######## block 1 ########
**Block 1: sizing map**

Drawn at 4 px/um.
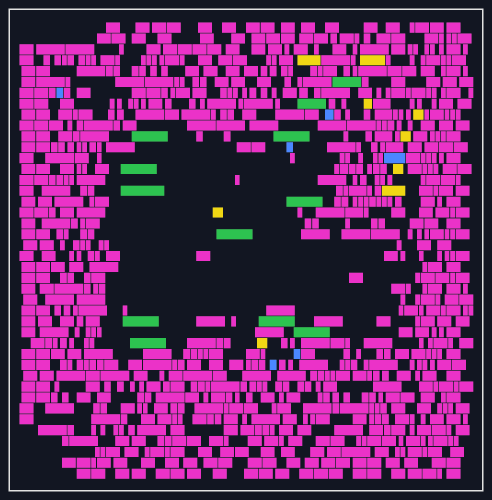
**Block 1: wire density map**

Drawn at 3 px/um. 24 x 24 tiles, from black (low) to pale yellow (high), scaled to the fullest tile. Values are wire area over tile area, all layers added.
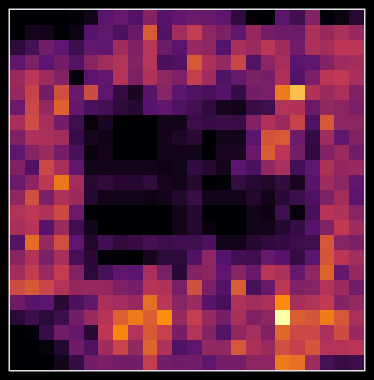
### src/rtl/mem_arb_pkg.sv
// Shared types and constants for the two-master memory arbiter.
package mem_arb_pkg;

    // FSM state encoding; values are fixed so waveforms decode consistently.
    typedef enum logic [1:0] {
        StIdle  = 2'd0,
        StIssue = 2'd1,
        StWait  = 2'd2,
        StDone  = 2'd3
    } state_e;

    // Latency down-counter width; covers LATENCY-1 for LATENCY up to 15.
    localparam int unsigned CNT_W = 4;

    localparam int unsigned LATENCY_DEFAULT = 1;

endpackage

### src/rtl/mem_arbiter_if.sv
// Bus bundle for the arbiter: two master request ports, hold/busy and the memory port.
interface mem_arbiter_if;

    logic        hold;
    logic        m0_strobe;
    logic        m1_strobe;
    logic        m0_rw;
    logic        m1_rw;
    logic [31:0] m0_addr;
    logic [31:0] m1_addr;
    logic [31:0] m0_wdata;
    logic [31:0] m1_wdata;
    logic [31:0] m0_rdata;
    logic [31:0] m1_rdata;
    logic        m0_ack;
    logic        m1_ack;
    logic        busy;
    logic        s_strobe;
    logic        s_rw;
    logic [31:0] s_addr;
    logic [31:0] s_wdata;
    logic [31:0] s_rdata;

    // Arbiter view: serves the masters, drives the memory port.
    modport slave (
        input  hold, m0_strobe, m1_strobe, m0_rw, m1_rw,
        input  m0_addr, m1_addr, m0_wdata, m1_wdata, s_rdata,
        output m0_rdata, m1_rdata, m0_ack, m1_ack, busy,
        output s_strobe, s_rw, s_addr, s_wdata
    );

    // Environment view: the requesting masters plus the memory device.
    modport master (
        output hold, m0_strobe, m1_strobe, m0_rw, m1_rw,
        output m0_addr, m1_addr, m0_wdata, m1_wdata, s_rdata,
        input  m0_rdata, m1_rdata, m0_ack, m1_ack, busy,
        input  s_strobe, s_rw, s_addr, s_wdata
    );

endinterface

### src/rtl/mem_arbiter_rr_pick2.sv
// Combinational 2-way round-robin chooser; gnt is the index of the winning requester.
module rr_pick2 (
    input  logic [1:0] req,
    input  logic       last,
    output logic       gnt,
    output logic       valid
);

    // Lone requester wins; under contention the one that did not win last time wins.
    always_comb begin
        valid = |req;
        gnt   = 1'b0;
        if (req == 2'b11) begin
            gnt = ~last;
        end else begin
            gnt = req[1];
        end
    end

endmodule

### src/rtl/mem_arbiter.sv
// Two-master, one-slave memory arbiter: one access in flight, fair alternation, one-cycle ack.
module mem_arbiter
    import mem_arb_pkg::*;
#(
    parameter int unsigned LATENCY = LATENCY_DEFAULT
) (
    input  logic          clk,
    input  logic          reset_n,
    mem_arbiter_if.slave  bus
);

    localparam logic [CNT_W-1:0] CntLoad = CNT_W'(LATENCY - 1);

    state_e           r_state;
    state_e           w_state_d;
    logic [CNT_W-1:0] r_cnt;
    logic [CNT_W-1:0] w_cnt_d;
    logic             r_last;
    logic             r_grant;
    logic             r_rw;
    logic [31:0]      r_addr;
    logic [31:0]      r_wdata;
    logic             w_gnt;
    logic             w_valid;
    logic             w_start;
    logic             w_active;
    logic             w_done;

    rr_pick2 u_pick (
        .req   ({bus.m1_strobe, bus.m0_strobe}),
        .last  (r_last),
        .gnt   (w_gnt),
        .valid (w_valid)
    );

    // Next-state and latency counter; the counter runs through ISSUE and WAIT.
    always_comb begin
        w_state_d = r_state;
        w_cnt_d   = r_cnt;
        w_start   = 1'b0;
        unique case (r_state)
            StIdle: begin
                if (!bus.hold && w_valid) begin
                    w_start   = 1'b1;
                    w_state_d = StIssue;
                    w_cnt_d   = CntLoad;
                end
            end
            StIssue: begin
                w_state_d = (LATENCY == 1) ? StDone : StWait;
                if (r_cnt != '0) begin
                    w_cnt_d = r_cnt - CNT_W'(1);
                end
            end
            StWait: begin
                if (r_cnt == '0) begin
                    w_state_d = StDone;
                end else begin
                    w_cnt_d = r_cnt - CNT_W'(1);
                end
            end
            StDone: begin
                w_state_d = StIdle;
            end
            default: begin
                w_state_d = StIdle;
            end
        endcase
    end

    // State register with synchronous active-low reset.
    always_ff @(posedge clk) begin
        if (!reset_n) begin
            r_state <= StIdle;
            r_cnt   <= '0;
        end else begin
            r_state <= w_state_d;
            r_cnt   <= w_cnt_d;
        end
    end

    // Grant and request fields are captured only on the IDLE->ISSUE edge.
    always_ff @(posedge clk) begin
        if (!reset_n) begin
            r_last  <= 1'b1;
            r_grant <= 1'b0;
            r_rw    <= 1'b0;
            r_addr  <= '0;
            r_wdata <= '0;
        end else if (w_start) begin
            r_last  <= w_gnt;
            r_grant <= w_gnt;
            r_rw    <= w_gnt ? bus.m1_rw    : bus.m0_rw;
            r_addr  <= w_gnt ? bus.m1_addr  : bus.m0_addr;
            r_wdata <= w_gnt ? bus.m1_wdata : bus.m0_wdata;
        end
    end

    // Outputs decode from state and latches; rdata is a gated passthrough of s_rdata.
    always_comb begin
        w_active     = (r_state != StIdle);
        w_done       = (r_state == StDone);
        bus.busy     = w_active;
        bus.s_strobe = (r_state == StIssue);
        bus.s_rw     = w_active & r_rw;
        bus.s_addr   = w_active ? r_addr  : '0;
        bus.s_wdata  = w_active ? r_wdata : '0;
        bus.m0_ack   = w_done & ~r_grant;
        bus.m1_ack   = w_done &  r_grant;
        bus.m0_rdata = bus.m0_ack ? bus.s_rdata : '0;
        bus.m1_rdata = bus.m1_ack ? bus.s_rdata : '0;
    end

endmodule

### src/flat_wrapper.sv
// flat-port wrapper written by rule: the top's interface ports become plain ports
module mem_arbiter_flat import mem_arb_pkg::*;
#(
    parameter int unsigned LATENCY = LATENCY_DEFAULT
)
  (clk, reset_n, bus_hold, bus_m0_strobe, bus_m1_strobe, bus_m0_rw, bus_m1_rw, bus_m0_addr, bus_m1_addr, bus_m0_wdata, bus_m1_wdata, bus_s_rdata, bus_m0_rdata, bus_m1_rdata, bus_m0_ack, bus_m1_ack, bus_busy, bus_s_strobe, bus_s_rw, bus_s_addr, bus_s_wdata);
  mem_arbiter_if bus_i ();
  input  logic clk;
  input  logic reset_n;
  input wire logic [$bits(bus_i.hold)-1:0] bus_hold;
  input wire logic [$bits(bus_i.m0_strobe)-1:0] bus_m0_strobe;
  input wire logic [$bits(bus_i.m1_strobe)-1:0] bus_m1_strobe;
  input wire logic [$bits(bus_i.m0_rw)-1:0] bus_m0_rw;
  input wire logic [$bits(bus_i.m1_rw)-1:0] bus_m1_rw;
  input wire logic [$bits(bus_i.m0_addr)-1:0] bus_m0_addr;
  input wire logic [$bits(bus_i.m1_addr)-1:0] bus_m1_addr;
  input wire logic [$bits(bus_i.m0_wdata)-1:0] bus_m0_wdata;
  input wire logic [$bits(bus_i.m1_wdata)-1:0] bus_m1_wdata;
  input wire logic [$bits(bus_i.s_rdata)-1:0] bus_s_rdata;
  output wire logic [$bits(bus_i.m0_rdata)-1:0] bus_m0_rdata;
  output wire logic [$bits(bus_i.m1_rdata)-1:0] bus_m1_rdata;
  output wire logic [$bits(bus_i.m0_ack)-1:0] bus_m0_ack;
  output wire logic [$bits(bus_i.m1_ack)-1:0] bus_m1_ack;
  output wire logic [$bits(bus_i.busy)-1:0] bus_busy;
  output wire logic [$bits(bus_i.s_strobe)-1:0] bus_s_strobe;
  output wire logic [$bits(bus_i.s_rw)-1:0] bus_s_rw;
  output wire logic [$bits(bus_i.s_addr)-1:0] bus_s_addr;
  output wire logic [$bits(bus_i.s_wdata)-1:0] bus_s_wdata;
  assign bus_i.hold = bus_hold;
  assign bus_i.m0_strobe = bus_m0_strobe;
  assign bus_i.m1_strobe = bus_m1_strobe;
  assign bus_i.m0_rw = bus_m0_rw;
  assign bus_i.m1_rw = bus_m1_rw;
  assign bus_i.m0_addr = bus_m0_addr;
  assign bus_i.m1_addr = bus_m1_addr;
  assign bus_i.m0_wdata = bus_m0_wdata;
  assign bus_i.m1_wdata = bus_m1_wdata;
  assign bus_i.s_rdata = bus_s_rdata;
  assign bus_m0_rdata = bus_i.m0_rdata;
  assign bus_m1_rdata = bus_i.m1_rdata;
  assign bus_m0_ack = bus_i.m0_ack;
  assign bus_m1_ack = bus_i.m1_ack;
  assign bus_busy = bus_i.busy;
  assign bus_s_strobe = bus_i.s_strobe;
  assign bus_s_rw = bus_i.s_rw;
  assign bus_s_addr = bus_i.s_addr;
  assign bus_s_wdata = bus_i.s_wdata;
  mem_arbiter #(.LATENCY(LATENCY)) u_core (.clk(clk), .reset_n(reset_n), .bus(bus_i));
endmodule
### config.mk
export PLATFORM = sky130hd
export DESIGN_NAME = mem_arbiter_flat
export DESIGN_NICKNAME = d
export VERILOG_FILES = /design/src/rtl/mem_arb_pkg.sv /design/src/rtl/mem_arbiter_if.sv /design/src/rtl/mem_arbiter_rr_pick2.sv /design/src/rtl/mem_arbiter.sv /design/src/flat_wrapper.sv
export SDC_FILE = /design/constraint.sdc
export NUM_CORES = 1
export LEC_CHECK = 0
export ABC_AREA = 1
export CORE_AREA = 2 2 116 118
export DETAILED_ROUTE_END_ITERATION = 7
export DIE_AREA = 0 0 118 120
export HOLD_SLACK_MARGIN = 0.12
export PLACE_DENSITY = 0.87
export SLEW_MARGIN = 5
export SYNTH_ARGS = -nofsm -noshare
export SYNTH_HDL_FRONTEND = slang
export SYNTH_HIERARCHICAL = 1
export SYNTH_SLANG_ARGS = --single-unit
### constraint.sdc
create_clock -name clk -period 3.4 [get_ports clk]
set_clock_uncertainty 0.15 [all_clocks]
set_input_delay 0.51 -clock clk [delete_from_list [all_inputs] [get_ports clk]]
set_output_delay 0.51 -clock clk [all_outputs]
set_load 0.05 [all_outputs]
==> flow_summary_export.csv <==
group,metric,value,unit
floorplanning,ios,300,
outcome,status,"finished, final reports clean",
synthesis,synth-edff-count,0,
global_route,grt_antenna_before_repair,1,
placement,hpwl_after_detailed_placement,11480,um
synthesis,synth_largest_type_area_fraction,34.43,%
synthesis,yosysWarningCount,6,
worst_hold_path,hold_path.startpoint,"u_core/r_grant",
final_timing,timing_worst_slew_pin_value,0.9133,ns
clocking,tritoncts.num_buffers,9,
finish,multi_input_comb_cells,378,
synthesis,netlist_area,0.004244,mm2
setup_path,worst_setup_path_end_kind,"primary output",
global_route,grt_pass1_wl,22730,um
route,route.antenna.remaining_nets,0,
placement,place_ws,0.4422,ns
synthesis,synthArstFlopShare,0,%
setup_path,worstSetupStartpoint,"u_core/r_state[0]",
finish,fin_cells,1064,
final_timing,final_critical_path_required_period,3.269,ns
power_and_ir_drop,design_power_total,4.488,mW
## Picture notes: 'sizing map' of block 1
| size | color | cells | share |
|---|---|---|---|
| _6 and larger | green | 12 | 1.4% |
| _2 cells | blue | 6 | 0.68% |
| _3 and _4 cells | yellow | 9 | 1.0% |
| _0 and _1 cells | magenta | 860 | 97% |
Signal buffers: 306
Area Overhead vs Synth: 78.63%
Finished Cell Area: 0.007581 mm2
Final Worst Setup Slack: 0.1306 ns

## Picture notes: 'wire density map' of block 1
nearly empty tiles: 9.0%
densest ninth of the die: lower right
fullest tile: 0.57
total wire length: 14520 um
routed length per placed instance: 13.64 um

-- worst max-delay path, stage by stage (launching register included) --
cell	delay, ns
dfxtp_1	0.41
ha_1	0.20
inv_1	0.06
nor2_1	0.13
inv_1	0.40
nor2_1	0.23
clkdlybuf4s50_1	0.84
-- routing by layer --
metal / wire (um) / global-route usage (%) / share of wire (%) / vias up
met5: 0 / 0 / 0 / -
li1: - / - / - / 2455
met2: 7744 / 38.66 / 53 / 208
met1: 5485 / 20.84 / 38 / 2158
met4: 203 / 5.045 / 1.4 / 0
met3: 1082 / 5.656 / 7.5 / 12
-- repair_timing --
item,in CTS,in global routing
endpoints found under the setup margin,0,18
hold endpoints to repair,0,0
buffers inserted,0,0
resized,0,0
-- power by group through the flow --
| stage | clock (mW) | sequential [mW] | combinational [mW] |
|---|---|---|---|
| 4_1_cts | 0.923 | 1.19 | 2.41 |
| 3_3_place_gp | 0 | 1.19 | 2.36 |
| 6_report | 0.900 | 1.19 | 2.40 |
| 5_1_grt | 0.967 | 1.21 | 2.58 |
| 3_5_place_dp | 0 | 1.20 | 2.40 |
| 2_1_floorplan | 0 | 1.17 | 1.66 |

######## block 2 ########
[src/rtl/deser400_pkg.sv]
// ============================================================================
// Module   : deser400_pkg
// Purpose  : Shared types and helpers for the deser400 two-channel arbiter.
// Revision : 1.0 - initial release
// ============================================================================
`default_nettype none

package deser400_pkg;

  localparam int DATA_W_DEFAULT = 16;

  typedef enum logic {
    CH_A = 1'b0,
    CH_B = 1'b1
  } chan_e;

  typedef enum logic [1:0] {
    IDLE   = 2'd0,
    ACTIVE = 2'd1,
    DRAIN  = 2'd2
  } state_e;

  // Next value of a saturating drop counter; a same-cycle drop survives the clear.
  function automatic logic [15:0] drop_cnt_next(input logic [15:0] cur,
                                                input logic        clr,
                                                input logic        drop);
    logic [15:0] base;
    base = clr ? 16'h0000 : cur;
    if (drop && base != 16'hFFFF) begin
      return base + 16'h0001;
    end
    return base;
  endfunction

endpackage

`default_nettype wire

[src/rtl/deser400_arbiter_if.sv]
// ============================================================================
// Module   : deser400_arbiter_if
// Purpose  : Capture, output handshake and status signals of deser400_arbiter.
//            Drop counters exist only with DESER400_ARB_STATS_EN defined.
// Revision : 1.0 - initial release
// ============================================================================
`default_nettype none

interface deser400_arbiter_if #(
  parameter int DATA_W = 16
);
  logic              run;
  logic              write_a;
  logic [DATA_W-1:0] data_a;
  logic              write_b;
  logic [DATA_W-1:0] data_b;
  logic              out_valid;
  logic              out_ready;
  logic [DATA_W-1:0] out_data;
  logic              out_chan;
  logic              ovf_a;
  logic              ovf_b;
  logic              busy;
`ifdef DESER400_ARB_STATS_EN
  logic [15:0]       drop_cnt_a;
  logic [15:0]       drop_cnt_b;
`endif

  modport master (
    output run, write_a, data_a, write_b, data_b, out_ready,
`ifdef DESER400_ARB_STATS_EN
    input  drop_cnt_a, drop_cnt_b,
`endif
    input  out_valid, out_data, out_chan, ovf_a, ovf_b, busy
  );

  modport slave (
    input  run, write_a, data_a, write_b, data_b, out_ready,
`ifdef DESER400_ARB_STATS_EN
    output drop_cnt_a, drop_cnt_b,
`endif
    output out_valid, out_data, out_chan, ovf_a, ovf_b, busy
  );

endinterface

`default_nettype wire

[src/rtl/deser400_arb_fifo.sv]
// ============================================================================
// Module   : deser400_arb_fifo
// Purpose  : Per-channel sync FIFO, first-word-fall-through, drops on full.
// Revision : 1.0 - initial release
// ============================================================================
`default_nettype none

module deser400_arb_fifo
  import deser400_pkg::*;
#(
  parameter int DATA_W = DATA_W_DEFAULT,
  parameter int DEPTH  = 8
) (
  input  wire logic              clock,
  input  wire logic              res_n,
  input  wire logic              i_push,
  input  wire logic [DATA_W-1:0] i_din,
  input  wire logic              i_pop,
  output logic                   o_full,
  output logic                   o_empty,
  output logic                   o_drop,
  output logic [DATA_W-1:0]      o_dout
);

  localparam int AW = $clog2(DEPTH);

  logic [DATA_W-1:0] r_mem [DEPTH];
  logic [AW-1:0]     r_wptr;
  logic [AW-1:0]     r_rptr;
  logic [AW:0]       r_count;
  logic              w_wr;
  logic              w_rd;

  // Full is judged on the pre-pop count, so push+pop on a full buffer drops.
  assign o_full  = (r_count == (AW+1)'(DEPTH));
  assign o_empty = (r_count == '0);
  assign w_wr    = i_push && !o_full;
  assign o_drop  = i_push && o_full;
  assign w_rd    = i_pop && !o_empty;
  assign o_dout  = r_mem[r_rptr];

  always_ff @(posedge clock) begin
    if (w_wr) begin
      r_mem[r_wptr] <= i_din;
    end
  end

  always_ff @(posedge clock or negedge res_n) begin
    if (!res_n) begin
      r_wptr  <= '0;
      r_rptr  <= '0;
      r_count <= '0;
    end else begin
      if (w_wr) begin
        r_wptr <= r_wptr + 1'b1;
      end
      if (w_rd) begin
        r_rptr <= r_rptr + 1'b1;
      end
      if (w_wr && !w_rd) begin
        r_count <= r_count + 1'b1;
      end else if (!w_wr && w_rd) begin
        r_count <= r_count - 1'b1;
      end
    end
  end

endmodule

`default_nettype wire

[src/rtl/deser400_arbiter.sv]
// ============================================================================
// Module   : deser400_arbiter
// Purpose  : Merges deser400 channels A/B into one tagged round-robin stream.
//            Optional macro DESER400_ARB_STATS_EN adds per-channel drop counters.
// Revision : 1.0 - initial release
// ============================================================================
`default_nettype none

module deser400_arbiter
  import deser400_pkg::*;
#(
  parameter int DATA_W     = DATA_W_DEFAULT,
  parameter int FIFO_DEPTH = 8
) (
  input  wire logic         clock,
  input  wire logic         res_n,
  deser400_arbiter_if.slave bus
);

  logic              w_full_a, w_full_b;
  logic              w_empty_a, w_empty_b;
  logic              w_drop_a, w_drop_b;
  logic [DATA_W-1:0] w_dout_a, w_dout_b;
  logic              w_load, w_take, w_pop_a, w_pop_b, w_clr, w_busy;
  chan_e             w_grant;

  state_e            r_state;
  chan_e             r_last;
  chan_e             r_out_chan;
  logic              r_out_valid;
  logic [DATA_W-1:0] r_out_data;
  logic              r_run_q;
  logic              r_ovf_a, r_ovf_b;

  deser400_arb_fifo #(.DATA_W(DATA_W), .DEPTH(FIFO_DEPTH)) u_fifo_a (
    .clock(clock), .res_n(res_n),
    .i_push(bus.write_a && bus.run), .i_din(bus.data_a), .i_pop(w_pop_a),
    .o_full(w_full_a), .o_empty(w_empty_a), .o_drop(w_drop_a), .o_dout(w_dout_a)
  );

  deser400_arb_fifo #(.DATA_W(DATA_W), .DEPTH(FIFO_DEPTH)) u_fifo_b (
    .clock(clock), .res_n(res_n),
    .i_push(bus.write_b && bus.run), .i_din(bus.data_b), .i_pop(w_pop_b),
    .o_full(w_full_b), .o_empty(w_empty_b), .o_drop(w_drop_b), .o_dout(w_dout_b)
  );

  // Output register refills in the same cycle it is consumed: no bubble.
  assign w_load = !r_out_valid || bus.out_ready;
  assign w_take = w_load && (!w_empty_a || !w_empty_b);
  assign w_clr  = bus.run && !r_run_q;
  assign w_busy = !w_empty_a || !w_empty_b || r_out_valid;

  always_comb begin
    w_grant = CH_A;
    if (!w_empty_a && !w_empty_b) begin
      w_grant = (r_last == CH_B) ? CH_A : CH_B;
    end else if (w_empty_a) begin
      w_grant = CH_B;
    end
  end

  assign w_pop_a = w_take && (w_grant == CH_A);
  assign w_pop_b = w_take && (w_grant == CH_B);

  always_ff @(posedge clock or negedge res_n) begin
    if (!res_n) begin
      r_out_valid <= 1'b0;
      r_out_data  <= '0;
      r_out_chan  <= CH_A;
      r_last      <= CH_B;
      r_run_q     <= 1'b0;
      r_ovf_a     <= 1'b0;
      r_ovf_b     <= 1'b0;
    end else begin
      r_run_q <= bus.run;
      r_ovf_a <= (w_clr ? 1'b0 : r_ovf_a) | w_drop_a;
      r_ovf_b <= (w_clr ? 1'b0 : r_ovf_b) | w_drop_b;
      if (w_load) begin
        r_out_valid <= w_take;
      end
      if (w_take) begin
        r_out_data <= (w_grant == CH_A) ? w_dout_a : w_dout_b;
        r_out_chan <= w_grant;
        r_last     <= w_grant;
      end
    end
  end

  always_ff @(posedge clock or negedge res_n) begin
    if (!res_n) begin
      r_state <= IDLE;
    end else begin
      case (r_state)
        IDLE:    if (bus.run) r_state <= ACTIVE;
        ACTIVE:  if (!bus.run) r_state <= DRAIN;
        DRAIN:   if (bus.run) r_state <= ACTIVE;
                 else if (!w_busy) r_state <= IDLE;
        default: r_state <= IDLE;
      endcase
    end
  end

`ifdef DESER400_ARB_STATS_EN
  logic [15:0] r_drop_cnt_a, r_drop_cnt_b;

  always_ff @(posedge clock or negedge res_n) begin
    if (!res_n) begin
      r_drop_cnt_a <= '0;
      r_drop_cnt_b <= '0;
    end else begin
      r_drop_cnt_a <= drop_cnt_next(r_drop_cnt_a, w_clr, w_drop_a);
      r_drop_cnt_b <= drop_cnt_next(r_drop_cnt_b, w_clr, w_drop_b);
    end
  end

  assign bus.drop_cnt_a = r_drop_cnt_a;
  assign bus.drop_cnt_b = r_drop_cnt_b;
`endif

  assign bus.out_valid = r_out_valid;
  assign bus.out_data  = r_out_data;
  assign bus.out_chan  = r_out_chan;
  assign bus.ovf_a     = r_ovf_a;
  assign bus.ovf_b     = r_ovf_b;
  assign bus.busy      = w_busy;

endmodule

`default_nettype wire

[src/flat_wrapper.sv]
// flat-port wrapper written by rule: the top's interface ports become plain ports
module deser400_arbiter_flat import deser400_pkg::*;
#(
  parameter int DATA_W     = DATA_W_DEFAULT,
  parameter int FIFO_DEPTH = 8
)
  (clock, res_n, bus_run, bus_write_a, bus_data_a, bus_write_b, bus_data_b, bus_out_ready, bus_out_valid, bus_out_data, bus_out_chan, bus_ovf_a, bus_ovf_b, bus_busy);
  deser400_arbiter_if #(.DATA_W(DATA_W)) bus_i ();
  input  wire logic clock;
  input  wire logic res_n;
  input wire logic [$bits(bus_i.run)-1:0] bus_run;
  input wire logic [$bits(bus_i.write_a)-1:0] bus_write_a;
  input wire logic [$bits(bus_i.data_a)-1:0] bus_data_a;
  input wire logic [$bits(bus_i.write_b)-1:0] bus_write_b;
  input wire logic [$bits(bus_i.data_b)-1:0] bus_data_b;
  input wire logic [$bits(bus_i.out_ready)-1:0] bus_out_ready;
  output wire logic [$bits(bus_i.out_valid)-1:0] bus_out_valid;
  output wire logic [$bits(bus_i.out_data)-1:0] bus_out_data;
  output wire logic [$bits(bus_i.out_chan)-1:0] bus_out_chan;
  output wire logic [$bits(bus_i.ovf_a)-1:0] bus_ovf_a;
  output wire logic [$bits(bus_i.ovf_b)-1:0] bus_ovf_b;
  output wire logic [$bits(bus_i.busy)-1:0] bus_busy;
  assign bus_i.run = bus_run;
  assign bus_i.write_a = bus_write_a;
  assign bus_i.data_a = bus_data_a;
  assign bus_i.write_b = bus_write_b;
  assign bus_i.data_b = bus_data_b;
  assign bus_i.out_ready = bus_out_ready;
  assign bus_out_valid = bus_i.out_valid;
  assign bus_out_data = bus_i.out_data;
  assign bus_out_chan = bus_i.out_chan;
  assign bus_ovf_a = bus_i.ovf_a;
  assign bus_ovf_b = bus_i.ovf_b;
  assign bus_busy = bus_i.busy;
  deser400_arbiter #(.DATA_W(DATA_W), .FIFO_DEPTH(FIFO_DEPTH)) u_core (.clock(clock), .res_n(res_n), .bus(bus_i));
endmodule
[config.mk]
export PLATFORM = sky130hd
export DESIGN_NAME = deser400_arbiter_flat
export DESIGN_NICKNAME = d
export VERILOG_FILES = /design/src/rtl/deser400_pkg.sv /design/src/rtl/deser400_arbiter_if.sv /design/src/rtl/deser400_arb_fifo.sv /design/src/rtl/deser400_arbiter.sv /design/src/flat_wrapper.sv
export SDC_FILE = /design/constraint.sdc
export NUM_CORES = 1
export LEC_CHECK = 0
export ABC_AREA = 1
export CAP_MARGIN = 20
export CELL_PAD_IN_SITES_DETAIL_PLACEMENT = 1
export CELL_PAD_IN_SITES_GLOBAL_PLACEMENT = 1
export CORE_ASPECT_RATIO = 0.9
export CORE_MARGIN = 2
export CORE_UTILIZATION = 47
export DETAILED_ROUTE_END_ITERATION = 8
export MAX_ROUTING_LAYER = met4
export PLACE_DENSITY_LB_ADDON = 0.1
export SYNTH_ARGS = -nofsm -noshare
export SYNTH_HDL_FRONTEND = slang
export SYNTH_SLANG_ARGS = --single-unit
[constraint.sdc]
create_clock -name clock -period 2.8 [get_ports clock]
set_input_delay 0.56 -clock clock [delete_from_list [all_inputs] [get_ports clock]]
set_output_delay 0.56 -clock clock [all_outputs]
set_load 0.05 [all_outputs]
**Block 2: M3 wires**

Drawn at 3 px/um.
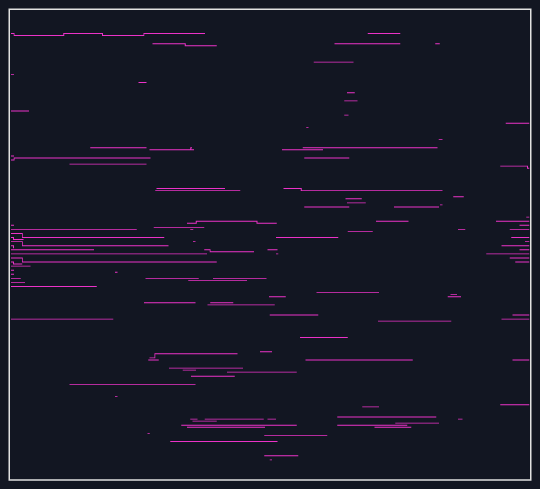
main direction: horizontal
nets with wire on the layer: 81
longest straight run: 65.1 um
wire length on this layer: 1720 um

==> flow_summary_export.csv <==
group,metric,value,unit
final_timing,final_min_period_over_clock_period,84.28,%
power_and_ir_drop,p_seq,5.82,mW
finish,layout.clock_buffers,49,
power_and_ir_drop,p_clk,3.87,mW
floorplanning,ios,59,
worst_hold_path,holdCritPathClass,"in2async",
synthesis,avgSynthCellArea,11.80,um2
finish,clockNetworkAreaShare,6.708,%
finish,multi_input_logic_portion_of_the_cell_area,21.30,%
synthesis,netlist_area,0.01213,mm2
synthesis,yosys.area_share.xor_xnor,0.8559,%
synthesis,top_logic_kind,"simple AND/OR/NAND/NOR gates",
synthesis,seq_area_frac_synth,72.03,%
outcome,status,"finished, final reports clean",
clocking,tritoncts.num_buffers,31,
**Block 2: sizing map**

Drawn at 3 px/um.
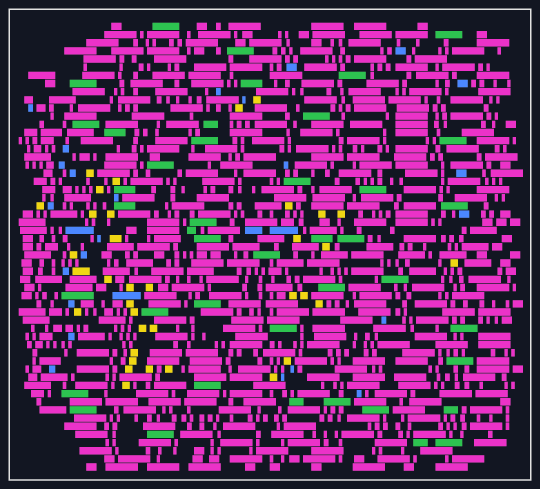
| size | color | cells | share |
|---|---|---|---|
| _6 and larger | green | 42 | 3.7% |
| _3 and _4 cells | yellow | 36 | 3.2% |
| _2 cells | blue | 28 | 2.5% |
| _0 and _1 cells | magenta | 1026 | 91% |
Finished Cell Area: 0.01417 mm2
Area Overhead vs Synth: 16.83%
Final Worst Setup Slack: 0.4401 ns
Signal buffers: 97

## metal layers
layer | up-vias | routed length, um | global-route usage [%]
met2 | 178 | 14200 | 37.85
met3 | 38 | 1717 | 3.912
met4 | 0 | 652 | 6.174
met1 | 4040 | 13530 | 31.36
met5 | - | 0 | -
li1 | 3726 | - | -
## synth_stat cells (all sizes together)
library cell	count
edfxtp	256
nand2	133
inv	25
dfstp	1
o21ai	126
xor2	5
a21o	2
clkinv	2
buf	36
or2	2
ha	10
fa	2
nand3	117
dfrtp	41
xnor2	6
nand3b	2
nor2	248
clkbuf	14
## worst min-delay path by stage
stage	from	to	slack, ns	cells past startpoint
2_1_floorplan	res_n	u_core.bus.out_chan	0.26	0
3_3_place_gp	u_core.bus.out_data[6]	u_core.bus.out_data[6]	0.48	2
3_5_place_dp	u_core.bus.out_chan	u_core.bus.out_chan	0.49	2
4_1_cts	res_n	u_core.bus.out_data[13]	0.02	1
5_1_grt	res_n	u_core.u_fifo_b.r_count[0]	0.04	1
6_report	res_n	u_core.u_fifo_b.r_count[2]	0.01	1
## cell families after synthesis
kind of cell,after synthesis
simple gates,502
fa+ha+maj,12
compound gates,128
xor+xnor,11
flops,298
buf+inv,77

######## block 3 ########
`src/rtl/uart_frame_sched.sv`:
```
// Round-robin scheduler sharing one UART transmitter among NUM_CH result producers.
// Optional checksum byte per frame when UART_FRAME_CSUM_EN is defined.
module uart_frame_sched #(
  parameter int         NUM_CH     = 4,
  parameter int         WORD_BYTES = 2,
  parameter logic [7:0] SYNC_BYTE  = 8'hA5,
  parameter int         HOLDOFF    = 160
) (
  input  logic                             clk,
  input  logic                             rst,
  input  logic [NUM_CH-1:0]                req,
  input  logic [NUM_CH*WORD_BYTES*8-1:0]   data,
  output logic [NUM_CH-1:0]                ack,
  output logic [7:0]                       uart_din,
  output logic                             uart_start,
  input  logic                             uart_done,
  output logic                             busy,
  output logic [15:0]                      frame_count
);

  localparam int WORD_W = WORD_BYTES * 8;
  localparam int CH_W   = (NUM_CH > 1) ? $clog2(NUM_CH) : 1;
  localparam int BC_W   = (WORD_BYTES > 1) ? $clog2(WORD_BYTES) : 1;
  localparam int HO_W   = (HOLDOFF > 0) ? $clog2(HOLDOFF + 1) : 1;

  localparam logic [BC_W-1:0]   BC_LAST = BC_W'(WORD_BYTES - 1);
  localparam logic [HO_W-1:0]   HO_INIT = HO_W'(HOLDOFF);
  localparam logic [CH_W-1:0]   CH_LAST = CH_W'(NUM_CH - 1);
  localparam logic [NUM_CH-1:0] ACK_ONE = NUM_CH'(1);

  typedef enum logic [2:0] {
    S_HOLD = 3'd0,
    S_IDLE = 3'd1,
    S_SYNC = 3'd2,
    S_CHAN = 3'd3,
    S_DATA = 3'd4
`ifdef UART_FRAME_CSUM_EN
    , S_CSUM = 3'd5
`endif
  } state_t;

  state_t            state_q, state_d;
  logic [CH_W-1:0]   ptr_q, ptr_d;
  logic [HO_W-1:0]   hold_q, hold_d;
  logic [WORD_W-1:0] shift_q, shift_d;
  logic [CH_W-1:0]   chan_q, chan_d;
  logic [BC_W-1:0]   bcnt_q, bcnt_d;
  logic [7:0]        din_q, din_d;
  logic              start_q, start_d;
  logic              busy_q, busy_d;
  logic [NUM_CH-1:0] ack_q, ack_d;
  logic [15:0]       fcnt_q, fcnt_d;
`ifdef UART_FRAME_CSUM_EN
  logic [7:0]        csum_q, csum_d;
`endif

  logic [CH_W-1:0]   gnt_s;
  logic [CH_W-1:0]   idx_s;
  logic              found_s;
  logic [WORD_W-1:0] word_s;
  logic              fin_s;

`ifdef UART_FRAME_CSUM_EN
  function automatic logic [7:0] frame_csum(input logic [CH_W-1:0] ch,
                                            input logic [WORD_W-1:0] w);
    logic [7:0] acc;
    acc = 8'(ch);
    for (int b = 0; b < WORD_BYTES; b++) begin
      acc = acc ^ w[b*8 +: 8];
    end
    return acc;
  endfunction
`endif

  // Grant search from ptr upward (lowest offset wins) and word select for the winner.
  always_comb begin
    gnt_s   = '0;
    idx_s   = '0;
    found_s = 1'b0;
    word_s  = '0;
    for (int i = NUM_CH - 1; i >= 0; i--) begin
      idx_s   = CH_W'((int'(ptr_q) + i) % NUM_CH);
      gnt_s   = req[idx_s] ? idx_s : gnt_s;
      found_s = found_s | req[idx_s];
    end
    for (int k = 0; k < NUM_CH; k++) begin
      word_s = (gnt_s == CH_W'(k)) ? data[k*WORD_W +: WORD_W] : word_s;
    end
  end

  // Frame sequencing: next state, next byte and handshake outputs.
  always_comb begin
    state_d = state_q;
    ptr_d   = ptr_q;
    hold_d  = hold_q;
    shift_d = shift_q;
    chan_d  = chan_q;
    bcnt_d  = bcnt_q;
    din_d   = din_q;
    start_d = start_q;
    busy_d  = busy_q;
    ack_d   = '0;
    fcnt_d  = fcnt_q;
    fin_s   = 1'b0;
`ifdef UART_FRAME_CSUM_EN
    csum_d  = csum_q;
`endif
    case (state_q)
      S_HOLD: begin
        if (hold_q == '0) begin
          state_d = S_IDLE;
        end else begin
          hold_d = hold_q - HO_W'(1);
        end
      end
      S_IDLE: begin
        if (found_s) begin
          shift_d = word_s;
          chan_d  = gnt_s;
          ack_d   = ACK_ONE << gnt_s;
          busy_d  = 1'b1;
          ptr_d   = (gnt_s == CH_LAST) ? '0 : gnt_s + CH_W'(1);
          din_d   = SYNC_BYTE;
          start_d = 1'b1;
          state_d = S_SYNC;
`ifdef UART_FRAME_CSUM_EN
          csum_d  = frame_csum(gnt_s, word_s);
`endif
        end else begin
          state_d = S_IDLE;
        end
      end
      S_SYNC: begin
        if (uart_done) begin
          din_d   = 8'(chan_q);
          state_d = S_CHAN;
        end else begin
          state_d = S_SYNC;
        end
      end
      S_CHAN: begin
        if (uart_done) begin
          din_d   = shift_q[WORD_W-1 -: 8];
          shift_d = shift_q << 4'd8;
          bcnt_d  = BC_LAST;
          state_d = S_DATA;
        end else begin
          state_d = S_CHAN;
        end
      end
      S_DATA: begin
        // bcnt counts the data bytes still to follow the one on the wire
        if (uart_done && (bcnt_q != '0)) begin
          din_d   = shift_q[WORD_W-1 -: 8];
          shift_d = shift_q << 4'd8;
          bcnt_d  = bcnt_q - BC_W'(1);
        end else if (uart_done) begin
`ifdef UART_FRAME_CSUM_EN
          din_d   = csum_q;
          state_d = S_CSUM;
`else
          fin_s   = 1'b1;
`endif
        end else begin
          state_d = S_DATA;
        end
      end
`ifdef UART_FRAME_CSUM_EN
      S_CSUM: begin
        if (uart_done) begin
          fin_s = 1'b1;
        end else begin
          state_d = S_CSUM;
        end
      end
`endif
      default: begin
        state_d = S_HOLD;
        hold_d  = HO_INIT;
        din_d   = 8'hFF;
        start_d = 1'b0;
        busy_d  = 1'b0;
      end
    endcase
    if (fin_s) begin
      din_d   = 8'hFF;
      start_d = 1'b0;
      busy_d  = 1'b0;
      fcnt_d  = fcnt_q + 16'd1;
      state_d = S_IDLE;
    end else begin
      fcnt_d  = fcnt_q;
    end
  end

  // State and output registers.
  always_ff @(posedge clk or posedge rst) begin
    if (rst) begin
      state_q <= S_HOLD;
      ptr_q   <= '0;
      hold_q  <= HO_INIT;
      shift_q <= '0;
      chan_q  <= '0;
      bcnt_q  <= '0;
      din_q   <= 8'hFF;
      start_q <= 1'b0;
      busy_q  <= 1'b0;
      ack_q   <= '0;
      fcnt_q  <= 16'd0;
`ifdef UART_FRAME_CSUM_EN
      csum_q  <= 8'd0;
`endif
    end else begin
      state_q <= state_d;
      ptr_q   <= ptr_d;
      hold_q  <= hold_d;
      shift_q <= shift_d;
      chan_q  <= chan_d;
      bcnt_q  <= bcnt_d;
      din_q   <= din_d;
      start_q <= start_d;
      busy_q  <= busy_d;
      ack_q   <= ack_d;
      fcnt_q  <= fcnt_d;
`ifdef UART_FRAME_CSUM_EN
      csum_q  <= csum_d;
`endif
    end
  end

  assign ack         = ack_q;
  assign uart_din    = din_q;
  assign uart_start  = start_q;
  assign busy        = busy_q;
  assign frame_count = fcnt_q;

endmodule
```
`config.mk`:
```
export PLATFORM = sky130hd
export DESIGN_NAME = uart_frame_sched
export DESIGN_NICKNAME = d
export VERILOG_FILES = /design/src/rtl/uart_frame_sched.sv
export SDC_FILE = /design/constraint.sdc
export NUM_CORES = 1
export LEC_CHECK = 0
export CAP_MARGIN = 20
export CORE_UTILIZATION = 40
export CTS_CLUSTER_SIZE = 30
export DETAILED_ROUTE_END_ITERATION = 10
export GPL_TIMING_DRIVEN = 0
export PLACE_DENSITY = 0.68
export SETUP_SLACK_MARGIN = 0.2
export SYNTH_ARGS = -nofsm -noshare
export SYNTH_HDL_FRONTEND = slang
export SYNTH_SLANG_ARGS = --single-unit
```
`constraint.sdc`:
```
create_clock -name clk -period 5 [get_ports clk]
set_input_delay 1.5 -clock clk [delete_from_list [all_inputs] [get_ports clk]]
set_output_delay 1.5 -clock clk [all_outputs]
set_load 0.02 [all_outputs]
```
**Block 3: sizing map**

Drawn at 4 px/um.
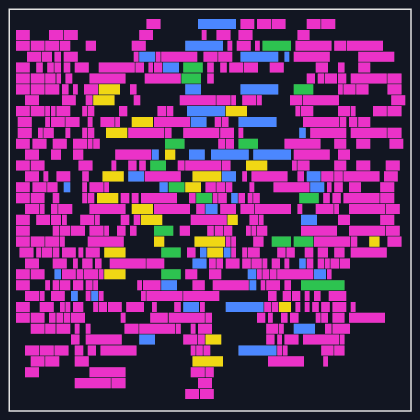
| size | color | cells | share |
|---|---|---|---|
| _0 and _1 cells | magenta | 436 | 84% |
| _6 and larger | green | 16 | 3.1% |
| _2 cells | blue | 41 | 7.9% |
| _3 and _4 cells | yellow | 23 | 4.5% |
Final Worst Setup Slack: 0.7803 ns
Area Overhead vs Synth: 35.94%
Finished Cell Area: 0.005230 mm2
Signal buffers: 129

cell families (layout without fill, tap and decap cells):
logic type      count (synthesis)  after routing  synth area share [%]
compound gates                110            110                 19.19
xor+xnor                       15             15                 3.415
fa+ha+maj                       8              8                 2.536
buf+inv                        62            178                 7.154
flops                          61             61                 40.00
mux                            31             31                 9.951
simple gates                  113            113                 17.76
stage by stage:
step	setup slack, ns	hold WS (ns)	instances	total power [mW]	utilization [%]
floorplan	1.552	0.4753	400	1.920	-
global placement	0.5631	0.4571	628	2.312	53.85
detailed placement	0.4954	0.4567	629	2.347	54.07
CTS	0.8448	0.4723	645	2.811	56.33
global route	0.6214	0.4892	645	3.001	56.33
finish	0.7803	0.4700	645	2.797	56.33
critical path, delay by kind of cell:
kind / cells / cell delay [ns]
AOI/OAI and AO/OA: 4 / 1.28
adders and majority gates: 1 / 0.36
buffers and inverters: 2 / 0.93
muxes: 2 / 0.35
and+or+nand+nor: 1 / 0.06
per-layer routing:
layer	part of all wire [%]	track usage, %	vias up
li1	-	-	1659
met1	45	25.56	1579
met2	47	34.38	114
met3	6.0	4.248	16
met4	2.0	7.804	0
met5	0	0	-
==> flow_summary_export.csv <==
group,metric,value,unit
outcome,status,"finished, final reports clean",
clocking,cts_sinks,61,
finish,post_route_cells_drive_above_1_share,15.50,%
synthesis,synth_top_cell_by_area,"dfrtp_1",
synthesis,yosys-stat-area,0.003847,mm2
power_and_ir_drop,pwr_density_cell,534.8,mW/mm2
finish,buf_share,22.22,%
worst_hold_path,hold-path-cell-count,2,
power_and_ir_drop,power.share.sequential,29.5,%
worst_hold_path,holdCritPathClass,"reg2reg",
route,route.antenna.remaining_nets,0,
run,cap_violations,0,
final_timing,hold_viol_final,0,
setup_path,worst-path-max-fanout,10,
synthesis,avgSynthCellArea,9.619,um2
setup_path,crit_required,5.27,ns
setup_path,critical_path.slowest_cell,"a311oi_1",
global_route,via_count_of_the_first_global_routing_pass,3371,
finish,multi_input_logic_portion_of_the_cell_area,38.88,%
floorplanning,die.size.y,100.1,um
finish,final_net_count,589,
power_and_ir_drop,powerComb,1.52,mW
synthesis,synth_dominant_cell_count,"a21oi_1",
finish,fillerInstances,833,
finish,layout.clock_buffers,11,
final_timing,grt_setup_unrepaired,"no",
floorplanning,fp-utilization,41.44,%
global_route,grt.total_usage,20.32,%
setup_path,worst_setup_path_end_kind,"register",
power_and_ir_drop,share_comb_of_total_power,54.2,%

######## block 4 ########
--- config.mk ---
export PLATFORM = sky130hd
export DESIGN_NAME = frame_commit_scheduler_flat
export DESIGN_NICKNAME = d
export VERILOG_FILES = /design/src/rtl/frame_commit_scheduler_if.sv /design/src/rtl/frame_commit_scheduler.sv /design/src/flat_wrapper.sv
export SDC_FILE = /design/constraint.sdc
export NUM_CORES = 1
export LEC_CHECK = 0
export CAP_MARGIN = 20
export CORE_ASPECT_RATIO = 2
export CORE_MARGIN = 2
export CORE_UTILIZATION = 59
export CTS_BUF_LIST = sky130_fd_sc_hd__clkbuf_8
export DETAILED_ROUTE_END_ITERATION = 6
export PLACE_DENSITY = 0.83
export REMOVE_ABC_BUFFERS = 1
export SYNTH_ARGS = -nofsm -noshare
export SYNTH_HDL_FRONTEND = slang
export SYNTH_SLANG_ARGS = --single-unit
--- constraint.sdc ---
create_clock -name clk_vga -period 4.1 [get_ports clk_vga]
set_input_delay 0.615 -clock clk_vga [delete_from_list [all_inputs] [get_ports clk_vga]]
set_output_delay 0.615 -clock clk_vga [all_outputs]
set_load 0.03 [all_outputs]
--- src/rtl/frame_commit_scheduler_if.sv ---
// Cell-write handshake from game logic into the frame commit scheduler.
interface frame_commit_scheduler_if #(
    parameter int ADDR_W = 9,
    parameter int DATA_W = 16
);
    logic              wr_valid;
    logic [ADDR_W-1:0] wr_addr;
    logic [DATA_W-1:0] wr_data;
    logic              wr_ready;

    modport master (output wr_valid, wr_addr, wr_data, input wr_ready);
    modport slave  (input wr_valid, wr_addr, wr_data, output wr_ready);
endinterface

--- src/rtl/frame_commit_scheduler.sv ---
// Buffers board-cell writes in a FIFO and commits them to the board RAM only
// during vertical blanking; also provides a frame counter and commit-done pulse.
module frame_commit_scheduler #(
    parameter int WIDTH  = 12,
    parameter int VSIZE  = 600,
    parameter int ADDR_W = 9,
    parameter int DATA_W = 16,
    parameter int DEPTH  = 8,
    parameter int FCNT_W = 16
) (
    input  logic                     clk_vga,
    input  logic                     reset_n,
    input  logic [WIDTH-1:0]         vdata,
    frame_commit_scheduler_if.slave  wr,
    output logic                     ram_we,
    output logic [ADDR_W-1:0]        ram_addr,
    output logic [DATA_W-1:0]        ram_wdata,
    output logic                     in_vblank,
    output logic [FCNT_W-1:0]        frame_cnt,
    output logic                     commit_done,
    output logic [$clog2(DEPTH):0]   fifo_level
);
    localparam int AW = $clog2(DEPTH);
    localparam int LW = AW + 1;
    localparam logic [WIDTH-1:0] VSIZE_V = WIDTH'(VSIZE);
    localparam logic [LW-1:0]    FULL_V  = LW'(DEPTH);

    typedef enum logic [1:0] {ACTIVE, DRAIN, DONE} state_t;
    state_t state;

    logic [ADDR_W+DATA_W-1:0] mem [DEPTH];
    logic [AW-1:0]            rd_ptr;
    logic [AW-1:0]            wr_ptr;
    logic [LW-1:0]            count;
    logic                     vblank_now;
    logic                     push;
    logic                     pop;
    logic [ADDR_W-1:0]        head_addr;
    logic [DATA_W-1:0]        head_data;

    assign vblank_now             = (vdata >= VSIZE_V);
    assign wr.wr_ready            = (count != FULL_V);
    assign push                   = wr.wr_valid & wr.wr_ready;
    assign pop                    = (state == DRAIN) & vblank_now & (count != '0);
    assign {head_addr, head_data} = mem[rd_ptr];
    assign fifo_level             = count;

    // Storage needs no reset: pointers and count define validity.
    always_ff @(posedge clk_vga) begin
        if (push) begin
            mem[wr_ptr] <= {wr.wr_addr, wr.wr_data};
        end
    end

    always_ff @(posedge clk_vga) begin
        if (!reset_n) begin
            rd_ptr <= '0;
            wr_ptr <= '0;
            count  <= '0;
        end else begin
            if (push) begin
                wr_ptr <= wr_ptr + AW'(1);
            end
            if (pop) begin
                rd_ptr <= rd_ptr + AW'(1);
            end
            case ({push, pop})
                2'b10:   count <= count + LW'(1);
                2'b01:   count <= count - LW'(1);
                default: count <= count;
            endcase
        end
    end

    // in_vblank resets high so leaving reset mid-blank is not seen as an entry.
    always_ff @(posedge clk_vga) begin
        if (!reset_n) begin
            state       <= ACTIVE;
            ram_we      <= 1'b0;
            ram_addr    <= '0;
            ram_wdata   <= '0;
            frame_cnt   <= '0;
            commit_done <= 1'b0;
            in_vblank   <= 1'b1;
        end else begin
            in_vblank   <= vblank_now;
            ram_we      <= 1'b0;
            commit_done <= 1'b0;
            case (state)
                ACTIVE: begin
                    if (vblank_now && !in_vblank) begin
                        frame_cnt <= frame_cnt + FCNT_W'(1);
                        state     <= DRAIN;
                    end
                end
                DRAIN: begin
                    if (!vblank_now) begin
                        state <= ACTIVE;
                    end else if (count != '0) begin
                        ram_we    <= 1'b1;
                        ram_addr  <= head_addr;
                        ram_wdata <= head_data;
                    end else begin
                        commit_done <= 1'b1;
                        state       <= DONE;
                    end
                end
                DONE: begin
                    if (!vblank_now) begin
                        state <= ACTIVE;
                    end
                end
                default: state <= ACTIVE;
            endcase
        end
    end
endmodule

--- src/flat_wrapper.sv ---
// flat-port wrapper written by rule: the top's interface ports become plain ports
module frame_commit_scheduler_flat 
#(
    parameter int WIDTH  = 12,
    parameter int VSIZE  = 600,
    parameter int ADDR_W = 9,
    parameter int DATA_W = 16,
    parameter int DEPTH  = 8,
    parameter int FCNT_W = 16
)
  (clk_vga, reset_n, vdata, ram_we, ram_addr, ram_wdata, in_vblank, frame_cnt, commit_done, fifo_level, wr_wr_valid, wr_wr_addr, wr_wr_data, wr_wr_ready);
  frame_commit_scheduler_if #(.ADDR_W(ADDR_W), .DATA_W(DATA_W)) wr_i ();
  input  logic clk_vga;
  input  logic reset_n;
  input  logic [WIDTH-1:0] vdata;
  output logic ram_we;
  output logic [ADDR_W-1:0] ram_addr;
  output logic [DATA_W-1:0] ram_wdata;
  output logic in_vblank;
  output logic [FCNT_W-1:0] frame_cnt;
  output logic commit_done;
  output logic [$clog2(DEPTH):0] fifo_level;
  input wire logic [$bits(wr_i.wr_valid)-1:0] wr_wr_valid;
  input wire logic [$bits(wr_i.wr_addr)-1:0] wr_wr_addr;
  input wire logic [$bits(wr_i.wr_data)-1:0] wr_wr_data;
  output wire logic [$bits(wr_i.wr_ready)-1:0] wr_wr_ready;
  assign wr_i.wr_valid = wr_wr_valid;
  assign wr_i.wr_addr = wr_wr_addr;
  assign wr_i.wr_data = wr_wr_data;
  assign wr_wr_ready = wr_i.wr_ready;
  frame_commit_scheduler #(.WIDTH(WIDTH), .VSIZE(VSIZE), .ADDR_W(ADDR_W), .DATA_W(DATA_W), .DEPTH(DEPTH), .FCNT_W(FCNT_W)) u_core (.clk_vga(clk_vga), .reset_n(reset_n), .vdata(vdata), .wr(wr_i), .ram_we(ram_we), .ram_addr(ram_addr), .ram_wdata(ram_wdata), .in_vblank(in_vblank), .frame_cnt(frame_cnt), .commit_done(commit_done), .fifo_level(fifo_level));
endmodule
**Block 4: sizing map**

Drawn at 3 px/um.
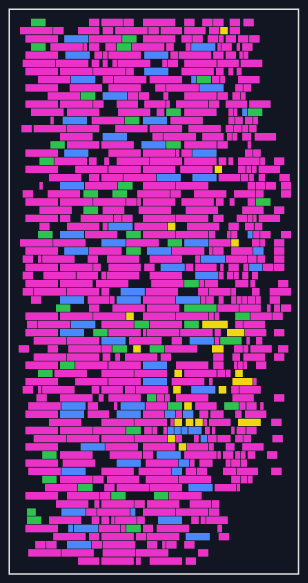
| size | color | cells | share |
|---|---|---|---|
| _6 and larger | green | 45 | 6.5% |
| _2 cells | blue | 67 | 9.7% |
| _3 and _4 cells | yellow | 21 | 3.0% |
| _0 and _1 cells | magenta | 558 | 81% |

**Block 4: clock routing**

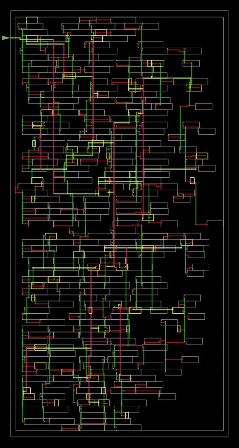
flip-flop and latch count: 256
total clock buffers created by CTS: 35

==> flow_summary_export.csv <==
group,metric,value,unit
power_and_ir_drop,vdd.ir_drop.worst,311.3,uV
final_timing,grt_setup_unrepaired,"no",
synthesis,fraction_of_the_mapped_netlist_area_in_adder_cells,0.7535,%
clocking,post_cts_setup_buffer_count,0,
setup_path,worstReg2RegStart,"u_core.fifo_level[0]",
floorplanning,core_area,0.01668,mm2
power_and_ir_drop,power.switching,1.095,mW
final_timing,slew_violations,0,
finish,area_growth,18.12,%
final_timing,setup_viol,0,
finish,fin_cells,898,
synthesis,synth_stat.cells,561,
floorplanning,floorplan.die.width,95.89,um
power_and_ir_drop,power_leader,"registers",
floorplanning,floorplan.rows,67,
power_and_ir_drop,power.leakage,3.703,nW
finish,finished_cell_area,0.01177,mm2
synthesis,ys.flops,256,
route,drc_errors,0,
finish,lay_top_count,"edfxtp_1",
synthesis,yosys-stat-area,0.009963,mm2
final_timing,setup-tns-final,0,ns
setup_path,critical_path.reg2reg.endpoint,"u_core.fifo_level[2]",
global_route,use_met3,3.777,%
placement,gpl_congestion,0.7249,
final_timing,whs,0.4756,ns
clocking,cts_repair_resize_count,0,
synthesis,top_logic_kind,"multiplexers",
outcome,status,"finished, final reports clean",
==> worst max-delay path: stages (launching register included) <==
cell and delay, ns:
dfxtp_1 0.40, or4b_1 0.67, clkdlybuf4s50_1 0.66
==> cell type report <==
cell class,count,area share [%]
sequential,256,60.60
multi-input combinational,268,22.86
timing repair buffer,101,8.356
clock buffer,41,4.795
tap,207,2.201
clock inverter,23,1.127
inverter,2,0.06379
==> layer usage <==
metal	part of all wire (%)	vias to the layer above
li1	-	2489
met3	5.4	56
met4	3.6	0
met2	55	198
met1	36	2822
met5	0	-
==> Yosys cell counts, drive strengths merged, types with 7 or more instances <==
cell    number
mux2i       31
nor2        10
o31ai       10
nand2       14
buf         19
edfxtp     200
clkbuf      16
o21ai        7
a211oi      27
a21oi       46
or4         10
mux4        50
nand3       11
dfxtp       56
nand2b       9
==> registers in the layout, indices dropped and copies added, names as in the netlist <==
name and flops:
u_core.commit_done 1, u_core.state 2, u_core.fifo_level 4, u_core.in_vblank 1, u_core.mem 200, u_core.ram_addr 9
u_core.rd_ptr 3, u_core.frame_cnt 16, u_core.ram_wdata 16, u_core.ram_we 1, u_core.wr_ptr 3

######## block 5 ########
**src/rtl/inst_fetch.sv**
```systemverilog
// inst_fetch: instruction fetch unit of rv32Core.
//
// Owns the fetch PC and requests 128-bit (4-instruction) lines from
// instruction memory with a valid/ready handshake. Returned bundles go into
// a small circular fetch queue that feeds decode. A redirect flushes the
// queue, drops any response in flight and restarts fetch at the new PC.
//
// Parameters:
//   RESET_PC  byte address fetched first after reset
//   FQ_DEPTH  fetch-queue entries (power of 2, >= 2)
//
// Ports:
//   i_clk, i_resetn          clock, asynchronous active-low reset
//   o_imem_valid             read request to instruction memory
//   o_imem_raddr             line index (pc[IMEM_ADDRW+3:4])
//   i_imem_ready             response valid (only while o_imem_valid is high)
//   i_imem_rinst             line data, slot k = bits [32k+31:32k]
//   i_redirect, i_redirect_pc  flush and restart at i_redirect_pc
//   o_fq_valid, i_fq_ready   queue head handshake towards decode
//   o_fq_pc                  line-aligned PC of head bundle
//   o_fq_inst                head bundle
//   o_fq_mask                per-slot valid bits of head bundle
//
// Optional build macro IFU_STAT_EN adds:
//   o_stat_bundles           bundles enqueued (wraps mod 2^32)
//   o_stat_stall             IDLE cycles blocked by a full queue
//
// IMEM_ADDRW normally comes from configure.h; a default is supplied here.

`ifndef IMEM_ADDRW
`define IMEM_ADDRW 16
`endif

module inst_fetch #(
    parameter logic [31:0] RESET_PC = 32'h0000_0000,
    parameter int unsigned FQ_DEPTH = 4
) (
    input  logic                   i_clk,
    input  logic                   i_resetn,
    output logic                   o_imem_valid,
    output logic [`IMEM_ADDRW-1:0] o_imem_raddr,
    input  logic                   i_imem_ready,
    input  logic [127:0]           i_imem_rinst,
    input  logic                   i_redirect,
    input  logic [31:0]            i_redirect_pc,
    output logic                   o_fq_valid,
    input  logic                   i_fq_ready,
    output logic [31:0]            o_fq_pc,
    output logic [127:0]           o_fq_inst,
    output logic [3:0]             o_fq_mask
`ifdef IFU_STAT_EN
    ,
    output logic [31:0]            o_stat_bundles,
    output logic [31:0]            o_stat_stall
`endif
);

    localparam int unsigned AW = `IMEM_ADDRW;
    localparam int unsigned PW = $clog2(FQ_DEPTH);

    typedef enum logic [1:0] {
        IDLE,
        REQ,
        RESP
    } state_t;

    state_t state, state_nx;

    logic [31:0]    pc;
    logic [31:0]    line_pc;
    logic [3:0]     line_mask;
    logic           inflight;
    logic [PW:0]    wptr, rptr;
    logic [PW:0]    count;
    logic [PW+1:0]  occupancy;
    logic           can_fetch;
    logic           enq, deq;

    logic [31:0]    fq_pc   [FQ_DEPTH];
    logic [127:0]   fq_inst [FQ_DEPTH];
    logic [3:0]     fq_mask [FQ_DEPTH];

    assign line_pc   = pc & 32'hFFFF_FFF0;
    // Slots below the entry word of the line are not part of the fetch stream.
    assign line_mask = 4'b1111 << pc[3:2];

    assign count     = wptr - rptr;
    // A slot is reserved from REQ until the response is enqueued, so a
    // response can always be accepted without checking for a full queue.
    assign occupancy = {1'b0, count} + {{(PW+1){1'b0}}, inflight};
    assign can_fetch = occupancy < (PW+2)'(FQ_DEPTH);

    assign o_fq_valid = (wptr != rptr);
    assign enq = (state == RESP) && i_imem_ready && !i_redirect;
    assign deq = o_fq_valid && i_fq_ready && !i_redirect;

    // ---------------- FSM: state register ----------------
    always_ff @(posedge i_clk or negedge i_resetn) begin
        if (!i_resetn) begin
            state <= IDLE;
        end else begin
            state <= state_nx;
        end
    end

    // ---------------- FSM: next state ----------------
    always_comb begin
        state_nx = state;
        if (i_redirect) begin
            state_nx = IDLE;
        end else begin
            case (state)
                IDLE:    if (can_fetch) state_nx = REQ;
                REQ:     state_nx = RESP;
                RESP:    if (i_imem_ready) state_nx = IDLE;
                default: state_nx = IDLE;
            endcase
        end
    end

    // ---------------- FSM: outputs ----------------
    // Valid drops in IDLE between transactions so each ready pulse maps to
    // exactly one address.
    always_comb begin
        o_imem_valid = 1'b0;
        case (state)
            REQ, RESP: o_imem_valid = 1'b1;
            default:   o_imem_valid = 1'b0;
        endcase
    end

    // ---------------- PC, address and queue pointers ----------------
    always_ff @(posedge i_clk or negedge i_resetn) begin
        if (!i_resetn) begin
            pc           <= RESET_PC;
            inflight     <= 1'b0;
            o_imem_raddr <= '0;
            wptr         <= '0;
            rptr         <= '0;
        end else if (i_redirect) begin
            pc       <= i_redirect_pc & 32'hFFFF_FFFC;
            inflight <= 1'b0;
            wptr     <= '0;
            rptr     <= '0;
        end else begin
            if (state == IDLE && can_fetch) begin
                inflight     <= 1'b1;
                o_imem_raddr <= pc[AW+3:4];
            end
            if (enq) begin
                pc       <= line_pc + 32'd16;
                inflight <= 1'b0;
                wptr     <= wptr + 1'b1;
            end
            if (deq) begin
                rptr <= rptr + 1'b1;
            end
        end
    end

    // ---------------- Queue storage ----------------
    always_ff @(posedge i_clk) begin
        if (enq) begin
            fq_pc[wptr[PW-1:0]]   <= line_pc;
            fq_inst[wptr[PW-1:0]] <= i_imem_rinst;
            fq_mask[wptr[PW-1:0]] <= line_mask;
        end
    end

    always_comb begin
        o_fq_pc   = '0;
        o_fq_inst = '0;
        o_fq_mask = '0;
        if (o_fq_valid) begin
            o_fq_pc   = fq_pc[rptr[PW-1:0]];
            o_fq_inst = fq_inst[rptr[PW-1:0]];
            o_fq_mask = fq_mask[rptr[PW-1:0]];
        end
    end

`ifdef IFU_STAT_EN
    // ---------------- Statistics ----------------
    always_ff @(posedge i_clk or negedge i_resetn) begin
        if (!i_resetn) begin
            o_stat_bundles <= '0;
            o_stat_stall   <= '0;
        end else begin
            if (enq) begin
                o_stat_bundles <= o_stat_bundles + 32'd1;
            end
            if (state == IDLE && !can_fetch) begin
                o_stat_stall <= o_stat_stall + 32'd1;
            end
        end
    end
`endif

endmodule

```
**config.mk**
```make
export PLATFORM = sky130hd
export DESIGN_NAME = inst_fetch
export DESIGN_NICKNAME = d
export VERILOG_FILES = /design/src/rtl/inst_fetch.sv
export SDC_FILE = /design/constraint.sdc
export NUM_CORES = 1
export LEC_CHECK = 0
export CELL_PAD_IN_SITES_DETAIL_PLACEMENT = 0
export CELL_PAD_IN_SITES_GLOBAL_PLACEMENT = 1
export CORE_ASPECT_RATIO = 1.1
export CORE_MARGIN = 2
export CORE_UTILIZATION = 35
export CTS_CLUSTER_SIZE = 24
export DETAILED_ROUTE_END_ITERATION = 8
export PLACE_DENSITY_LB_ADDON = 0.15
export SLEW_MARGIN = 20
export SYNTH_ARGS = -nofsm -noshare
export SYNTH_HDL_FRONTEND = slang
export SYNTH_SLANG_ARGS = --single-unit
```
**constraint.sdc**
```tcl
create_clock -name i_clk -period 11 [get_ports i_clk]
set_clock_uncertainty 0.1 [all_clocks]
set_input_delay 1.65 -clock i_clk [delete_from_list [all_inputs] [get_ports i_clk]]
set_output_delay 1.65 -clock i_clk [all_outputs]
set_load 0.05 [all_outputs]
```
**Block 5: clock routing**

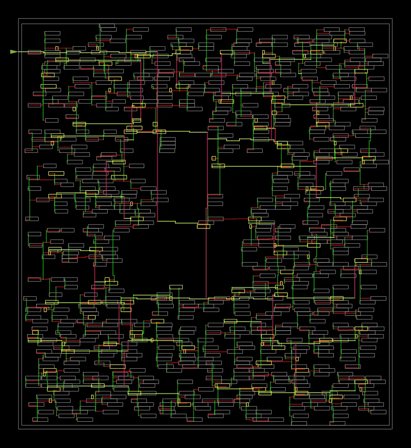
total clock buffers created by CTS: 74
sinks on the clock net: 691
clock buffer instance count of the final layout: 89
clock latency reported for the late side of the worst-skew pair: 0.61 ns
power attributed to the clock group: 2.41 mW

**Block 5: M3 wires**

Drawn at 1.5 px/um.
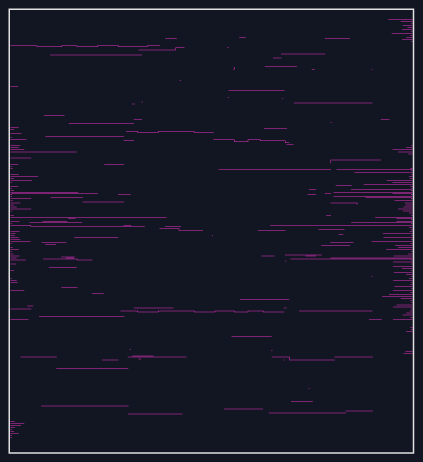
share of all routed wire: 6.0%
main direction: horizontal
wire length on this layer: 3730 um
nets with wire on the layer: 197
longest straight run: 104 um

cells in the mapped netlist, types with 2 or more instances:
cell type	instances
o31ai_1	11
a31oi_1	13
clkbuf_1	51
and3_1	6
o21ai_0	15
inv_1	15
nor3_1	4
nand4_1	5
mux2_2	16
xnor2_1	8
nor4_1	3
mux4_2	159
ha_1	11
buf_2	11
or3_1	2
a21oi_1	3
xor2_1	6
edfxtp_1	636
buf_1	4
nor2_1	21
o211ai_1	4
or4_4	2
dfrtp_1	55
buf_4	5
a211o_1	2
buf_6	3
nand3_1	11
mux2i_1	3
nand2_1	30
and2_1	161
or4_1	14
path summary, 6_finish.rpt:
kind                                 start         endpoint  slack, ns  depth (start not counted)
max                                rptr[1]   o_fq_inst[109]       4.63                          7
min                        o_imem_raddr[7]  o_imem_raddr[7]       0.41                          1
max reg2reg                        rptr[0]  o_imem_raddr[1]       7.18                          7
min reg2reg                o_imem_raddr[7]  o_imem_raddr[7]       0.41                          1
max in group asynchronous         i_resetn          rptr[0]       9.10                          2
min in group asynchronous         i_resetn            pc[9]       1.11                          2
routing by layer:
metal  global-route usage [%]  routed length [um]
met1                    20.56               26920
met2                    26.29               31080
met3                    4.244                3731
met4                    3.564                 814
met5                        0                  94
==> flow_summary_export.csv <==
group,metric,value,unit
power_and_ir_drop,power_switching_share,26.30,%
finish,final_net_count,1851,
outcome,status,"finished, final reports clean",
setup_path,worst_setup_path_end_kind,"primary output",
run,warning_count,34,
floorplanning,core_area,0.07613,mm2
finish,fin_util,44.41,%
synthesis,seq_area_frac_synth,76.06,%
power_and_ir_drop,pwr_density_cell,187.6,mW/mm2
setup_path,worst-endpoint-arrival,4.62,ns
synthesis,synth.lib_cells_used.distinct,52,
route,route.final.wire_length,62640,um
floorplanning,die.size.y,294.9,um
worst_hold_path,holdCritPathClass,"reg2reg",
final_timing,setup_slack,4.631,ns
global_route,via_count_of_the_first_global_routing_pass,14307,
synthesis,avgSynthCellArea,20.53,um2
final_timing,slew_violations,0,

######## block 6 ########
**Block 6: clock routing**

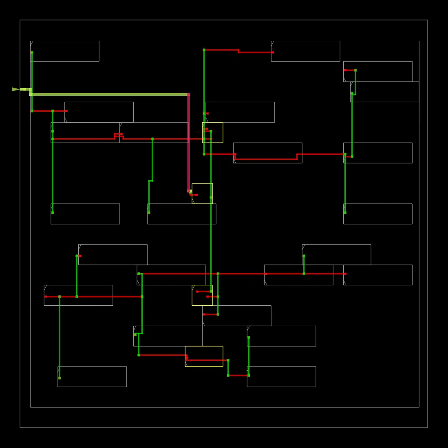
**Block 6: sizing map**

Drawn at 8 px/um.
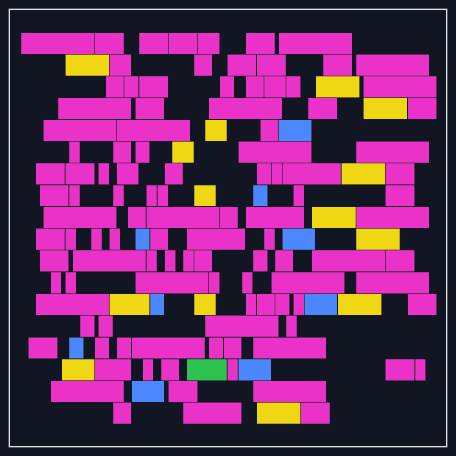
[config.mk]
export PLATFORM = sky130hd
export DESIGN_NAME = mul_seq
export DESIGN_NICKNAME = d
export VERILOG_FILES = /design/src/rtl/mul_pkg.sv /design/src/rtl/mul_row.sv /design/src/rtl/mul_seq.sv
export SDC_FILE = /design/constraint.sdc
export NUM_CORES = 1
export LEC_CHECK = 0
export CAP_MARGIN = 25
export CORE_UTILIZATION = 45
export DETAILED_ROUTE_END_ITERATION = 12
export GPL_ROUTABILITY_DRIVEN = 0
export GPL_TIMING_DRIVEN = 0
export PLACE_DENSITY_LB_ADDON = 0.1
export SYNTH_ARGS = -nofsm -noshare
export SYNTH_HDL_FRONTEND = slang
export SYNTH_HIERARCHICAL = 1
export SYNTH_SLANG_ARGS = --single-unit
[constraint.sdc]
create_clock -name clk -period 3.5 [get_ports clk]
set_clock_uncertainty 0.1 [all_clocks]
set_input_delay 0.7 -clock clk [delete_from_list [all_inputs] [get_ports clk]]
set_output_delay 0.7 -clock clk [all_outputs]
set_load 0.02 [all_outputs]
[src/rtl/mul_pkg.sv]
// Shared definitions for the sequential shift-add multiplier: FSM state
// encoding and the iteration-counter width helper.
package mul_pkg;

   typedef enum logic [1:0] {
      MS_IDLE = 2'd0,
      MS_RUN  = 2'd1,
      MS_DONE = 2'd2
   } ms_state_e;

   // Counter must hold 0..n-1; never narrower than one bit.
   function automatic int cnt_width(input int n);
      return (n <= 2) ? 1 : $clog2(n);
   endfunction

endpackage : mul_pkg

[src/rtl/mul_row.sv]
// One row of N partial-product/full-adder cells: so/co = si + (x & y) + ci.
// With MUL_SEQ_SIGNED_EN defined, sum[N] is the sign of the true (N+1)-bit result.
module mul_row #(
   parameter int N = 4
) (
   input  logic [N-1:0] si,
   input  logic [N-1:0] x,
   input  logic         y,
   input  logic         ci,
   output logic [N:0]   sum
);

   always_comb begin
      logic c;
      logic pp;
      // NOTE: blocking assignments are correct here; c ripples cell to cell
      // within one evaluation, which non-blocking would break.
      sum = '0;
      c   = ci;
      for (int i = 0; i < N; i++) begin
         pp     = x[i] & y;
         sum[i] = si[i] ^ pp ^ c;
         c      = (si[i] & pp) | (si[i] & c) | (pp & c);
      end
`ifdef MUL_SEQ_SIGNED_EN
      // Both row inputs are sign-extended by one bit, so the top bit is their XOR with the carry.
      sum[N] = si[N-1] ^ (x[N-1] & y) ^ c;
`else
      sum[N] = c;
`endif
   end

endmodule : mul_row

[src/rtl/mul_seq.sv]
// Sequential shift-add multiplier: one multiplier bit per cycle, 2N-bit product
// after N steps. Define MUL_SEQ_SIGNED_EN for two's-complement operands.
module mul_seq
   import mul_pkg::*;
#(
   parameter int N = 4
) (
   input  logic           clk,
   input  logic           rst,
   input  logic           start,
   input  logic [N-1:0]   a,
   input  logic [N-1:0]   b,
   output logic           busy,
   output logic           done,
   output logic [2*N-1:0] p
);

   localparam int CW = cnt_width(N);
   localparam logic [CW-1:0] CNT_LAST = CW'(N - 1);

   ms_state_e      state_q, state_d;
   logic [N-1:0]   areg_q, areg_d;
   logic [2*N-1:0] acc_q, acc_d;
   logic [CW-1:0]  cnt_q, cnt_d;
   logic [2*N-1:0] p_q, p_d;

   logic           last_step;
   logic [N-1:0]   row_x;
   logic           row_ci;
   logic [N:0]     row_sum;
   logic [2*N-1:0] acc_step;

   assign last_step = (cnt_q == CNT_LAST);

`ifdef MUL_SEQ_SIGNED_EN
   // The multiplier's sign bit carries weight -2^(N-1): subtract on the last step.
   assign row_x  = (last_step && acc_q[0]) ? ~areg_q : areg_q;
   assign row_ci = last_step & acc_q[0];
`else
   assign row_x  = areg_q;
   assign row_ci = 1'b0;
`endif

   mul_row #(.N(N)) u_row (
      .si  (acc_q[2*N-1:N]),
      .x   (row_x),
      .y   (acc_q[0]),
      .ci  (row_ci),
      .sum (row_sum)
   );

   assign acc_step = {row_sum, acc_q[N-1:1]};

   always_comb begin
      state_d = state_q;
      areg_d  = areg_q;
      acc_d   = acc_q;
      cnt_d   = cnt_q;
      p_d     = p_q;
      unique case (state_q)
         MS_IDLE, MS_DONE: begin
            if (start) begin
               areg_d  = a;
               acc_d   = {{N{1'b0}}, b};
               cnt_d   = '0;
               state_d = MS_RUN;
            end else begin
               state_d = MS_IDLE;
            end
         end
         MS_RUN: begin
            acc_d = acc_step;
            cnt_d = cnt_q + 1'b1;
            if (last_step) begin
               p_d     = acc_step;
               state_d = MS_DONE;
            end
         end
         default: state_d = MS_IDLE;
      endcase
   end

   // NOTE: sequential state uses non-blocking assignments only, so every flop
   // samples the pre-edge values regardless of statement order.
   always_ff @(posedge clk or posedge rst) begin
      if (rst) begin
         state_q <= MS_IDLE;
         areg_q  <= '0;
         acc_q   <= '0;
         cnt_q   <= '0;
         p_q     <= '0;
      end else begin
         state_q <= state_d;
         areg_q  <= areg_d;
         acc_q   <= acc_d;
         cnt_q   <= cnt_d;
         p_q     <= p_d;
      end
   end

   assign busy = (state_q == MS_RUN);
   assign done = (state_q == MS_DONE);
   assign p    = p_q;

endmodule : mul_seq
==> flow_summary_export.csv <==
group,metric,value,unit
route,drt-pass1-iter-count,4,
global_route,via_count_of_the_first_global_routing_pass,795,
synthesis,ys.flops,24,
final_timing,fmax,358.3,MHz
outcome,status,"finished, final reports clean",
finish,post_route_cells_drive_above_1_share,18.05,%
final_timing,hold_viol_final,0,
synthesis,fraction_of_the_mapped_netlist_area_in_adder_cells,7.467,%
floorplanning,floorplan.rows,18,
setup_path,timing.reg2reg.worst_path_depth,10,
clocking,cts.htree.levels,1,
synthesis,top_ff_cell_synth,"dfrtp_1",
synthesis,yosys-top-cells-area,"dfrtp_1 (48%), mux2_4 (9.7%), fa_1 (6.5%)",
clocking,tritoncts,"yes",
finish,buf_share,14.71,%
synthesis,synth_stat.cells,109,
finish,mostFrequentLayoutCells,"dfrtp_1 (24), clkdlybuf4s50_1 (20), nand2_1 (18), mux2_4 (8), o21ai_0 (7)",
clocking,cts_hold_buf,0,
floorplanning,floorplan.die.width,54.49,um
finish,final_net_count,150,
synthesis,synth_top_cell_by_area,"dfrtp_1",
synthesis,ys_sh_mux,17.46,%
finish,fillerInstances,217,
About 'clock routing' of block 6:
total clock buffers created by CTS: 3
sinks on the clock net: 24
clock buffer instance count of the final layout: 4

About 'sizing map' of block 6:
| size | color | cells | share |
|---|---|---|---|
| _0 and _1 cells | magenta | 109 | 82% |
| _2 cells | blue | 9 | 6.8% |
| _3 and _4 cells | yellow | 14 | 11% |
| _6 and larger | green | 1 | 0.75% |

## through the flow
| stage | area, um2 | setup WS [ns] | power (mW) |
|---|---|---|---|
| after floorplan | 1240 | 0.9096 | 0.9996 |
| after global placement | 1478 | 0.8116 | 1.196 |
| after detailed placement | 1478 | 0.7536 | 1.221 |
| after CTS | 1514 | 0.6830 | 1.375 |
| after global routing | 1514 | 0.5568 | 1.464 |
| final | 1514 | 0.7090 | 1.355 |
## worst max-delay path, cell delays in order (launching register included)
cell and delay [ns]:
dfrtp_1 0.45, and2_1 0.18, fa_1 0.38, fa_1 0.39
fa_1 0.37, inv_1 0.09, fa_1 0.43, inv_1 0.08
mux2_2 0.14, nand2_1 0.04, o21ai_0 0.07
## where the power goes
part	internal [mW]	switching, mW	leakage, nW	total, mW
Combinational	0.384	0.328	0.392	0.713
Clock	0.0635	0.0816	0.0210	0.145
Sequential	0.406	0.0912	0.294	0.497
## layer usage
layer | vias up | track usage [%] | share of wire (%)
li1 | 406 | - | -
met2 | 15 | 27.85 | 49
met3 | 2 | 2.500 | 2.8
met1 | 392 | 22.78 | 48
met4 | 0 | 6.410 | 0.53
met5 | - | 0 | 0

######## block 7 ########
**Block 7: M3 wires**

Drawn at 4 px/um.
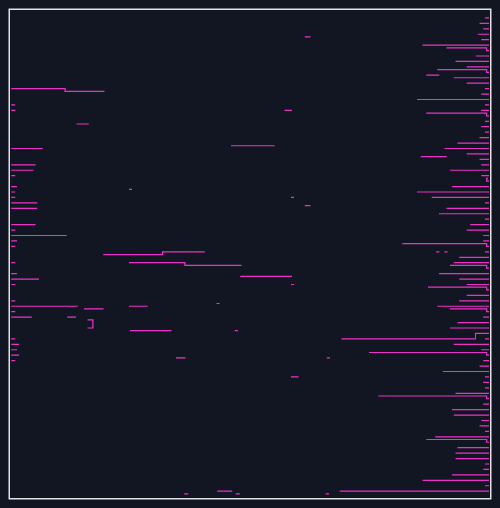
**Block 7: clock routing**

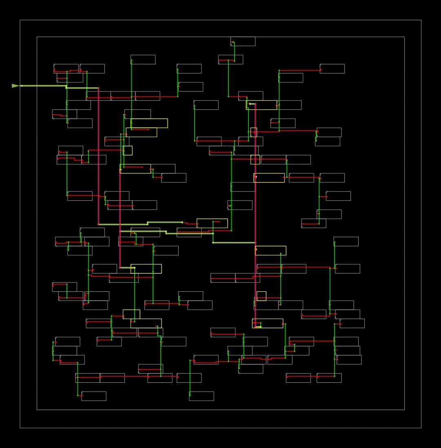
<file path="src/rtl/hart_debug_ctrl.sv">
`default_nettype none
// ============================================================================
// Module   : hart_debug_ctrl
// Brief    : Hart-side debug responder: halt/resume handshake, DPC capture and
//            Access Register commands against the GPR file.
//            Optional feature macro: DEBUG_DPC_ACCESS_EN (regno 0x07B1 -> DPC).
// Revision : 1.0 - initial release
// ============================================================================
module hart_debug_ctrl #(
    parameter logic [31:0] RESET_PC = 32'h0000_0000
) (
    input  logic        clk,
    input  logic        rst,
    input  logic        halt_req,
    input  logic        resume_req,
    input  logic        exec,
    input  logic [31:0] command,
    input  logic [31:0] data0_in,
    input  logic [31:0] data1_in,
    output logic        halted,
    output logic        done,
    output logic        write,
    output logic        error,
    output logic        exception,
    output logic [31:0] data0_out,
    output logic        core_stall,
    input  logic        core_idle,
    input  logic [31:0] core_pc,
    output logic        resume_valid,
    output logic [31:0] resume_pc,
    output logic [4:0]  gpr_addr,
    output logic        gpr_we,
    output logic [31:0] gpr_wdata,
    input  logic [31:0] gpr_rdata
);

    typedef enum logic [2:0] {
        RUN     = 3'd0,
        HALTING = 3'd1,
        HALTED  = 3'd2,
        ACCESS  = 3'd3,
        RESP    = 3'd4
    } state_t;

    state_t      r_state;
    state_t      w_state_next;
    logic        w_resume_fire;

    logic [31:0] r_cmd;
    logic [31:0] r_dpc;
    logic [31:0] r_data0;
    logic        r_bad_exec;
    logic        r_resume_valid;
    logic        r_write;
    logic        r_error;
    logic        r_exception;
    logic        r_gpr_read;

    logic [15:0] w_regno;
    logic        w_fmt_ok;
    logic        w_transfer;
    logic        w_is_write;
    logic        w_is_gpr;
    logic        w_is_dpc;
    logic        w_acc_ok;
    logic        w_gpr_acc;
    logic        w_dpc_acc;
    logic        w_in_access;
    logic        w_in_resp;
    logic        w_unused_bits;

    // Decode works on the command latched when exec was accepted.
    assign w_regno    = r_cmd[15:0];
    assign w_fmt_ok   = (r_cmd[31:24] == 8'd0) && (r_cmd[22:20] == 3'd2) &&
                        !r_cmd[19] && !r_cmd[18];
    assign w_transfer = r_cmd[17];
    assign w_is_write = r_cmd[16];
    assign w_is_gpr   = (w_regno[15:5] == 11'h080);
`ifdef DEBUG_DPC_ACCESS_EN
    assign w_is_dpc   = (w_regno == 16'h07B1);
`else
    assign w_is_dpc   = 1'b0;
`endif
    assign w_acc_ok   = w_fmt_ok && w_transfer;
    assign w_gpr_acc  = w_acc_ok && w_is_gpr;
    assign w_dpc_acc  = w_acc_ok && w_is_dpc;

    assign w_in_access = (r_state == ACCESS);
    assign w_in_resp   = (r_state == RESP);

    assign w_unused_bits = ^{data1_in, r_cmd[23]};

    always_comb begin
        w_state_next  = r_state;
        w_resume_fire = 1'b0;
        unique case (r_state)
            RUN:     if (halt_req) w_state_next = HALTING;
            HALTING: if (core_idle) w_state_next = HALTED;
            HALTED: begin
                // A pending command takes priority; resume is re-sampled after RESP.
                if (exec) begin
                    w_state_next = ACCESS;
                end else if (resume_req && !halt_req) begin
                    w_state_next  = RUN;
                    w_resume_fire = 1'b1;
                end
            end
            ACCESS:  w_state_next = RESP;
            RESP:    w_state_next = HALTED;
            default: w_state_next = RUN;
        endcase
    end

    always_ff @(posedge clk) begin
        if (rst) begin
            r_state        <= RUN;
            r_cmd          <= 32'd0;
            r_dpc          <= RESET_PC;
            r_data0        <= 32'd0;
            r_bad_exec     <= 1'b0;
            r_resume_valid <= 1'b0;
            r_write        <= 1'b0;
            r_error        <= 1'b0;
            r_exception    <= 1'b0;
            r_gpr_read     <= 1'b0;
        end else begin
            r_state        <= w_state_next;
            r_resume_valid <= w_resume_fire;
            r_bad_exec     <= exec && ((r_state == RUN) || (r_state == HALTING));

            if ((r_state == HALTED) && exec) begin
                r_cmd <= command;
            end
            if ((r_state == HALTING) && core_idle) begin
                r_dpc <= core_pc;
            end

            if (w_in_access) begin
                r_error     <= !w_fmt_ok;
                r_exception <= w_acc_ok && !w_is_gpr && !w_is_dpc;
                r_write     <= w_acc_ok && !w_is_write && (w_is_gpr || w_is_dpc);
                r_gpr_read  <= w_gpr_acc && !w_is_write;
                if (w_dpc_acc && !w_is_write) begin
                    r_data0 <= r_dpc;
                end
                if (w_dpc_acc && w_is_write) begin
                    r_dpc <= data0_in;
                end
            end

            if (w_in_resp && r_gpr_read) begin
                r_data0 <= gpr_rdata;
            end
        end
    end

    assign halted       = (r_state == HALTED) || (r_state == ACCESS) || (r_state == RESP);
    assign core_stall   = (r_state != RUN);
    assign resume_valid = r_resume_valid;
    assign resume_pc    = r_dpc;

    assign done      = w_in_resp || r_bad_exec;
    assign write     = w_in_resp && r_write;
    assign error     = (w_in_resp && r_error) || r_bad_exec;
    assign exception = w_in_resp && r_exception;
    // Register-file read data arrives during RESP, so it is forwarded straight out.
    assign data0_out = (w_in_resp && r_gpr_read) ? gpr_rdata : r_data0;

    assign gpr_addr  = (w_in_access && w_gpr_acc) ? w_regno[4:0] : 5'd0;
    assign gpr_we    = w_in_access && w_gpr_acc && w_is_write && (w_regno[4:0] != 5'd0);
    assign gpr_wdata = gpr_we ? data0_in : 32'd0;

endmodule
`default_nettype wire

</file>
<file path="config.mk">
export PLATFORM = sky130hd
export DESIGN_NAME = hart_debug_ctrl
export DESIGN_NICKNAME = d
export VERILOG_FILES = /design/src/rtl/hart_debug_ctrl.sv
export SDC_FILE = /design/constraint.sdc
export NUM_CORES = 1
export LEC_CHECK = 0
export CAP_MARGIN = 20
export CORE_AREA = 5 5 115 117
export CTS_CLUSTER_SIZE = 20
export DETAILED_ROUTE_END_ITERATION = 10
export DIE_AREA = 0 0 120 122
export PLACE_DENSITY_LB_ADDON = 0.2
export SLEW_MARGIN = 0
export SYNTH_ARGS = -nofsm -noshare
export SYNTH_HDL_FRONTEND = slang
export SYNTH_SLANG_ARGS = --single-unit
</file>
<file path="constraint.sdc">
create_clock -name clk -period 2.4 [get_ports clk]
set_input_delay 0.24 -clock clk [delete_from_list [all_inputs] [get_ports clk]]
set_output_delay 0.24 -clock clk [all_outputs]
set_load 0.005 [all_outputs]
</file>
==> flow_summary_export.csv <==
group,metric,value,unit
setup_path,crit_path_frequent_cell,"buf_6",
final_timing,setup_viol,0,
finish,post_route_cells_drive_above_1_share,21.63,%
global_route,use_met2,34.67,%
power_and_ir_drop,p_seq,1.80,mW
outcome,status,"finished, final reports clean",
synthesis,synth_top_cell_by_area,"dfxtp_1",
power_and_ir_drop,share_comb_of_total_power,13.1,%
synthesis,synth_stat.cells,484,
floorplanning,die_area,0.01464,mm2
synthesis,yosys.area_share.xor_xnor,0,%
placement,place_ws,-0.01342,ns
power_and_ir_drop,design_power_total,3.736,mW
route,wl_met2,7736,um
setup_path,setup.worst_path.start_class,"register",
finish,final_net_count,911,
setup_path,timing.reg2reg.worst_path_depth,8,
About 'M3 wires' of block 7:
longest straight run: 37.0 um
nets with wire on the layer: 132
main direction: horizontal
wire length on this layer: 902 um
share of all routed wire: 6.2%

About 'clock routing' of block 7:
clock latency reported for the late side of the worst-skew pair: 0.34 ns
Clock Skew: 0.007379 ns
clock buffer instance count of the final layout: 10
power attributed to the clock group: 1.45 mW
total clock buffers created by CTS: 9

[placed cells by master (no fill, tap or decap), types with 3 or more instances in the layout]
master / synthesis / final
o21ai_0: 3 / 3
clkdlybuf4s50_1: 0 / 177
dfxtp_2: 0 / 3
buf_12: 2 / 6
nor2_1: 6 / 6
dfxtp_1: 104 / 99
and2_4: 0 / 22
mux2_4: 30 / 30
dlymetal6s2s_1: 0 / 24
buf_6: 3 / 23
a21oi_1: 66 / 66
and2b_1: 10 / 10
clkinvlp_4: 0 / 3
nand2_1: 132 / 132
nor2b_1: 24 / 23
clkbuf_16: 0 / 11
buf_2: 6 / 11
nand3_1: 4 / 3
buf_16: 0 / 3
buf_4: 1 / 29
clkdlybuf4s15_1: 0 / 5
and2_1: 40 / 18
[final cells by class]
type,count,share of cell area (%)
inverter,2,0.09762
clock buffer,10,3.108
tap,150,2.441
antenna,1,0.03254
multi-input combinational,345,28.26
timing repair buffer,283,38.09
clock inverter,5,0.7485
sequential,104,27.22
[sequential cells by signal, indices dropped and copies added, names as in the netlist]
name / cells
r_cmd: 31
r_exception: 1
r_data0: 32
r_write: 1
resume_pc: 32
r_error: 1
resume_valid: 1
r_gpr_read: 1
r_state: 3
r_bad_exec: 1

######## block 8 ########
**Block 8: M3 wires**

Drawn at 4 px/um.
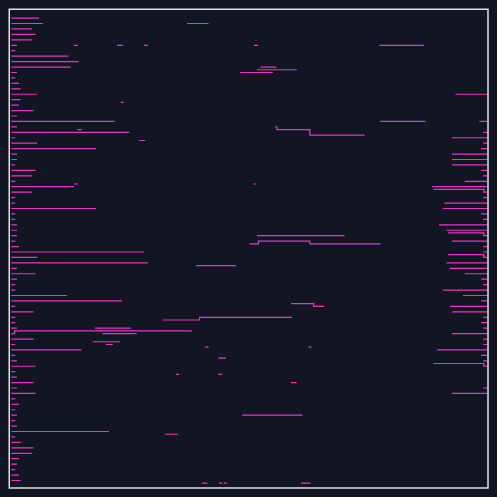
**Block 8: clock routing**

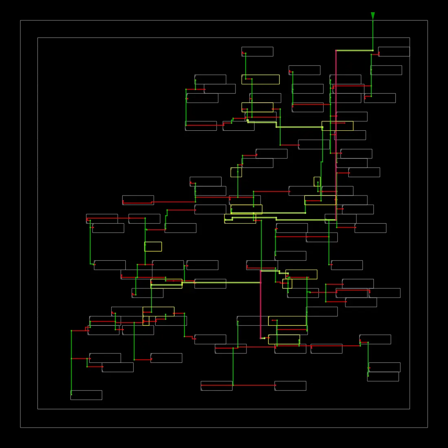
$ cat src/rtl/mem_arbiter.sv
// Two-to-one memory port arbiter between instruction fetch and data access.
// Define MEM_ARB_RR_EN for round-robin arbitration; default is data priority with a starvation limit.
module mem_arbiter #(
    parameter int WIDTH          = 32,
    parameter int ADDR_W         = 32,
    parameter int MAX_DATA_BURST = 4
) (
    input  logic                 clk,
    input  logic                 reset,
    input  logic                 instruction_valid,
    input  logic [ADDR_W-1:0]    instruction_addr,
    output logic [WIDTH-1:0]     instruction_read,
    output logic                 instruction_ready,
    output logic                 instruction_ack,
    input  logic                 data_read_valid,
    input  logic                 data_write_valid,
    input  logic [ADDR_W-1:0]    data_addr,
    input  logic [WIDTH-1:0]     data_write,
    input  logic [WIDTH/8-1:0]   data_write_byte,
    output logic [WIDTH-1:0]     data_read,
    output logic                 data_ready,
    output logic                 data_ack,
    output logic                 mem_read,
    output logic                 mem_write,
    output logic [ADDR_W-1:0]    mem_addr,
    output logic [WIDTH-1:0]     mem_wdata,
    output logic [WIDTH/8-1:0]   mem_wstrb,
    input  logic [WIDTH-1:0]     mem_rdata,
    input  logic                 mem_ready,
    input  logic                 mem_ack
);
    typedef enum logic [1:0] {IDLE, ISSUE, WAIT} state_t;
    localparam logic GNT_D = 1'b0;
    localparam logic GNT_I = 1'b1;

    state_t               state, state_nx;
    logic                 grant;
    logic [ADDR_W-1:0]    lat_addr;
    logic [WIDTH-1:0]     lat_wdata;
    logic [WIDTH/8-1:0]   lat_wstrb;
    logic                 lat_rd, lat_wr;
    logic                 i_req, d_req, pick_i, ack_fwd, rdy_fwd;

    assign i_req = instruction_valid;
    assign d_req = data_read_valid | data_write_valid;

`ifdef MEM_ARB_RR_EN
    // On contention the side that did not win last time goes next.
    assign pick_i = i_req && (!d_req || grant == GNT_D);
`else
    localparam logic [3:0] BURST_LIM = 4'(MAX_DATA_BURST);
    logic [3:0] burst_cnt;

    assign pick_i = i_req && (!d_req || burst_cnt == BURST_LIM);

    always_ff @(posedge clk or posedge reset) begin
        if (reset)
            burst_cnt <= '0;
        else if (state == IDLE && (i_req || d_req)) begin
            if (pick_i)
                burst_cnt <= '0;
            else if (i_req && burst_cnt != 4'hF)
                burst_cnt <= burst_cnt + 4'd1;
        end
    end
`endif

    always_ff @(posedge clk or posedge reset) begin
        if (reset) begin
            state     <= IDLE;
            grant     <= GNT_D;
            lat_addr  <= '0;
            lat_wdata <= '0;
            lat_wstrb <= '0;
            lat_rd    <= 1'b0;
            lat_wr    <= 1'b0;
        end else begin
            state <= state_nx;
            if (state == IDLE && (i_req || d_req)) begin
                grant <= pick_i;
                if (pick_i) begin
                    lat_addr  <= instruction_addr;
                    lat_wdata <= '0;
                    lat_wstrb <= '0;
                    lat_rd    <= 1'b1;
                    lat_wr    <= 1'b0;
                end else begin
                    // A simultaneous read+write request is served as the write.
                    lat_addr  <= data_addr;
                    lat_wdata <= data_write_valid ? data_write : '0;
                    lat_wstrb <= data_write_valid ? data_write_byte : '0;
                    lat_rd    <= !data_write_valid;
                    lat_wr    <= data_write_valid;
                end
            end
        end
    end

    always_comb begin
        state_nx  = state;
        mem_read  = 1'b0;
        mem_write = 1'b0;
        mem_addr  = '0;
        mem_wdata = '0;
        mem_wstrb = '0;
        ack_fwd   = 1'b0;
        rdy_fwd   = 1'b0;
        case (state)
            IDLE: if (i_req || d_req) state_nx = ISSUE;
            ISSUE: begin
                mem_read  = lat_rd;
                mem_write = lat_wr;
                mem_addr  = lat_addr;
                mem_wdata = lat_wdata;
                mem_wstrb = lat_wstrb;
                ack_fwd   = mem_ack;
                rdy_fwd   = mem_ack & mem_ready;
                if (mem_ack) state_nx = mem_ready ? IDLE : WAIT;
            end
            WAIT: begin
                rdy_fwd = mem_ready;
                if (mem_ready) state_nx = IDLE;
            end
            default: state_nx = IDLE;
        endcase
    end

    assign instruction_ack   = ack_fwd & (grant == GNT_I);
    assign data_ack          = ack_fwd & (grant == GNT_D);
    assign instruction_ready = rdy_fwd & (grant == GNT_I);
    assign data_ready        = rdy_fwd & (grant == GNT_D);
    assign instruction_read  = instruction_ready ? mem_rdata : '0;
    assign data_read         = data_ready ? mem_rdata : '0;
endmodule

$ cat config.mk
export PLATFORM = sky130hd
export DESIGN_NAME = mem_arbiter
export DESIGN_NICKNAME = d
export VERILOG_FILES = /design/src/rtl/mem_arbiter.sv
export SDC_FILE = /design/constraint.sdc
export NUM_CORES = 1
export LEC_CHECK = 0
export CAP_MARGIN = 25
export CORE_MARGIN = 5
export CORE_UTILIZATION = 37
export CTS_CLUSTER_DIAMETER = 40
export CTS_CLUSTER_SIZE = 25
export DETAILED_ROUTE_END_ITERATION = 8
export GPL_TIMING_DRIVEN = 0
export MAX_ROUTING_LAYER = met4
export PLACE_DENSITY_LB_ADDON = 0.05
export SLEW_MARGIN = 10
export SYNTH_ARGS = -nofsm -noshare
export SYNTH_HDL_FRONTEND = slang
export SYNTH_SLANG_ARGS = --single-unit
$ cat constraint.sdc
create_clock -name clk -period 3 [get_ports clk]
set_input_delay 0.3 -clock clk [delete_from_list [all_inputs] [get_ports clk]]
set_output_delay 0.3 -clock clk [all_outputs]
set_load 0.01 [all_outputs]
==> flow_summary_export.csv <==
group,metric,value,unit
outcome,status,"finished, final reports clean",
power_and_ir_drop,power.leakage,3.208,nW
finish,buf_share,39.28,%
setup_path,timing.critical_path.buf_inv,3,
final_timing,fmax,353.7,MHz
final_timing,setup-tns-final,0,ns
finish,sh_seq_area,24.92,%
synthesis,synth_stat.cells,474,
floorplanning,die_area,0.01424,mm2
synthesis,yosys-stat-area,0.004422,mm2
setup_path,worst_setup_path_end_kind,"primary output",
floorplanning,die.size.y,119.3,um
setup_path,worst-endpoint-arrival,2.53,ns
power_and_ir_drop,p_seq,1.81,mW
finish,area_taken_by_flip_flops_and_latches,0.001927,mm2
finish,non_clock_inverter_count,7,
floorplanning,ios,277,
synthesis,synth_largest_type_area_fraction,43.58,%
power_and_ir_drop,pwr_density_cell,854.5,mW/mm2
synthesis,netlist_area,0.004422,mm2
finish,clockNetworkAreaShare,4.208,%
synthesis,top_ff_cell_synth,"dfrtp_1",
power_and_ir_drop,power_frac_clock,17.8,%
power_and_ir_drop,design_power_total,6.606,mW
power_and_ir_drop,power.switching,2.388,mW
setup_path,crit_required,2.70,ns
clocking,cts_sinks,77,
setup_path,path_class,"reg2out",
## Picture notes: 'M3 wires' of block 8
nets with wire on the layer: 156
share of all routed wire: 6.4%
main direction: horizontal
longest straight run: 44.2 um
wire length on this layer: 1020 um
via count of the routed design: 4717
total wire length: 16070 um

## Picture notes: 'clock routing' of block 8
total clock buffers created by CTS: 9
clock buffer instance count of the final layout: 10
flip-flop and latch count: 77

[per-layer routing]
metal | routed length [um] | track usage [%] | vias up | part of all wire, %
li1 | - | - | 2246 | -
met1 | 6549 | 26.27 | 2259 | 41
met2 | 8162 | 38.08 | 187 | 51
met3 | 1019 | 5.983 | 25 | 6.3
met4 | 335 | 7.373 | 0 | 2.1
met5 | 0 | - | - | 0
[cells in the final DEF, fill, tap and decap left out, drive strengths merged, types with 2 or more instances in the layout]
master	count
bufinv	2
inv	7
nor2	36
and3	3
a21oi	3
o211ai	32
nand3	35
clkinv	3
nand2	5
a22o	37
a31oi	33
ha	5
clkdlybuf4s50	276
buf	27
dfrtp	77
and2	134
clkbuf	32
and4	2
mux2i	3
[kinds of logic (layout without fill, tap and decap cells)]
logic type | after synthesis | in the layout | synth area share [%]
AOI/OAI and AO/OA | 113 | 113 | 19.41
adders and majority gates | 5 | 5 | 1.415
buffers and inverters | 55 | 348 | 5.999
DFF | 77 | 77 | 43.58
muxes | 3 | 3 | 0.6791
and+or+nand+nor | 221 | 221 | 28.92
[sequential cells by signal (all words and copies together), names as in the netlist]
name       flops
grant          1
state          2
burst_cnt      4
lat_addr      32
lat_wr         1
lat_wstrb      4
lat_rd         1
lat_wdata     32

######## block 9 ########
**Block 9: M3 wires**

Drawn at 6 px/um.
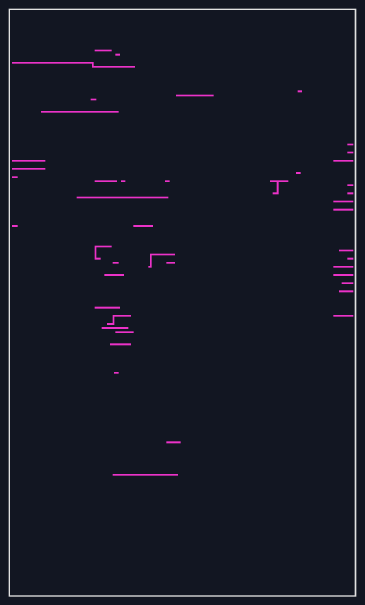
**Block 9: sub-block map**

Drawn at 4 px/um. Other cells in gray.
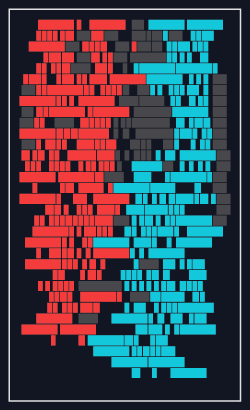
### config.mk
export PLATFORM = sky130hd
export DESIGN_NAME = vga_timing_ctrl
export DESIGN_NICKNAME = d
export VERILOG_FILES = /design/src/rtl/vga_pkg.sv /design/src/rtl/vga_phase_fsm.sv /design/src/rtl/vga_timing_ctrl.sv
export SDC_FILE = /design/constraint.sdc
export NUM_CORES = 1
export LEC_CHECK = 0
export ABC_AREA = 1
export CAP_MARGIN = 20
export CORE_ASPECT_RATIO = 1.75
export CORE_MARGIN = 2
export CORE_UTILIZATION = 57
export CTS_BUF_LIST = sky130_fd_sc_hd__clkbuf_8 sky130_fd_sc_hd__clkbuf_16
export DETAILED_ROUTE_END_ITERATION = 16
export PLACE_DENSITY = 0.89
export SLEW_MARGIN = 0
export SYNTH_ARGS = -nofsm -noshare
export SYNTH_HDL_FRONTEND = slang
export SYNTH_HIERARCHICAL = 1
export SYNTH_SLANG_ARGS = --single-unit
### constraint.sdc
create_clock -name clk -period 4.5 [get_ports clk]
set_clock_uncertainty 0.15 [all_clocks]
set_input_delay 1.35 -clock clk [delete_from_list [all_inputs] [get_ports clk]]
set_output_delay 1.35 -clock clk [all_outputs]
set_load 0.01 [all_outputs]
### src/rtl/vga_pkg.sv
// vga_pkg: shared timing constants and types for the VGA timing controller.
//   DEF_*          default 640x480@60 timing (pixels / lines)
//   h_total()      horizontal period from the four phase lengths
//   v_total()      vertical period from the four phase lengths
//   phase_t        phase of a line or frame: active, front porch, sync, back porch
//   next_phase()   phase that follows a given phase
package vga_pkg;

    localparam int unsigned DEF_H_ACTIVE = 640;
    localparam int unsigned DEF_H_FP     = 16;
    localparam int unsigned DEF_H_SYNC   = 96;
    localparam int unsigned DEF_H_BP     = 48;
    localparam int unsigned DEF_V_ACTIVE = 480;
    localparam int unsigned DEF_V_FP     = 10;
    localparam int unsigned DEF_V_SYNC   = 2;
    localparam int unsigned DEF_V_BP     = 33;

    typedef enum logic [1:0] {PH_ACT, PH_FP, PH_SYNC, PH_BP} phase_t;

    function automatic int unsigned h_total(input int unsigned act, input int unsigned fp,
                                            input int unsigned sync, input int unsigned bp);
        return act + fp + sync + bp;
    endfunction

    function automatic int unsigned v_total(input int unsigned act, input int unsigned fp,
                                            input int unsigned sync, input int unsigned bp);
        return act + fp + sync + bp;
    endfunction

    function automatic phase_t next_phase(input phase_t ph);
        phase_t nxt;
        unique case (ph)
            PH_ACT:  nxt = PH_FP;
            PH_FP:   nxt = PH_SYNC;
            PH_SYNC: nxt = PH_BP;
            PH_BP:   nxt = PH_ACT;
            default: nxt = PH_ACT;
        endcase
        return nxt;
    endfunction

endpackage

### src/rtl/vga_phase_fsm.sv
// vga_phase_fsm: four-phase (active, front porch, sync, back porch) sequencer with a
// position counter; used once per axis.
//   clk, reset    system clock, asynchronous active-high reset
//   step          advance by one position (pixel or line)
//   phase         current phase
//   phase_next    phase after this cycle (for registered decodes in the parent)
//   count         position within the period, 0..ACT+FP+SYNC+BP-1
//   wrap          step on the last position of the period (count returns to 0)
module vga_phase_fsm
    import vga_pkg::*;
#(
    parameter int unsigned ACT  = DEF_H_ACTIVE,
    parameter int unsigned FP   = DEF_H_FP,
    parameter int unsigned SYNC = DEF_H_SYNC,
    parameter int unsigned BP   = DEF_H_BP
) (
    input  logic       clk,
    input  logic       reset,
    input  logic       step,
    output phase_t     phase,
    output phase_t     phase_next,
    output logic [9:0] count,
    output logic       wrap
);

    phase_t     phase_q, phase_d;
    logic [9:0] pcnt_q, pcnt_d;    // position within the current phase
    logic [9:0] count_q, count_d;
    logic [9:0] last_idx;
    logic       last;

    always_comb begin
        last_idx = '0;
        unique case (phase_q)
            PH_ACT:  last_idx = 10'(ACT - 1);
            PH_FP:   last_idx = 10'(FP - 1);
            PH_SYNC: last_idx = 10'(SYNC - 1);
            PH_BP:   last_idx = 10'(BP - 1);
            default: last_idx = '0;
        endcase
    end

    assign last = (pcnt_q == last_idx);
    assign wrap = step && last && (phase_q == PH_BP);

    always_comb begin
        phase_d = phase_q;
        pcnt_d  = pcnt_q;
        count_d = count_q;
        if (step) begin
            count_d = wrap ? '0 : count_q + 10'd1;
            if (last) begin
                pcnt_d  = '0;
                phase_d = next_phase(phase_q);
            end else begin
                pcnt_d = pcnt_q + 10'd1;
            end
        end
    end

    always_ff @(posedge clk or posedge reset) begin
        if (reset) begin
            phase_q <= PH_ACT;
            pcnt_q  <= '0;
            count_q <= '0;
        end else begin
            phase_q <= phase_d;
            pcnt_q  <= pcnt_d;
            count_q <= count_d;
        end
    end

    assign phase      = phase_q;
    assign phase_next = phase_d;
    assign count      = count_q;

endmodule

### src/rtl/vga_timing_ctrl.sv
// vga_timing_ctrl: pixel-tick divider plus horizontal/vertical timing generator.
//   clk, reset    system clock, asynchronous active-high reset
//   en            run enable; low freezes every counter and output register
//   pix_en        one-clk pixel tick every CLK_DIV enabled clocks
//   x, y          current pixel / line position
//   hsync_n       horizontal sync, active low
//   vsync_n       vertical sync, active low
//   blank_n       high only inside the visible area
//   line_start    pulse with the tick that returns x to 0
//   frame_start   pulse with the tick that returns (x,y) to (0,0)
// Build option: define VGA_SYNC_DELAY_EN to delay hsync_n/vsync_n/blank_n by one pixel
// tick, matching a pixel path with one pixel of latency.
module vga_timing_ctrl
    import vga_pkg::*;
#(
    parameter int unsigned CLK_DIV  = 2,
    parameter int unsigned H_ACTIVE = DEF_H_ACTIVE,
    parameter int unsigned H_FP     = DEF_H_FP,
    parameter int unsigned H_SYNC   = DEF_H_SYNC,
    parameter int unsigned H_BP     = DEF_H_BP,
    parameter int unsigned V_ACTIVE = DEF_V_ACTIVE,
    parameter int unsigned V_FP     = DEF_V_FP,
    parameter int unsigned V_SYNC   = DEF_V_SYNC,
    parameter int unsigned V_BP     = DEF_V_BP
) (
    input  logic       clk,
    input  logic       reset,
    input  logic       en,
    output logic       pix_en,
    output logic [9:0] x,
    output logic [9:0] y,
    output logic       hsync_n,
    output logic       vsync_n,
    output logic       blank_n,
    output logic       line_start,
    output logic       frame_start
);

    localparam int unsigned H_TOTAL = h_total(H_ACTIVE, H_FP, H_SYNC, H_BP);
    localparam int unsigned V_TOTAL = v_total(V_ACTIVE, V_FP, V_SYNC, V_BP);
    localparam int unsigned DIV_W   = (CLK_DIV > 1) ? $clog2(CLK_DIV) : 1;

    if (H_TOTAL > 1024) begin : g_h_total_chk
        $error("H_TOTAL must not exceed 1024");
    end
    if (V_TOTAL > 1024) begin : g_v_total_chk
        $error("V_TOTAL must not exceed 1024");
    end
    if (CLK_DIV < 1) begin : g_clk_div_chk
        $error("CLK_DIV must be at least 1");
    end

    // Pixel-tick divider
    logic [DIV_W-1:0] div_q;

    always_ff @(posedge clk or posedge reset) begin
        if (reset) begin
            div_q <= '0;
        end else if (en) begin
            div_q <= (div_q == DIV_W'(CLK_DIV - 1)) ? '0 : div_q + DIV_W'(1);
        end
    end

    assign pix_en = en && !reset && (div_q == DIV_W'(CLK_DIV - 1));

    // Axis sequencers
    phase_t h_phase, h_phase_next, v_phase, v_phase_next;
    logic   h_wrap, v_wrap, v_step;

    assign v_step = pix_en && h_wrap;

    vga_phase_fsm #(
        .ACT  (H_ACTIVE),
        .FP   (H_FP),
        .SYNC (H_SYNC),
        .BP   (H_BP)
    ) u_h_fsm (
        .clk        (clk),
        .reset      (reset),
        .step       (pix_en),
        .phase      (h_phase),
        .phase_next (h_phase_next),
        .count      (x),
        .wrap       (h_wrap)
    );

    vga_phase_fsm #(
        .ACT  (V_ACTIVE),
        .FP   (V_FP),
        .SYNC (V_SYNC),
        .BP   (V_BP)
    ) u_v_fsm (
        .clk        (clk),
        .reset      (reset),
        .step       (v_step),
        .phase      (v_phase),
        .phase_next (v_phase_next),
        .count      (y),
        .wrap       (v_wrap)
    );

    assign line_start  = h_wrap;
    assign frame_start = v_wrap;

    // Decodes are taken from the next-state phases so they land on the same edge as x,y.
    logic hs_q, vs_q, bl_q;

    always_ff @(posedge clk or posedge reset) begin
        if (reset) begin
            hs_q <= 1'b1;
            vs_q <= 1'b1;
            bl_q <= 1'b1;
        end else if (pix_en) begin
            hs_q <= (h_phase_next != PH_SYNC);
            vs_q <= (v_phase_next != PH_SYNC);
            bl_q <= (h_phase_next == PH_ACT) && (v_phase_next == PH_ACT);
        end
    end

    a_hsync_phase: assert property (@(posedge clk) disable iff (reset)
        (h_phase == PH_SYNC) == !hs_q);
    a_vsync_phase: assert property (@(posedge clk) disable iff (reset)
        (v_phase == PH_SYNC) == !vs_q);

`ifdef VGA_SYNC_DELAY_EN
    logic hs_dly_q, vs_dly_q, bl_dly_q;

    always_ff @(posedge clk or posedge reset) begin
        if (reset) begin
            hs_dly_q <= 1'b1;
            vs_dly_q <= 1'b1;
            bl_dly_q <= 1'b1;
        end else if (pix_en) begin
            hs_dly_q <= hs_q;
            vs_dly_q <= vs_q;
            bl_dly_q <= bl_q;
        end
    end

    assign hsync_n = hs_dly_q;
    assign vsync_n = vs_dly_q;
    assign blank_n = bl_dly_q;
`else
    assign hsync_n = hs_q;
    assign vsync_n = vs_q;
    assign blank_n = bl_q;
`endif

endmodule
==> flow_summary_export.csv <==
group,metric,value,unit
final_timing,max-slew-margin-rel,42.26,%
setup_path,path_class,"in2out",
final_timing,final_min_period_over_clock_period,97.22,%
final_timing,whs,0.3357,ns
finish,lay_top_count,"nand2_1",
clocking,tritoncts,"yes",
floorplanning,die_area,0.005604,mm2
floorplanning,die.size.y,97.55,um
synthesis,ys_sh_mux,0,%
outcome,status,"finished, final reports clean",
floorplanning,ios,29,
power_and_ir_drop,power.leakage,1.829,nW
clocking,cts_sinks,48,
synthesis,synthArstFlopShare,100.0,%
placement,hpwl_after_detailed_placement,4352,um
setup_path,crit_required,3.00,ns
final_timing,final_critical_path_required_period,4.375,ns
clocking,post_cts_setup_buffer_count,0,
placement,numPortBuffers,28,
route,drc_errors,0,
setup_path,largest_delay_share_family_worst_path,"buffers and inverters",
## Picture notes: 'M3 wires' of block 9
longest straight run: 14.9 um
nets with wire on the layer: 34
share of all routed wire: 2.7%
wire length on this layer: 158 um
main direction: horizontal
met3 Usage GRT: 3.329%
via count of the routed design: 2384
total wire length: 5837 um

## Picture notes: 'sub-block map' of block 9
| instance | color | cells |
|---|---|---|
| u_v_fsm | red | 183 |
| u_h_fsm | cyan | 166 |

## registers in the layout, summed over array words and instances (netlist names)
signal          cells
u_h_fsm/count      10
u_h_fsm/pcnt_q     10
u_v_fsm/count      10
u_v_fsm/pcnt_q     10
u_h_fsm/phase       2
u_v_fsm/phase       2
blank_n             1
div_q               1
hsync_n             1
vsync_n             1
## power breakdown
group / internal [mW] / total, mW / switching [mW]
logic: 0.103 / 0.213 / 0.109
registers: 0.491 / 0.552 / 0.0616
clock network: 0.196 / 0.341 / 0.145
total: 0.790 / 1.11 / 0.316
## cell type report
type / instances / area, um2
Tap cell: 54 / 67.56
Inverter: 73 / 275.3
Sequential cell: 48 / 1205
Timing Repair Buffer: 36 / 337.8
Fill cell: 379 / 1521
Multi-Input combinational cell: 248 / 1359
Clock buffer: 7 / 96.34
Clock inverter: 1 / 30.03
## metrics by stage
step	power [mW]	utilization (%)
after floorplan	0.6759	-
after global placement	0.7589	66.21
after detailed placement	0.7706	66.21
after CTS	1.115	68.90
after global routing	1.170	68.90
final	1.106	68.90
## per-layer routing
layer	up-vias	track usage [%]
met1	1112	23.12
met4	0	11.81
met2	55	42.40
met5	-	0
met3	18	3.329
li1	1199	-

######## block 10 ########
**Block 10: routed clock nets over the placement**

Drawn at 1.5 px/um.
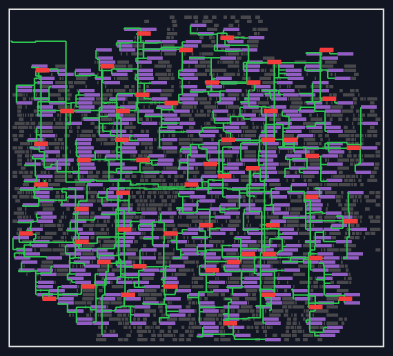
**Block 10: M3 wires**

Drawn at 2 px/um.
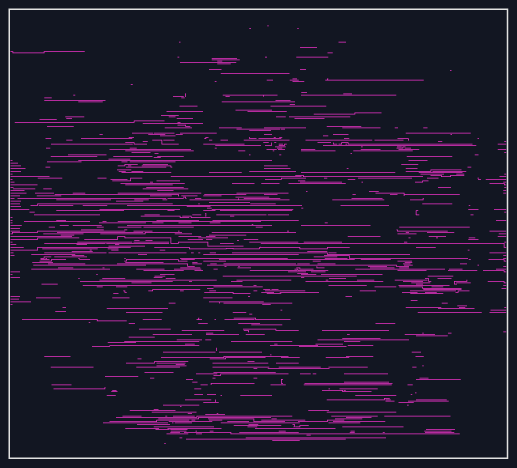
**Block 10: wire density map**

Drawn at 1.5 px/um. 25 x 22 tiles, from black (low) to pale yellow (high), scaled to the fullest tile. Values are wire area over tile area, all layers added.
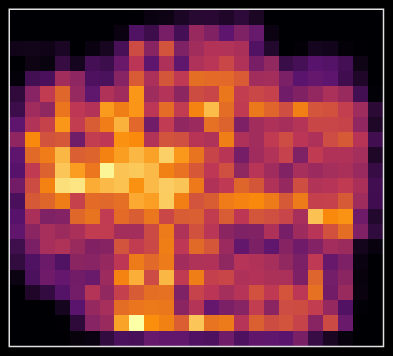
==> src/rtl/register_file.sv <==
// Sixteen-entry general-purpose register file with two combinational read ports,
// one write port, program counter in R15 (auto-increment) and link capture into R14.
module register_file #(
    parameter int                    DATA_WIDTH = 32,
    parameter logic [DATA_WIDTH-1:0] PC_RESET   = '0,
    parameter int                    PC_STEP    = 4
) (
    input  logic                  clk,
    input  logic                  reset,
    input  logic [3:0]            addr_a,
    input  logic [3:0]            addr_b,
    input  logic [3:0]            addr_w,
    input  logic [DATA_WIDTH-1:0] write_data,
    input  logic                  write_enable,
    input  logic                  pc_inc_enable,
    input  logic                  link_enable,
    output logic [DATA_WIDTH-1:0] data_a,
    output logic [DATA_WIDTH-1:0] data_b,
    output logic [DATA_WIDTH-1:0] pc_out
);

    localparam logic [3:0]            LINK_IDX  = 4'd14;
    localparam logic [3:0]            PC_IDX    = 4'd15;
    localparam logic [DATA_WIDTH-1:0] PC_STEP_W = DATA_WIDTH'(PC_STEP);

    logic [DATA_WIDTH-1:0] regs [16];

    logic write_link;
    logic write_pc;

    assign write_link = write_enable && (addr_w == LINK_IDX);
    assign write_pc   = write_enable && (addr_w == PC_IDX);

    always_ff @(posedge clk) begin
        if (reset) begin
            for (int i = 0; i < 15; i++) begin
                regs[i] <= '0;
            end
            regs[15] <= PC_RESET;
        end else begin
            for (int i = 0; i < 14; i++) begin
                if (write_enable && (addr_w == 4'(i))) begin
                    regs[i] <= write_data;
                end
            end

            // Write port beats link capture; link samples R15 before this edge.
            if (write_link) begin
                regs[14] <= write_data;
            end else if (link_enable) begin
                regs[14] <= regs[15];
            end

            if (write_pc) begin
                regs[15] <= write_data;
            end else if (pc_inc_enable) begin
                regs[15] <= regs[15] + PC_STEP_W;
            end
        end
    end

    // Write-through bypass covers the write port only, not link/increment.
    always_comb begin
        data_a = regs[addr_a];
        data_b = regs[addr_b];
        if (write_enable && (addr_w == addr_a)) begin
            data_a = write_data;
        end
        if (write_enable && (addr_w == addr_b)) begin
            data_b = write_data;
        end
    end

    assign pc_out = regs[15];

endmodule

==> config.mk <==
export PLATFORM = sky130hd
export DESIGN_NAME = register_file
export DESIGN_NICKNAME = d
export VERILOG_FILES = /design/src/rtl/register_file.sv
export SDC_FILE = /design/constraint.sdc
export NUM_CORES = 1
export LEC_CHECK = 0
export CAP_MARGIN = 40
export CORE_ASPECT_RATIO = 0.9
export CORE_UTILIZATION = 50
export CTS_CLUSTER_DIAMETER = 50
export DETAILED_ROUTE_END_ITERATION = 10
export PLACE_DENSITY = 0.68
export SLEW_MARGIN = 20
export SYNTH_ARGS = -nofsm -noshare
export SYNTH_HDL_FRONTEND = slang
export SYNTH_SLANG_ARGS = --single-unit
export TNS_END_PERCENT = 30
==> constraint.sdc <==
create_clock -name clk -period 7.5 [get_ports clk]
set_input_delay 1.5 -clock clk [delete_from_list [all_inputs] [get_ports clk]]
set_output_delay 1.5 -clock clk [all_outputs]
set_load 0.05 [all_outputs]
==> flow_summary_export.csv <==
group,metric,value,unit
setup_path,critical_path.slowest_cell,"clkdlybuf4s50_1",
global_route,grt_start_max_net_pins,64,
power_and_ir_drop,vdd.ir_drop.worst,210.7,uV
final_timing,hold_viol_final,0,
power_and_ir_drop,powerComb,1.41,mW
power_and_ir_drop,pwr_density_cell,239.3,mW/mm2
global_route,globalRouteMet1Util,43.16,%
setup_path,worst_setup_path_end_kind,"primary output",
worst_hold_path,hold_path.startpoint,"regs[15][0]",
power_and_ir_drop,internal_power,5.436,mW
outcome,status,"finished, final reports clean",
setup_path,worst-endpoint-arrival,4.99,ns
finish,number_of_flip_flops_in_the_largest_register,512,
setup_path,timing.reg2reg.worst_path_depth,5,
global_route,grt_pass1_wl,126700,um
placement,numPortBuffers,144,
synthesis,synthesis.nets,1973,
finish,insertedDiodeCount,0,
placement,hpwl_after_detailed_placement,52100,um
final_timing,final_min_period_over_clock_period,86.56,%
global_route,layer_with_the_highest_usage_after_global_routing,"met2",
final_timing,grt_setup_unrepaired,"no",
clocking,cts-root-buf,"clkbuf_16",
setup_path,worstReg2RegStart,"regs[15][12]",
synthesis,synth_dominant_cell_count,"edfxtp_1",
final_timing,final_critical_path_required_period,6.492,ns
Notes on 'routed clock nets over the placement' of block 10 above:
[flip-flops] purple | count: 512
[clock wires] green | length: 6300 um
[clock drivers] red | count: 54
routed clock nets: 55
flops lie: all over the die
relative contribution of the clock network to total power: 34.6%
power attributed to the clock group: 2.60 mW
Clock Skew: 0.01596 ns
clock latency reported for the late side of the worst-skew pair: 0.61 ns

Notes on 'M3 wires' of block 10 above:
wire length on this layer: 10800 um
nets with wire on the layer: 346
met3 Usage GRT: 7.588%
total wire length: 87280 um
via count of the routed design: 18993

Notes on 'wire density map' of block 10 above:
tiles over half the peak: 37%
mean over tiles: 0.27
fullest tile: 0.68
nearly empty tiles: 12%

## cell type report
class                      instances  area [um2]  share of cell area, %
tap                              697       872.1                  2.775
inverter                          35       131.4                 0.4181
clock buffer                      67        1421                  4.523
sequential                       512       15370                  48.92
timing repair buffer             207        2360                  7.509
multi-input combinational       1182       11020                  35.07
clock inverter                    27       246.5                 0.7844
## metrics by stage
stage	setup WS [ns]	hold WS [ns]	cells	area [um2]
floorplan	2.182	0.8824	1923	27330
global placement	1.221	0.6407	2627	29630
detailed placement	1.115	0.6576	2632	29740
CTS	1.115	0.6698	2726	31410
global route	0.9266	0.7481	2727	31430
finish	1.008	0.6659	2727	31430
## layer usage
layer / part of all wire, % / vias to the layer above
met5: 0.092 / -
met4: 3.9 / 12
met3: 12 / 227
met2: 46 / 1431
met1: 38 / 9739
li1: - / 7584
## cells by family after synthesis
group,Yosys count,share of synthesized area (%)
adder cells (fa/ha/maj),1,0.04578
AND/OR/NAND/NOR,632,10.20
AND-OR/OR-AND,193,5.196
flip-flops,512,56.26
buffers and inverters,229,3.658
XOR/XNOR,35,1.122
multiplexers,321,23.52

######## block 11 ########
**Block 11: sequential cells grouped by signal name**

Drawn at 3 px/um. Other sequential cells in the stronger gray, the rest of the logic in the fainter gray.
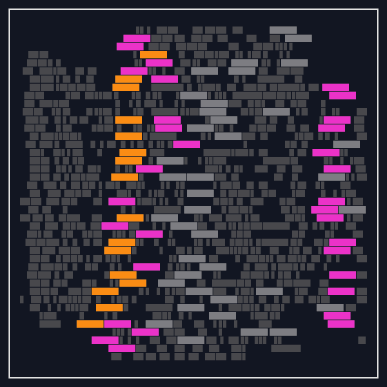
--- src/rtl/alu_pkg.sv ---
// Shared ALU datapath definitions: default widths, add/sub op encoding and
// the per-bit helper used to build signed saturation limits.
package alu_pkg;

  // Default datapath width and carry-select segment width.
  localparam int ALU_WIDTH     = 32;
  localparam int ADD_SEG_WIDTH = 16;

  // Add/subtract op encoding carried on the in_sub port.
  localparam logic OP_ADD = 1'b0;
  localparam logic OP_SUB = 1'b1;

  // One bit of a signed saturation limit. Signed max is 0 followed by ones,
  // signed min is 1 followed by zeros. So the MSB equals the "negative" flag
  // and every other bit is its complement.
  function automatic logic sat_bit(input logic neg, input logic is_msb);
    return is_msb ? neg : ~neg;
  endfunction

endpackage

--- src/rtl/addsub_segment.sv ---
// Combinational carry-select slice. It computes the sum for carry-in 0 and
// for carry-in 1 at the same time, then lets the incoming carry pick one. It
// also reports the carry into its top bit, which the top segment uses for
// signed overflow.
module addsub_segment #(
  parameter int W = 16
) (
  input  logic [W-1:0] a,
  input  logic [W-1:0] b,
  input  logic         cin,
  output logic [W-1:0] sum,
  output logic         cout,
  output logic         cmsb
);

  logic [W:0] s0;
  logic [W:0] s1;
  logic       cm0;
  logic       cm1;

  // Both carry-in cases, then select with the incoming carry.
  always_comb begin
    s0   = {1'b0, a} + {1'b0, b};
    s1   = {1'b0, a} + {1'b0, b} + {{W{1'b0}}, 1'b1};
    // The carry into bit W-1 is recovered from the sum bit and the operand bits.
    cm0  = s0[W-1] ^ a[W-1] ^ b[W-1];
    cm1  = s1[W-1] ^ a[W-1] ^ b[W-1];
    sum  = cin ? s1[W-1:0] : s0[W-1:0];
    cout = cin ? s1[W]     : s0[W];
    cmsb = cin ? cm1       : cm0;
  end

endmodule

--- src/rtl/pipelined_addsub.sv ---
// Pipelined add/subtract. The WIDTH-bit operation is split into
// NSEG = WIDTH/SEG_WIDTH carry-select segments, one segment per stage, with
// the carry registered between stages. Latency is NSEG cycles and throughput
// is one result per cycle.
//
// Optional build macro PIPELINED_ADDSUB_SAT_EN: when it is defined, results
// that overflow saturate to signed max or min, chosen by the sign of A.
// When it is undefined, results wrap modulo 2^WIDTH.
//
// Handshake: in_valid/in_ready and out_valid/out_ready are plain valid/ready
// pairs. A transfer happens on a rising edge where both are 1. The whole
// pipeline moves on a single enable adv = !out_valid | out_ready. The input
// side is ready exactly when adv=1, so the upstream side never has to wait
// for an empty slot. A held result (out_valid & !out_ready) keeps every
// out_* register frozen.
module pipelined_addsub
  import alu_pkg::*;
#(
  parameter int WIDTH     = ALU_WIDTH,
  parameter int SEG_WIDTH = ADD_SEG_WIDTH
) (
  input  logic             clock,
  input  logic             reset_n,
  input  logic             in_valid,
  output logic             in_ready,
  input  logic [WIDTH-1:0] in_a,
  input  logic [WIDTH-1:0] in_b,
  input  logic             in_sub,
  input  logic             in_cin,
  output logic             out_valid,
  input  logic             out_ready,
  output logic [WIDTH-1:0] out_sum,
  output logic             out_cout,
  output logic             out_ovf,
  output logic             out_zero
);

  localparam int NSEG = WIDTH / SEG_WIDTH;
  localparam int LAST = NSEG - 1;

  // Global advance enable shared by every stage.
  logic adv;
  assign adv      = !out_valid | out_ready;
  assign in_ready = adv;

  // Operand conditioning for stage 0. Subtraction is A + ~B + 1, and the
  // extra carry-in is ignored while subtracting.
  logic [WIDTH-1:0] b_eff;
  logic             cin0;
  assign b_eff = (in_sub == OP_SUB) ? ~in_b : in_b;
  assign cin0  = (in_sub == OP_SUB) ? 1'b1 : in_cin;

  // Stage inputs (combinational) and stage registers. Operands are kept
  // shifted so that the segment a stage works on always sits in the low
  // SEG_WIDTH bits. Finished sum segments enter the partial sum from the top,
  // so after the last stage the sum is complete and correctly aligned.
  logic             v_in    [NSEG];
  logic             c_in    [NSEG];
  logic [WIDTH-1:0] a_in    [NSEG];
  logic [WIDTH-1:0] b_in    [NSEG];
  logic [WIDTH-1:0] s_nxt   [NSEG];

  logic             v_q     [NSEG];
  logic             c_q     [NSEG];
  logic [WIDTH-1:0] a_q     [NSEG];
  logic [WIDTH-1:0] b_q     [NSEG];
  logic [WIDTH-1:0] s_q     [NSEG];

  logic [SEG_WIDTH-1:0] seg_sum  [NSEG];
  logic                 seg_cout [NSEG];
  logic                 seg_cmsb [NSEG];

  for (genvar k = 0; k < NSEG; k++) begin : g_stage
    if (k == 0) begin : g_src
      assign v_in[k] = in_valid;
      assign c_in[k] = cin0;
      assign a_in[k] = in_a;
      assign b_in[k] = b_eff;
    end else begin : g_src
      assign v_in[k] = v_q[k-1];
      assign c_in[k] = c_q[k-1];
      assign a_in[k] = a_q[k-1];
      assign b_in[k] = b_q[k-1];
    end

    addsub_segment #(
      .W (SEG_WIDTH)
    ) u_seg (
      .a    (a_in[k][SEG_WIDTH-1:0]),
      .b    (b_in[k][SEG_WIDTH-1:0]),
      .cin  (c_in[k]),
      .sum  (seg_sum[k]),
      .cout (seg_cout[k]),
      .cmsb (seg_cmsb[k])
    );

    if (NSEG == 1) begin : g_acc
      assign s_nxt[k] = seg_sum[k];
    end else if (k == 0) begin : g_acc
      assign s_nxt[k] = {seg_sum[k], {(WIDTH-SEG_WIDTH){1'b0}}};
    end else begin : g_acc
      assign s_nxt[k] = {seg_sum[k], s_q[k-1][WIDTH-1:SEG_WIDTH]};
    end
  end

  // Skew and carry registers between stages. A stage that receives no
  // accepted input loads valid=0. Its data is don't-care and is loaded anyway.
  always_ff @(posedge clock or negedge reset_n) begin
    if (!reset_n) begin
      for (int k = 0; k < NSEG; k++) begin
        v_q[k] <= 1'b0;
        c_q[k] <= 1'b0;
        a_q[k] <= '0;
        b_q[k] <= '0;
        s_q[k] <= '0;
      end
    end else if (adv) begin
      for (int k = 0; k < NSEG; k++) begin
        v_q[k] <= v_in[k];
        c_q[k] <= seg_cout[k];
        a_q[k] <= a_in[k] >> SEG_WIDTH;
        b_q[k] <= b_in[k] >> SEG_WIDTH;
        s_q[k] <= s_nxt[k];
      end
    end
  end

  // Final-stage result and flags, before the output register.
  logic [WIDTH-1:0] fin_sum;
  logic             fin_cout;
  logic             fin_cmsb;
  logic             fin_ovf;
  assign fin_cout = seg_cout[LAST];
  assign fin_cmsb = seg_cmsb[LAST];
  assign fin_ovf  = fin_cout ^ fin_cmsb;

`ifdef PIPELINED_ADDSUB_SAT_EN
  // The top segment of A reaches the last stage together with its low bits,
  // so the sign of A is available there directly.
  logic             a_neg;
  logic [WIDTH-1:0] sat_val;
  assign a_neg = a_in[LAST][SEG_WIDTH-1];
  for (genvar i = 0; i < WIDTH; i++) begin : g_sat
    assign sat_val[i] = sat_bit(a_neg, i == WIDTH - 1);
  end
  assign fin_sum = fin_ovf ? sat_val : s_nxt[LAST];
`else
  assign fin_sum = s_nxt[LAST];
`endif

  // Output register. It is all-zero while no result is present, and it is
  // frozen while a result is held by backpressure.
  logic cmsb_q;
  always_ff @(posedge clock or negedge reset_n) begin
    if (!reset_n) begin
      out_valid <= 1'b0;
      out_sum   <= '0;
      out_cout  <= 1'b0;
      cmsb_q    <= 1'b0;
      out_zero  <= 1'b0;
    end else if (adv) begin
      out_valid <= v_in[LAST];
      if (v_in[LAST]) begin
        out_sum  <= fin_sum;
        out_cout <= fin_cout;
        cmsb_q   <= fin_cmsb;
        out_zero <= ~|fin_sum;
      end else begin
        out_sum  <= '0;
        out_cout <= 1'b0;
        cmsb_q   <= 1'b0;
        out_zero <= 1'b0;
      end
    end
  end

  // Signed overflow: carry into the MSB differs from the carry out of it.
  assign out_ovf = out_cout ^ cmsb_q;

endmodule

--- config.mk ---
export PLATFORM = sky130hd
export DESIGN_NAME = pipelined_addsub
export DESIGN_NICKNAME = d
export VERILOG_FILES = /design/src/rtl/alu_pkg.sv /design/src/rtl/addsub_segment.sv /design/src/rtl/pipelined_addsub.sv
export SDC_FILE = /design/constraint.sdc
export NUM_CORES = 1
export LEC_CHECK = 0
export CORE_MARGIN = 3
export CORE_UTILIZATION = 44
export DETAILED_ROUTE_END_ITERATION = 10
export GPL_TIMING_DRIVEN = 0
export PLACE_DENSITY = 0.69
export SLEW_MARGIN = 20
export SYNTH_ARGS = -nofsm -noshare
export SYNTH_HDL_FRONTEND = slang
export SYNTH_SLANG_ARGS = --single-unit
--- constraint.sdc ---
create_clock -name clock -period 7.9 [get_ports clock]
set_input_delay 1.58 -clock clock [delete_from_list [all_inputs] [get_ports clock]]
set_output_delay 1.58 -clock clock [all_outputs]
set_load 0.005 [all_outputs]
==> flow_summary_export.csv <==
group,metric,value,unit
finish,final_net_count,911,
power_and_ir_drop,power.leakage,3.214,nW
synthesis,synthArstFlopShare,100.0,%
synthesis,simple_gate_share,22.86,%
run,warning_count,26,
final_timing,fin_worst_skew,0.006965,ns
finish,clockNetworkAreaShare,4.075,%
final_timing,hold_viol_final,0,
clocking,tritoncts.num_buffers,9,
power_and_ir_drop,share_comb_of_total_power,44.6,%
synthesis,synthesis.nets,794,
route,drt-pass1-iter-count,4,
setup_path,critical_path.reg2reg.endpoint,"out_cout",
route,route.detailed.wl_per_inst,14.89,um
outcome,status,"finished, final reports clean",
synthesis,ys_sh_mux,0.5463,%
## Picture notes: 'sequential cells grouped by signal name' of block 11
| netlist name | color | sequential cells |
|---|---|---|
| out_sum | magenta | 32 |
| fin_sum | orange | 16 |

==> cells in the mapped netlist (8+ instances only) <==
| cell | count | area [um2] |
|---|---|---|
| a21o_1 | 8 | 60.06 |
| a21oi_1 | 26 | 130.1 |
| clkbuf_1 | 23 | 86.33 |
| dfrtp_1 | 86 | 2152 |
| ha_1 | 34 | 425.4 |
| inv_1 | 12 | 45.04 |
| nand2_1 | 153 | 574.3 |
| nand3_1 | 33 | 165.2 |
| nand4_1 | 10 | 62.56 |
| nor2_1 | 20 | 75.07 |
| nor3_1 | 16 | 80.08 |
| nor4_1 | 8 | 50.05 |
| o21ai_0 | 50 | 250.2 |
| or3_1 | 10 | 62.56 |
| xnor2_1 | 48 | 420.4 |
| xor2_1 | 34 | 297.8 |
==> cell families after synthesis <==
group / count (synthesis)
muxes: 3
adders and majority gates: 36
DFF: 86
xor gates and xnor gates: 83
AOI/OAI and AO/OA: 152
buffers and inverters: 42
and+or+nand+nor: 286
==> routing by layer <==
metal  wire [um]  up-vias
met5           0        -
met4         333        0
met3         820       23
met2        7420      120
met1        6047     2435
li1            -     2678
==> flip-flops by register name, summed over array words and instances (netlist names), 16 cells and up <==
name     count
a_in        16
out_sum     32
fin_sum     16
b_in        16


==> screenshots <==
M3 wires.
Plate I
Drawn at 8 px/um.
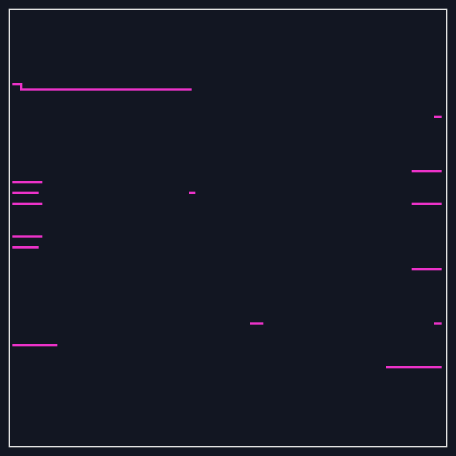
Plate II
Drawn at 4 px/um.
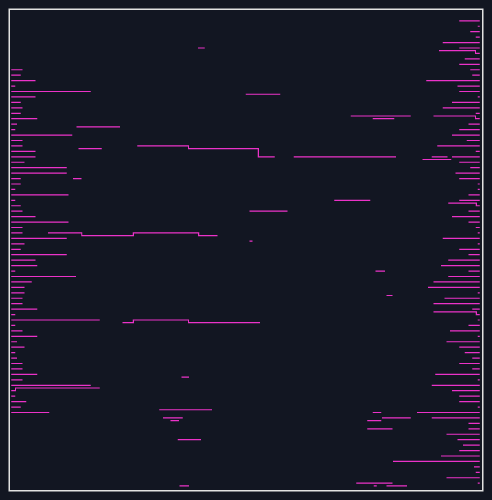
Plate III
Drawn at 4 px/um.
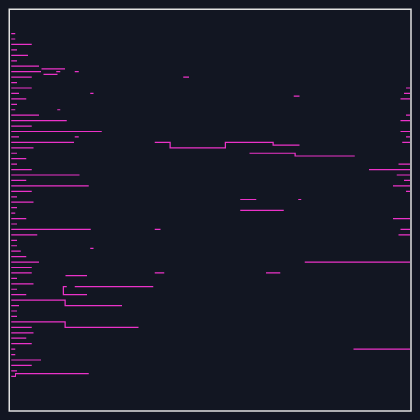
Plate IV
Drawn at 3 px/um.
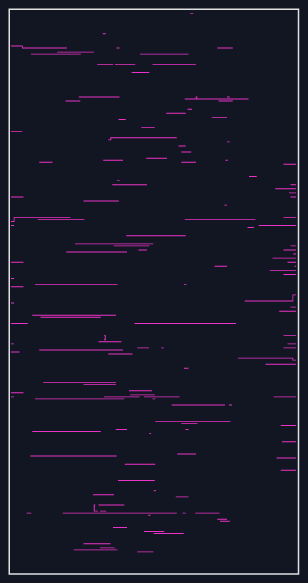
Plate V
Drawn at 4 px/um.
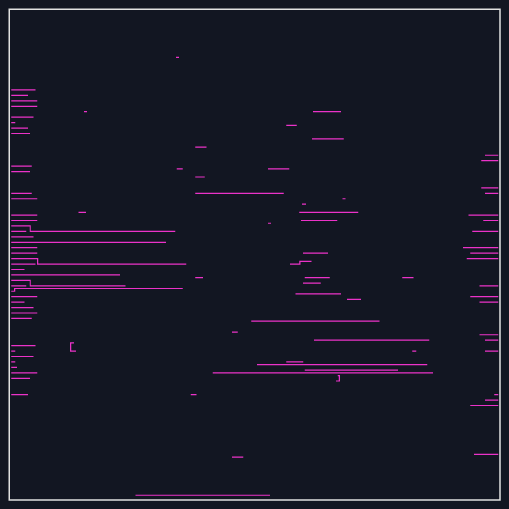
- Plate II = block 1
- Plate I = block 6
- Plate III = block 3
- Plate IV = block 4
- Plate V = block 11

Key to Plate I:
share of all routed wire: 2.9%
nets with wire on the layer: 14
wire length on this layer: 64.4 um


==> gallery <==
Sequential cells grouped by signal name.
shot_01.png
Drawn at 3 px/um. Other sequential cells in the stronger gray, the rest of the logic in the fainter gray.
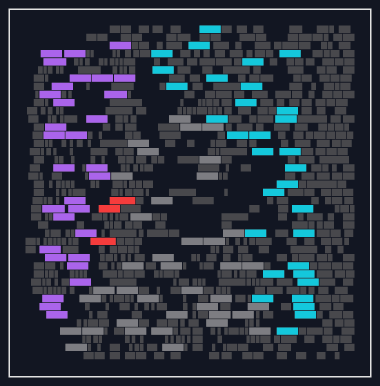
shot_02.png
Drawn at 4 px/um. Other sequential cells in the stronger gray, the rest of the logic in the fainter gray.
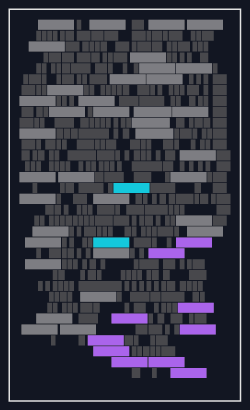
shot_03.png
Drawn at 3 px/um. Other sequential cells in the stronger gray, the rest of the logic in the fainter gray.
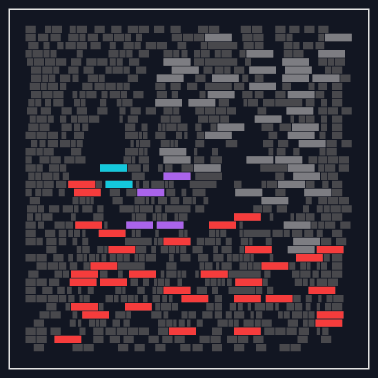
shot_04.png
Drawn at 6 px/um. Other sequential cells in the stronger gray, the rest of the logic in the fainter gray.
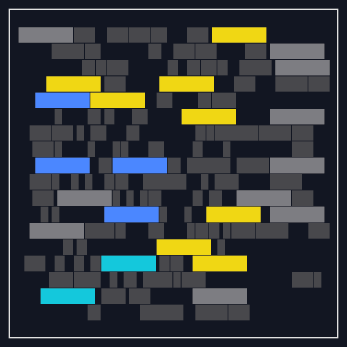
shot_05.png
Drawn at 3 px/um. Other sequential cells in the stronger gray, the rest of the logic in the fainter gray.
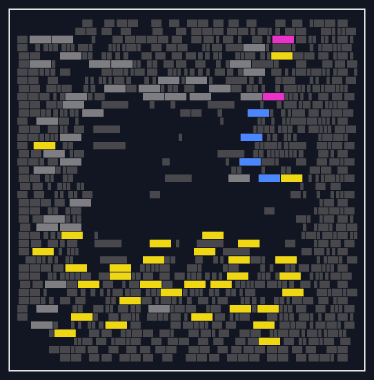
shot_06.png
Drawn at 4 px/um. Other sequential cells in the stronger gray, the rest of the logic in the fainter gray.
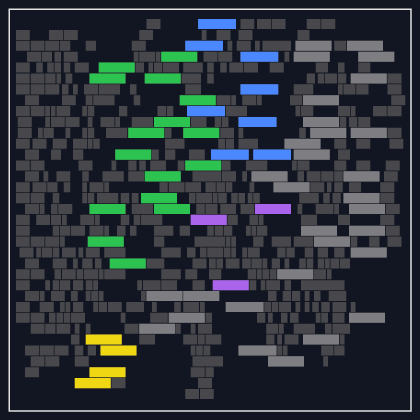
shot_02.png comes from block 9.
shot_06.png comes from block 3.
shot_03.png comes from block 8.
shot_04.png comes from block 6.
shot_01.png comes from block 7.
shot_05.png comes from block 1.

Power and IR drop assume default switching activity.
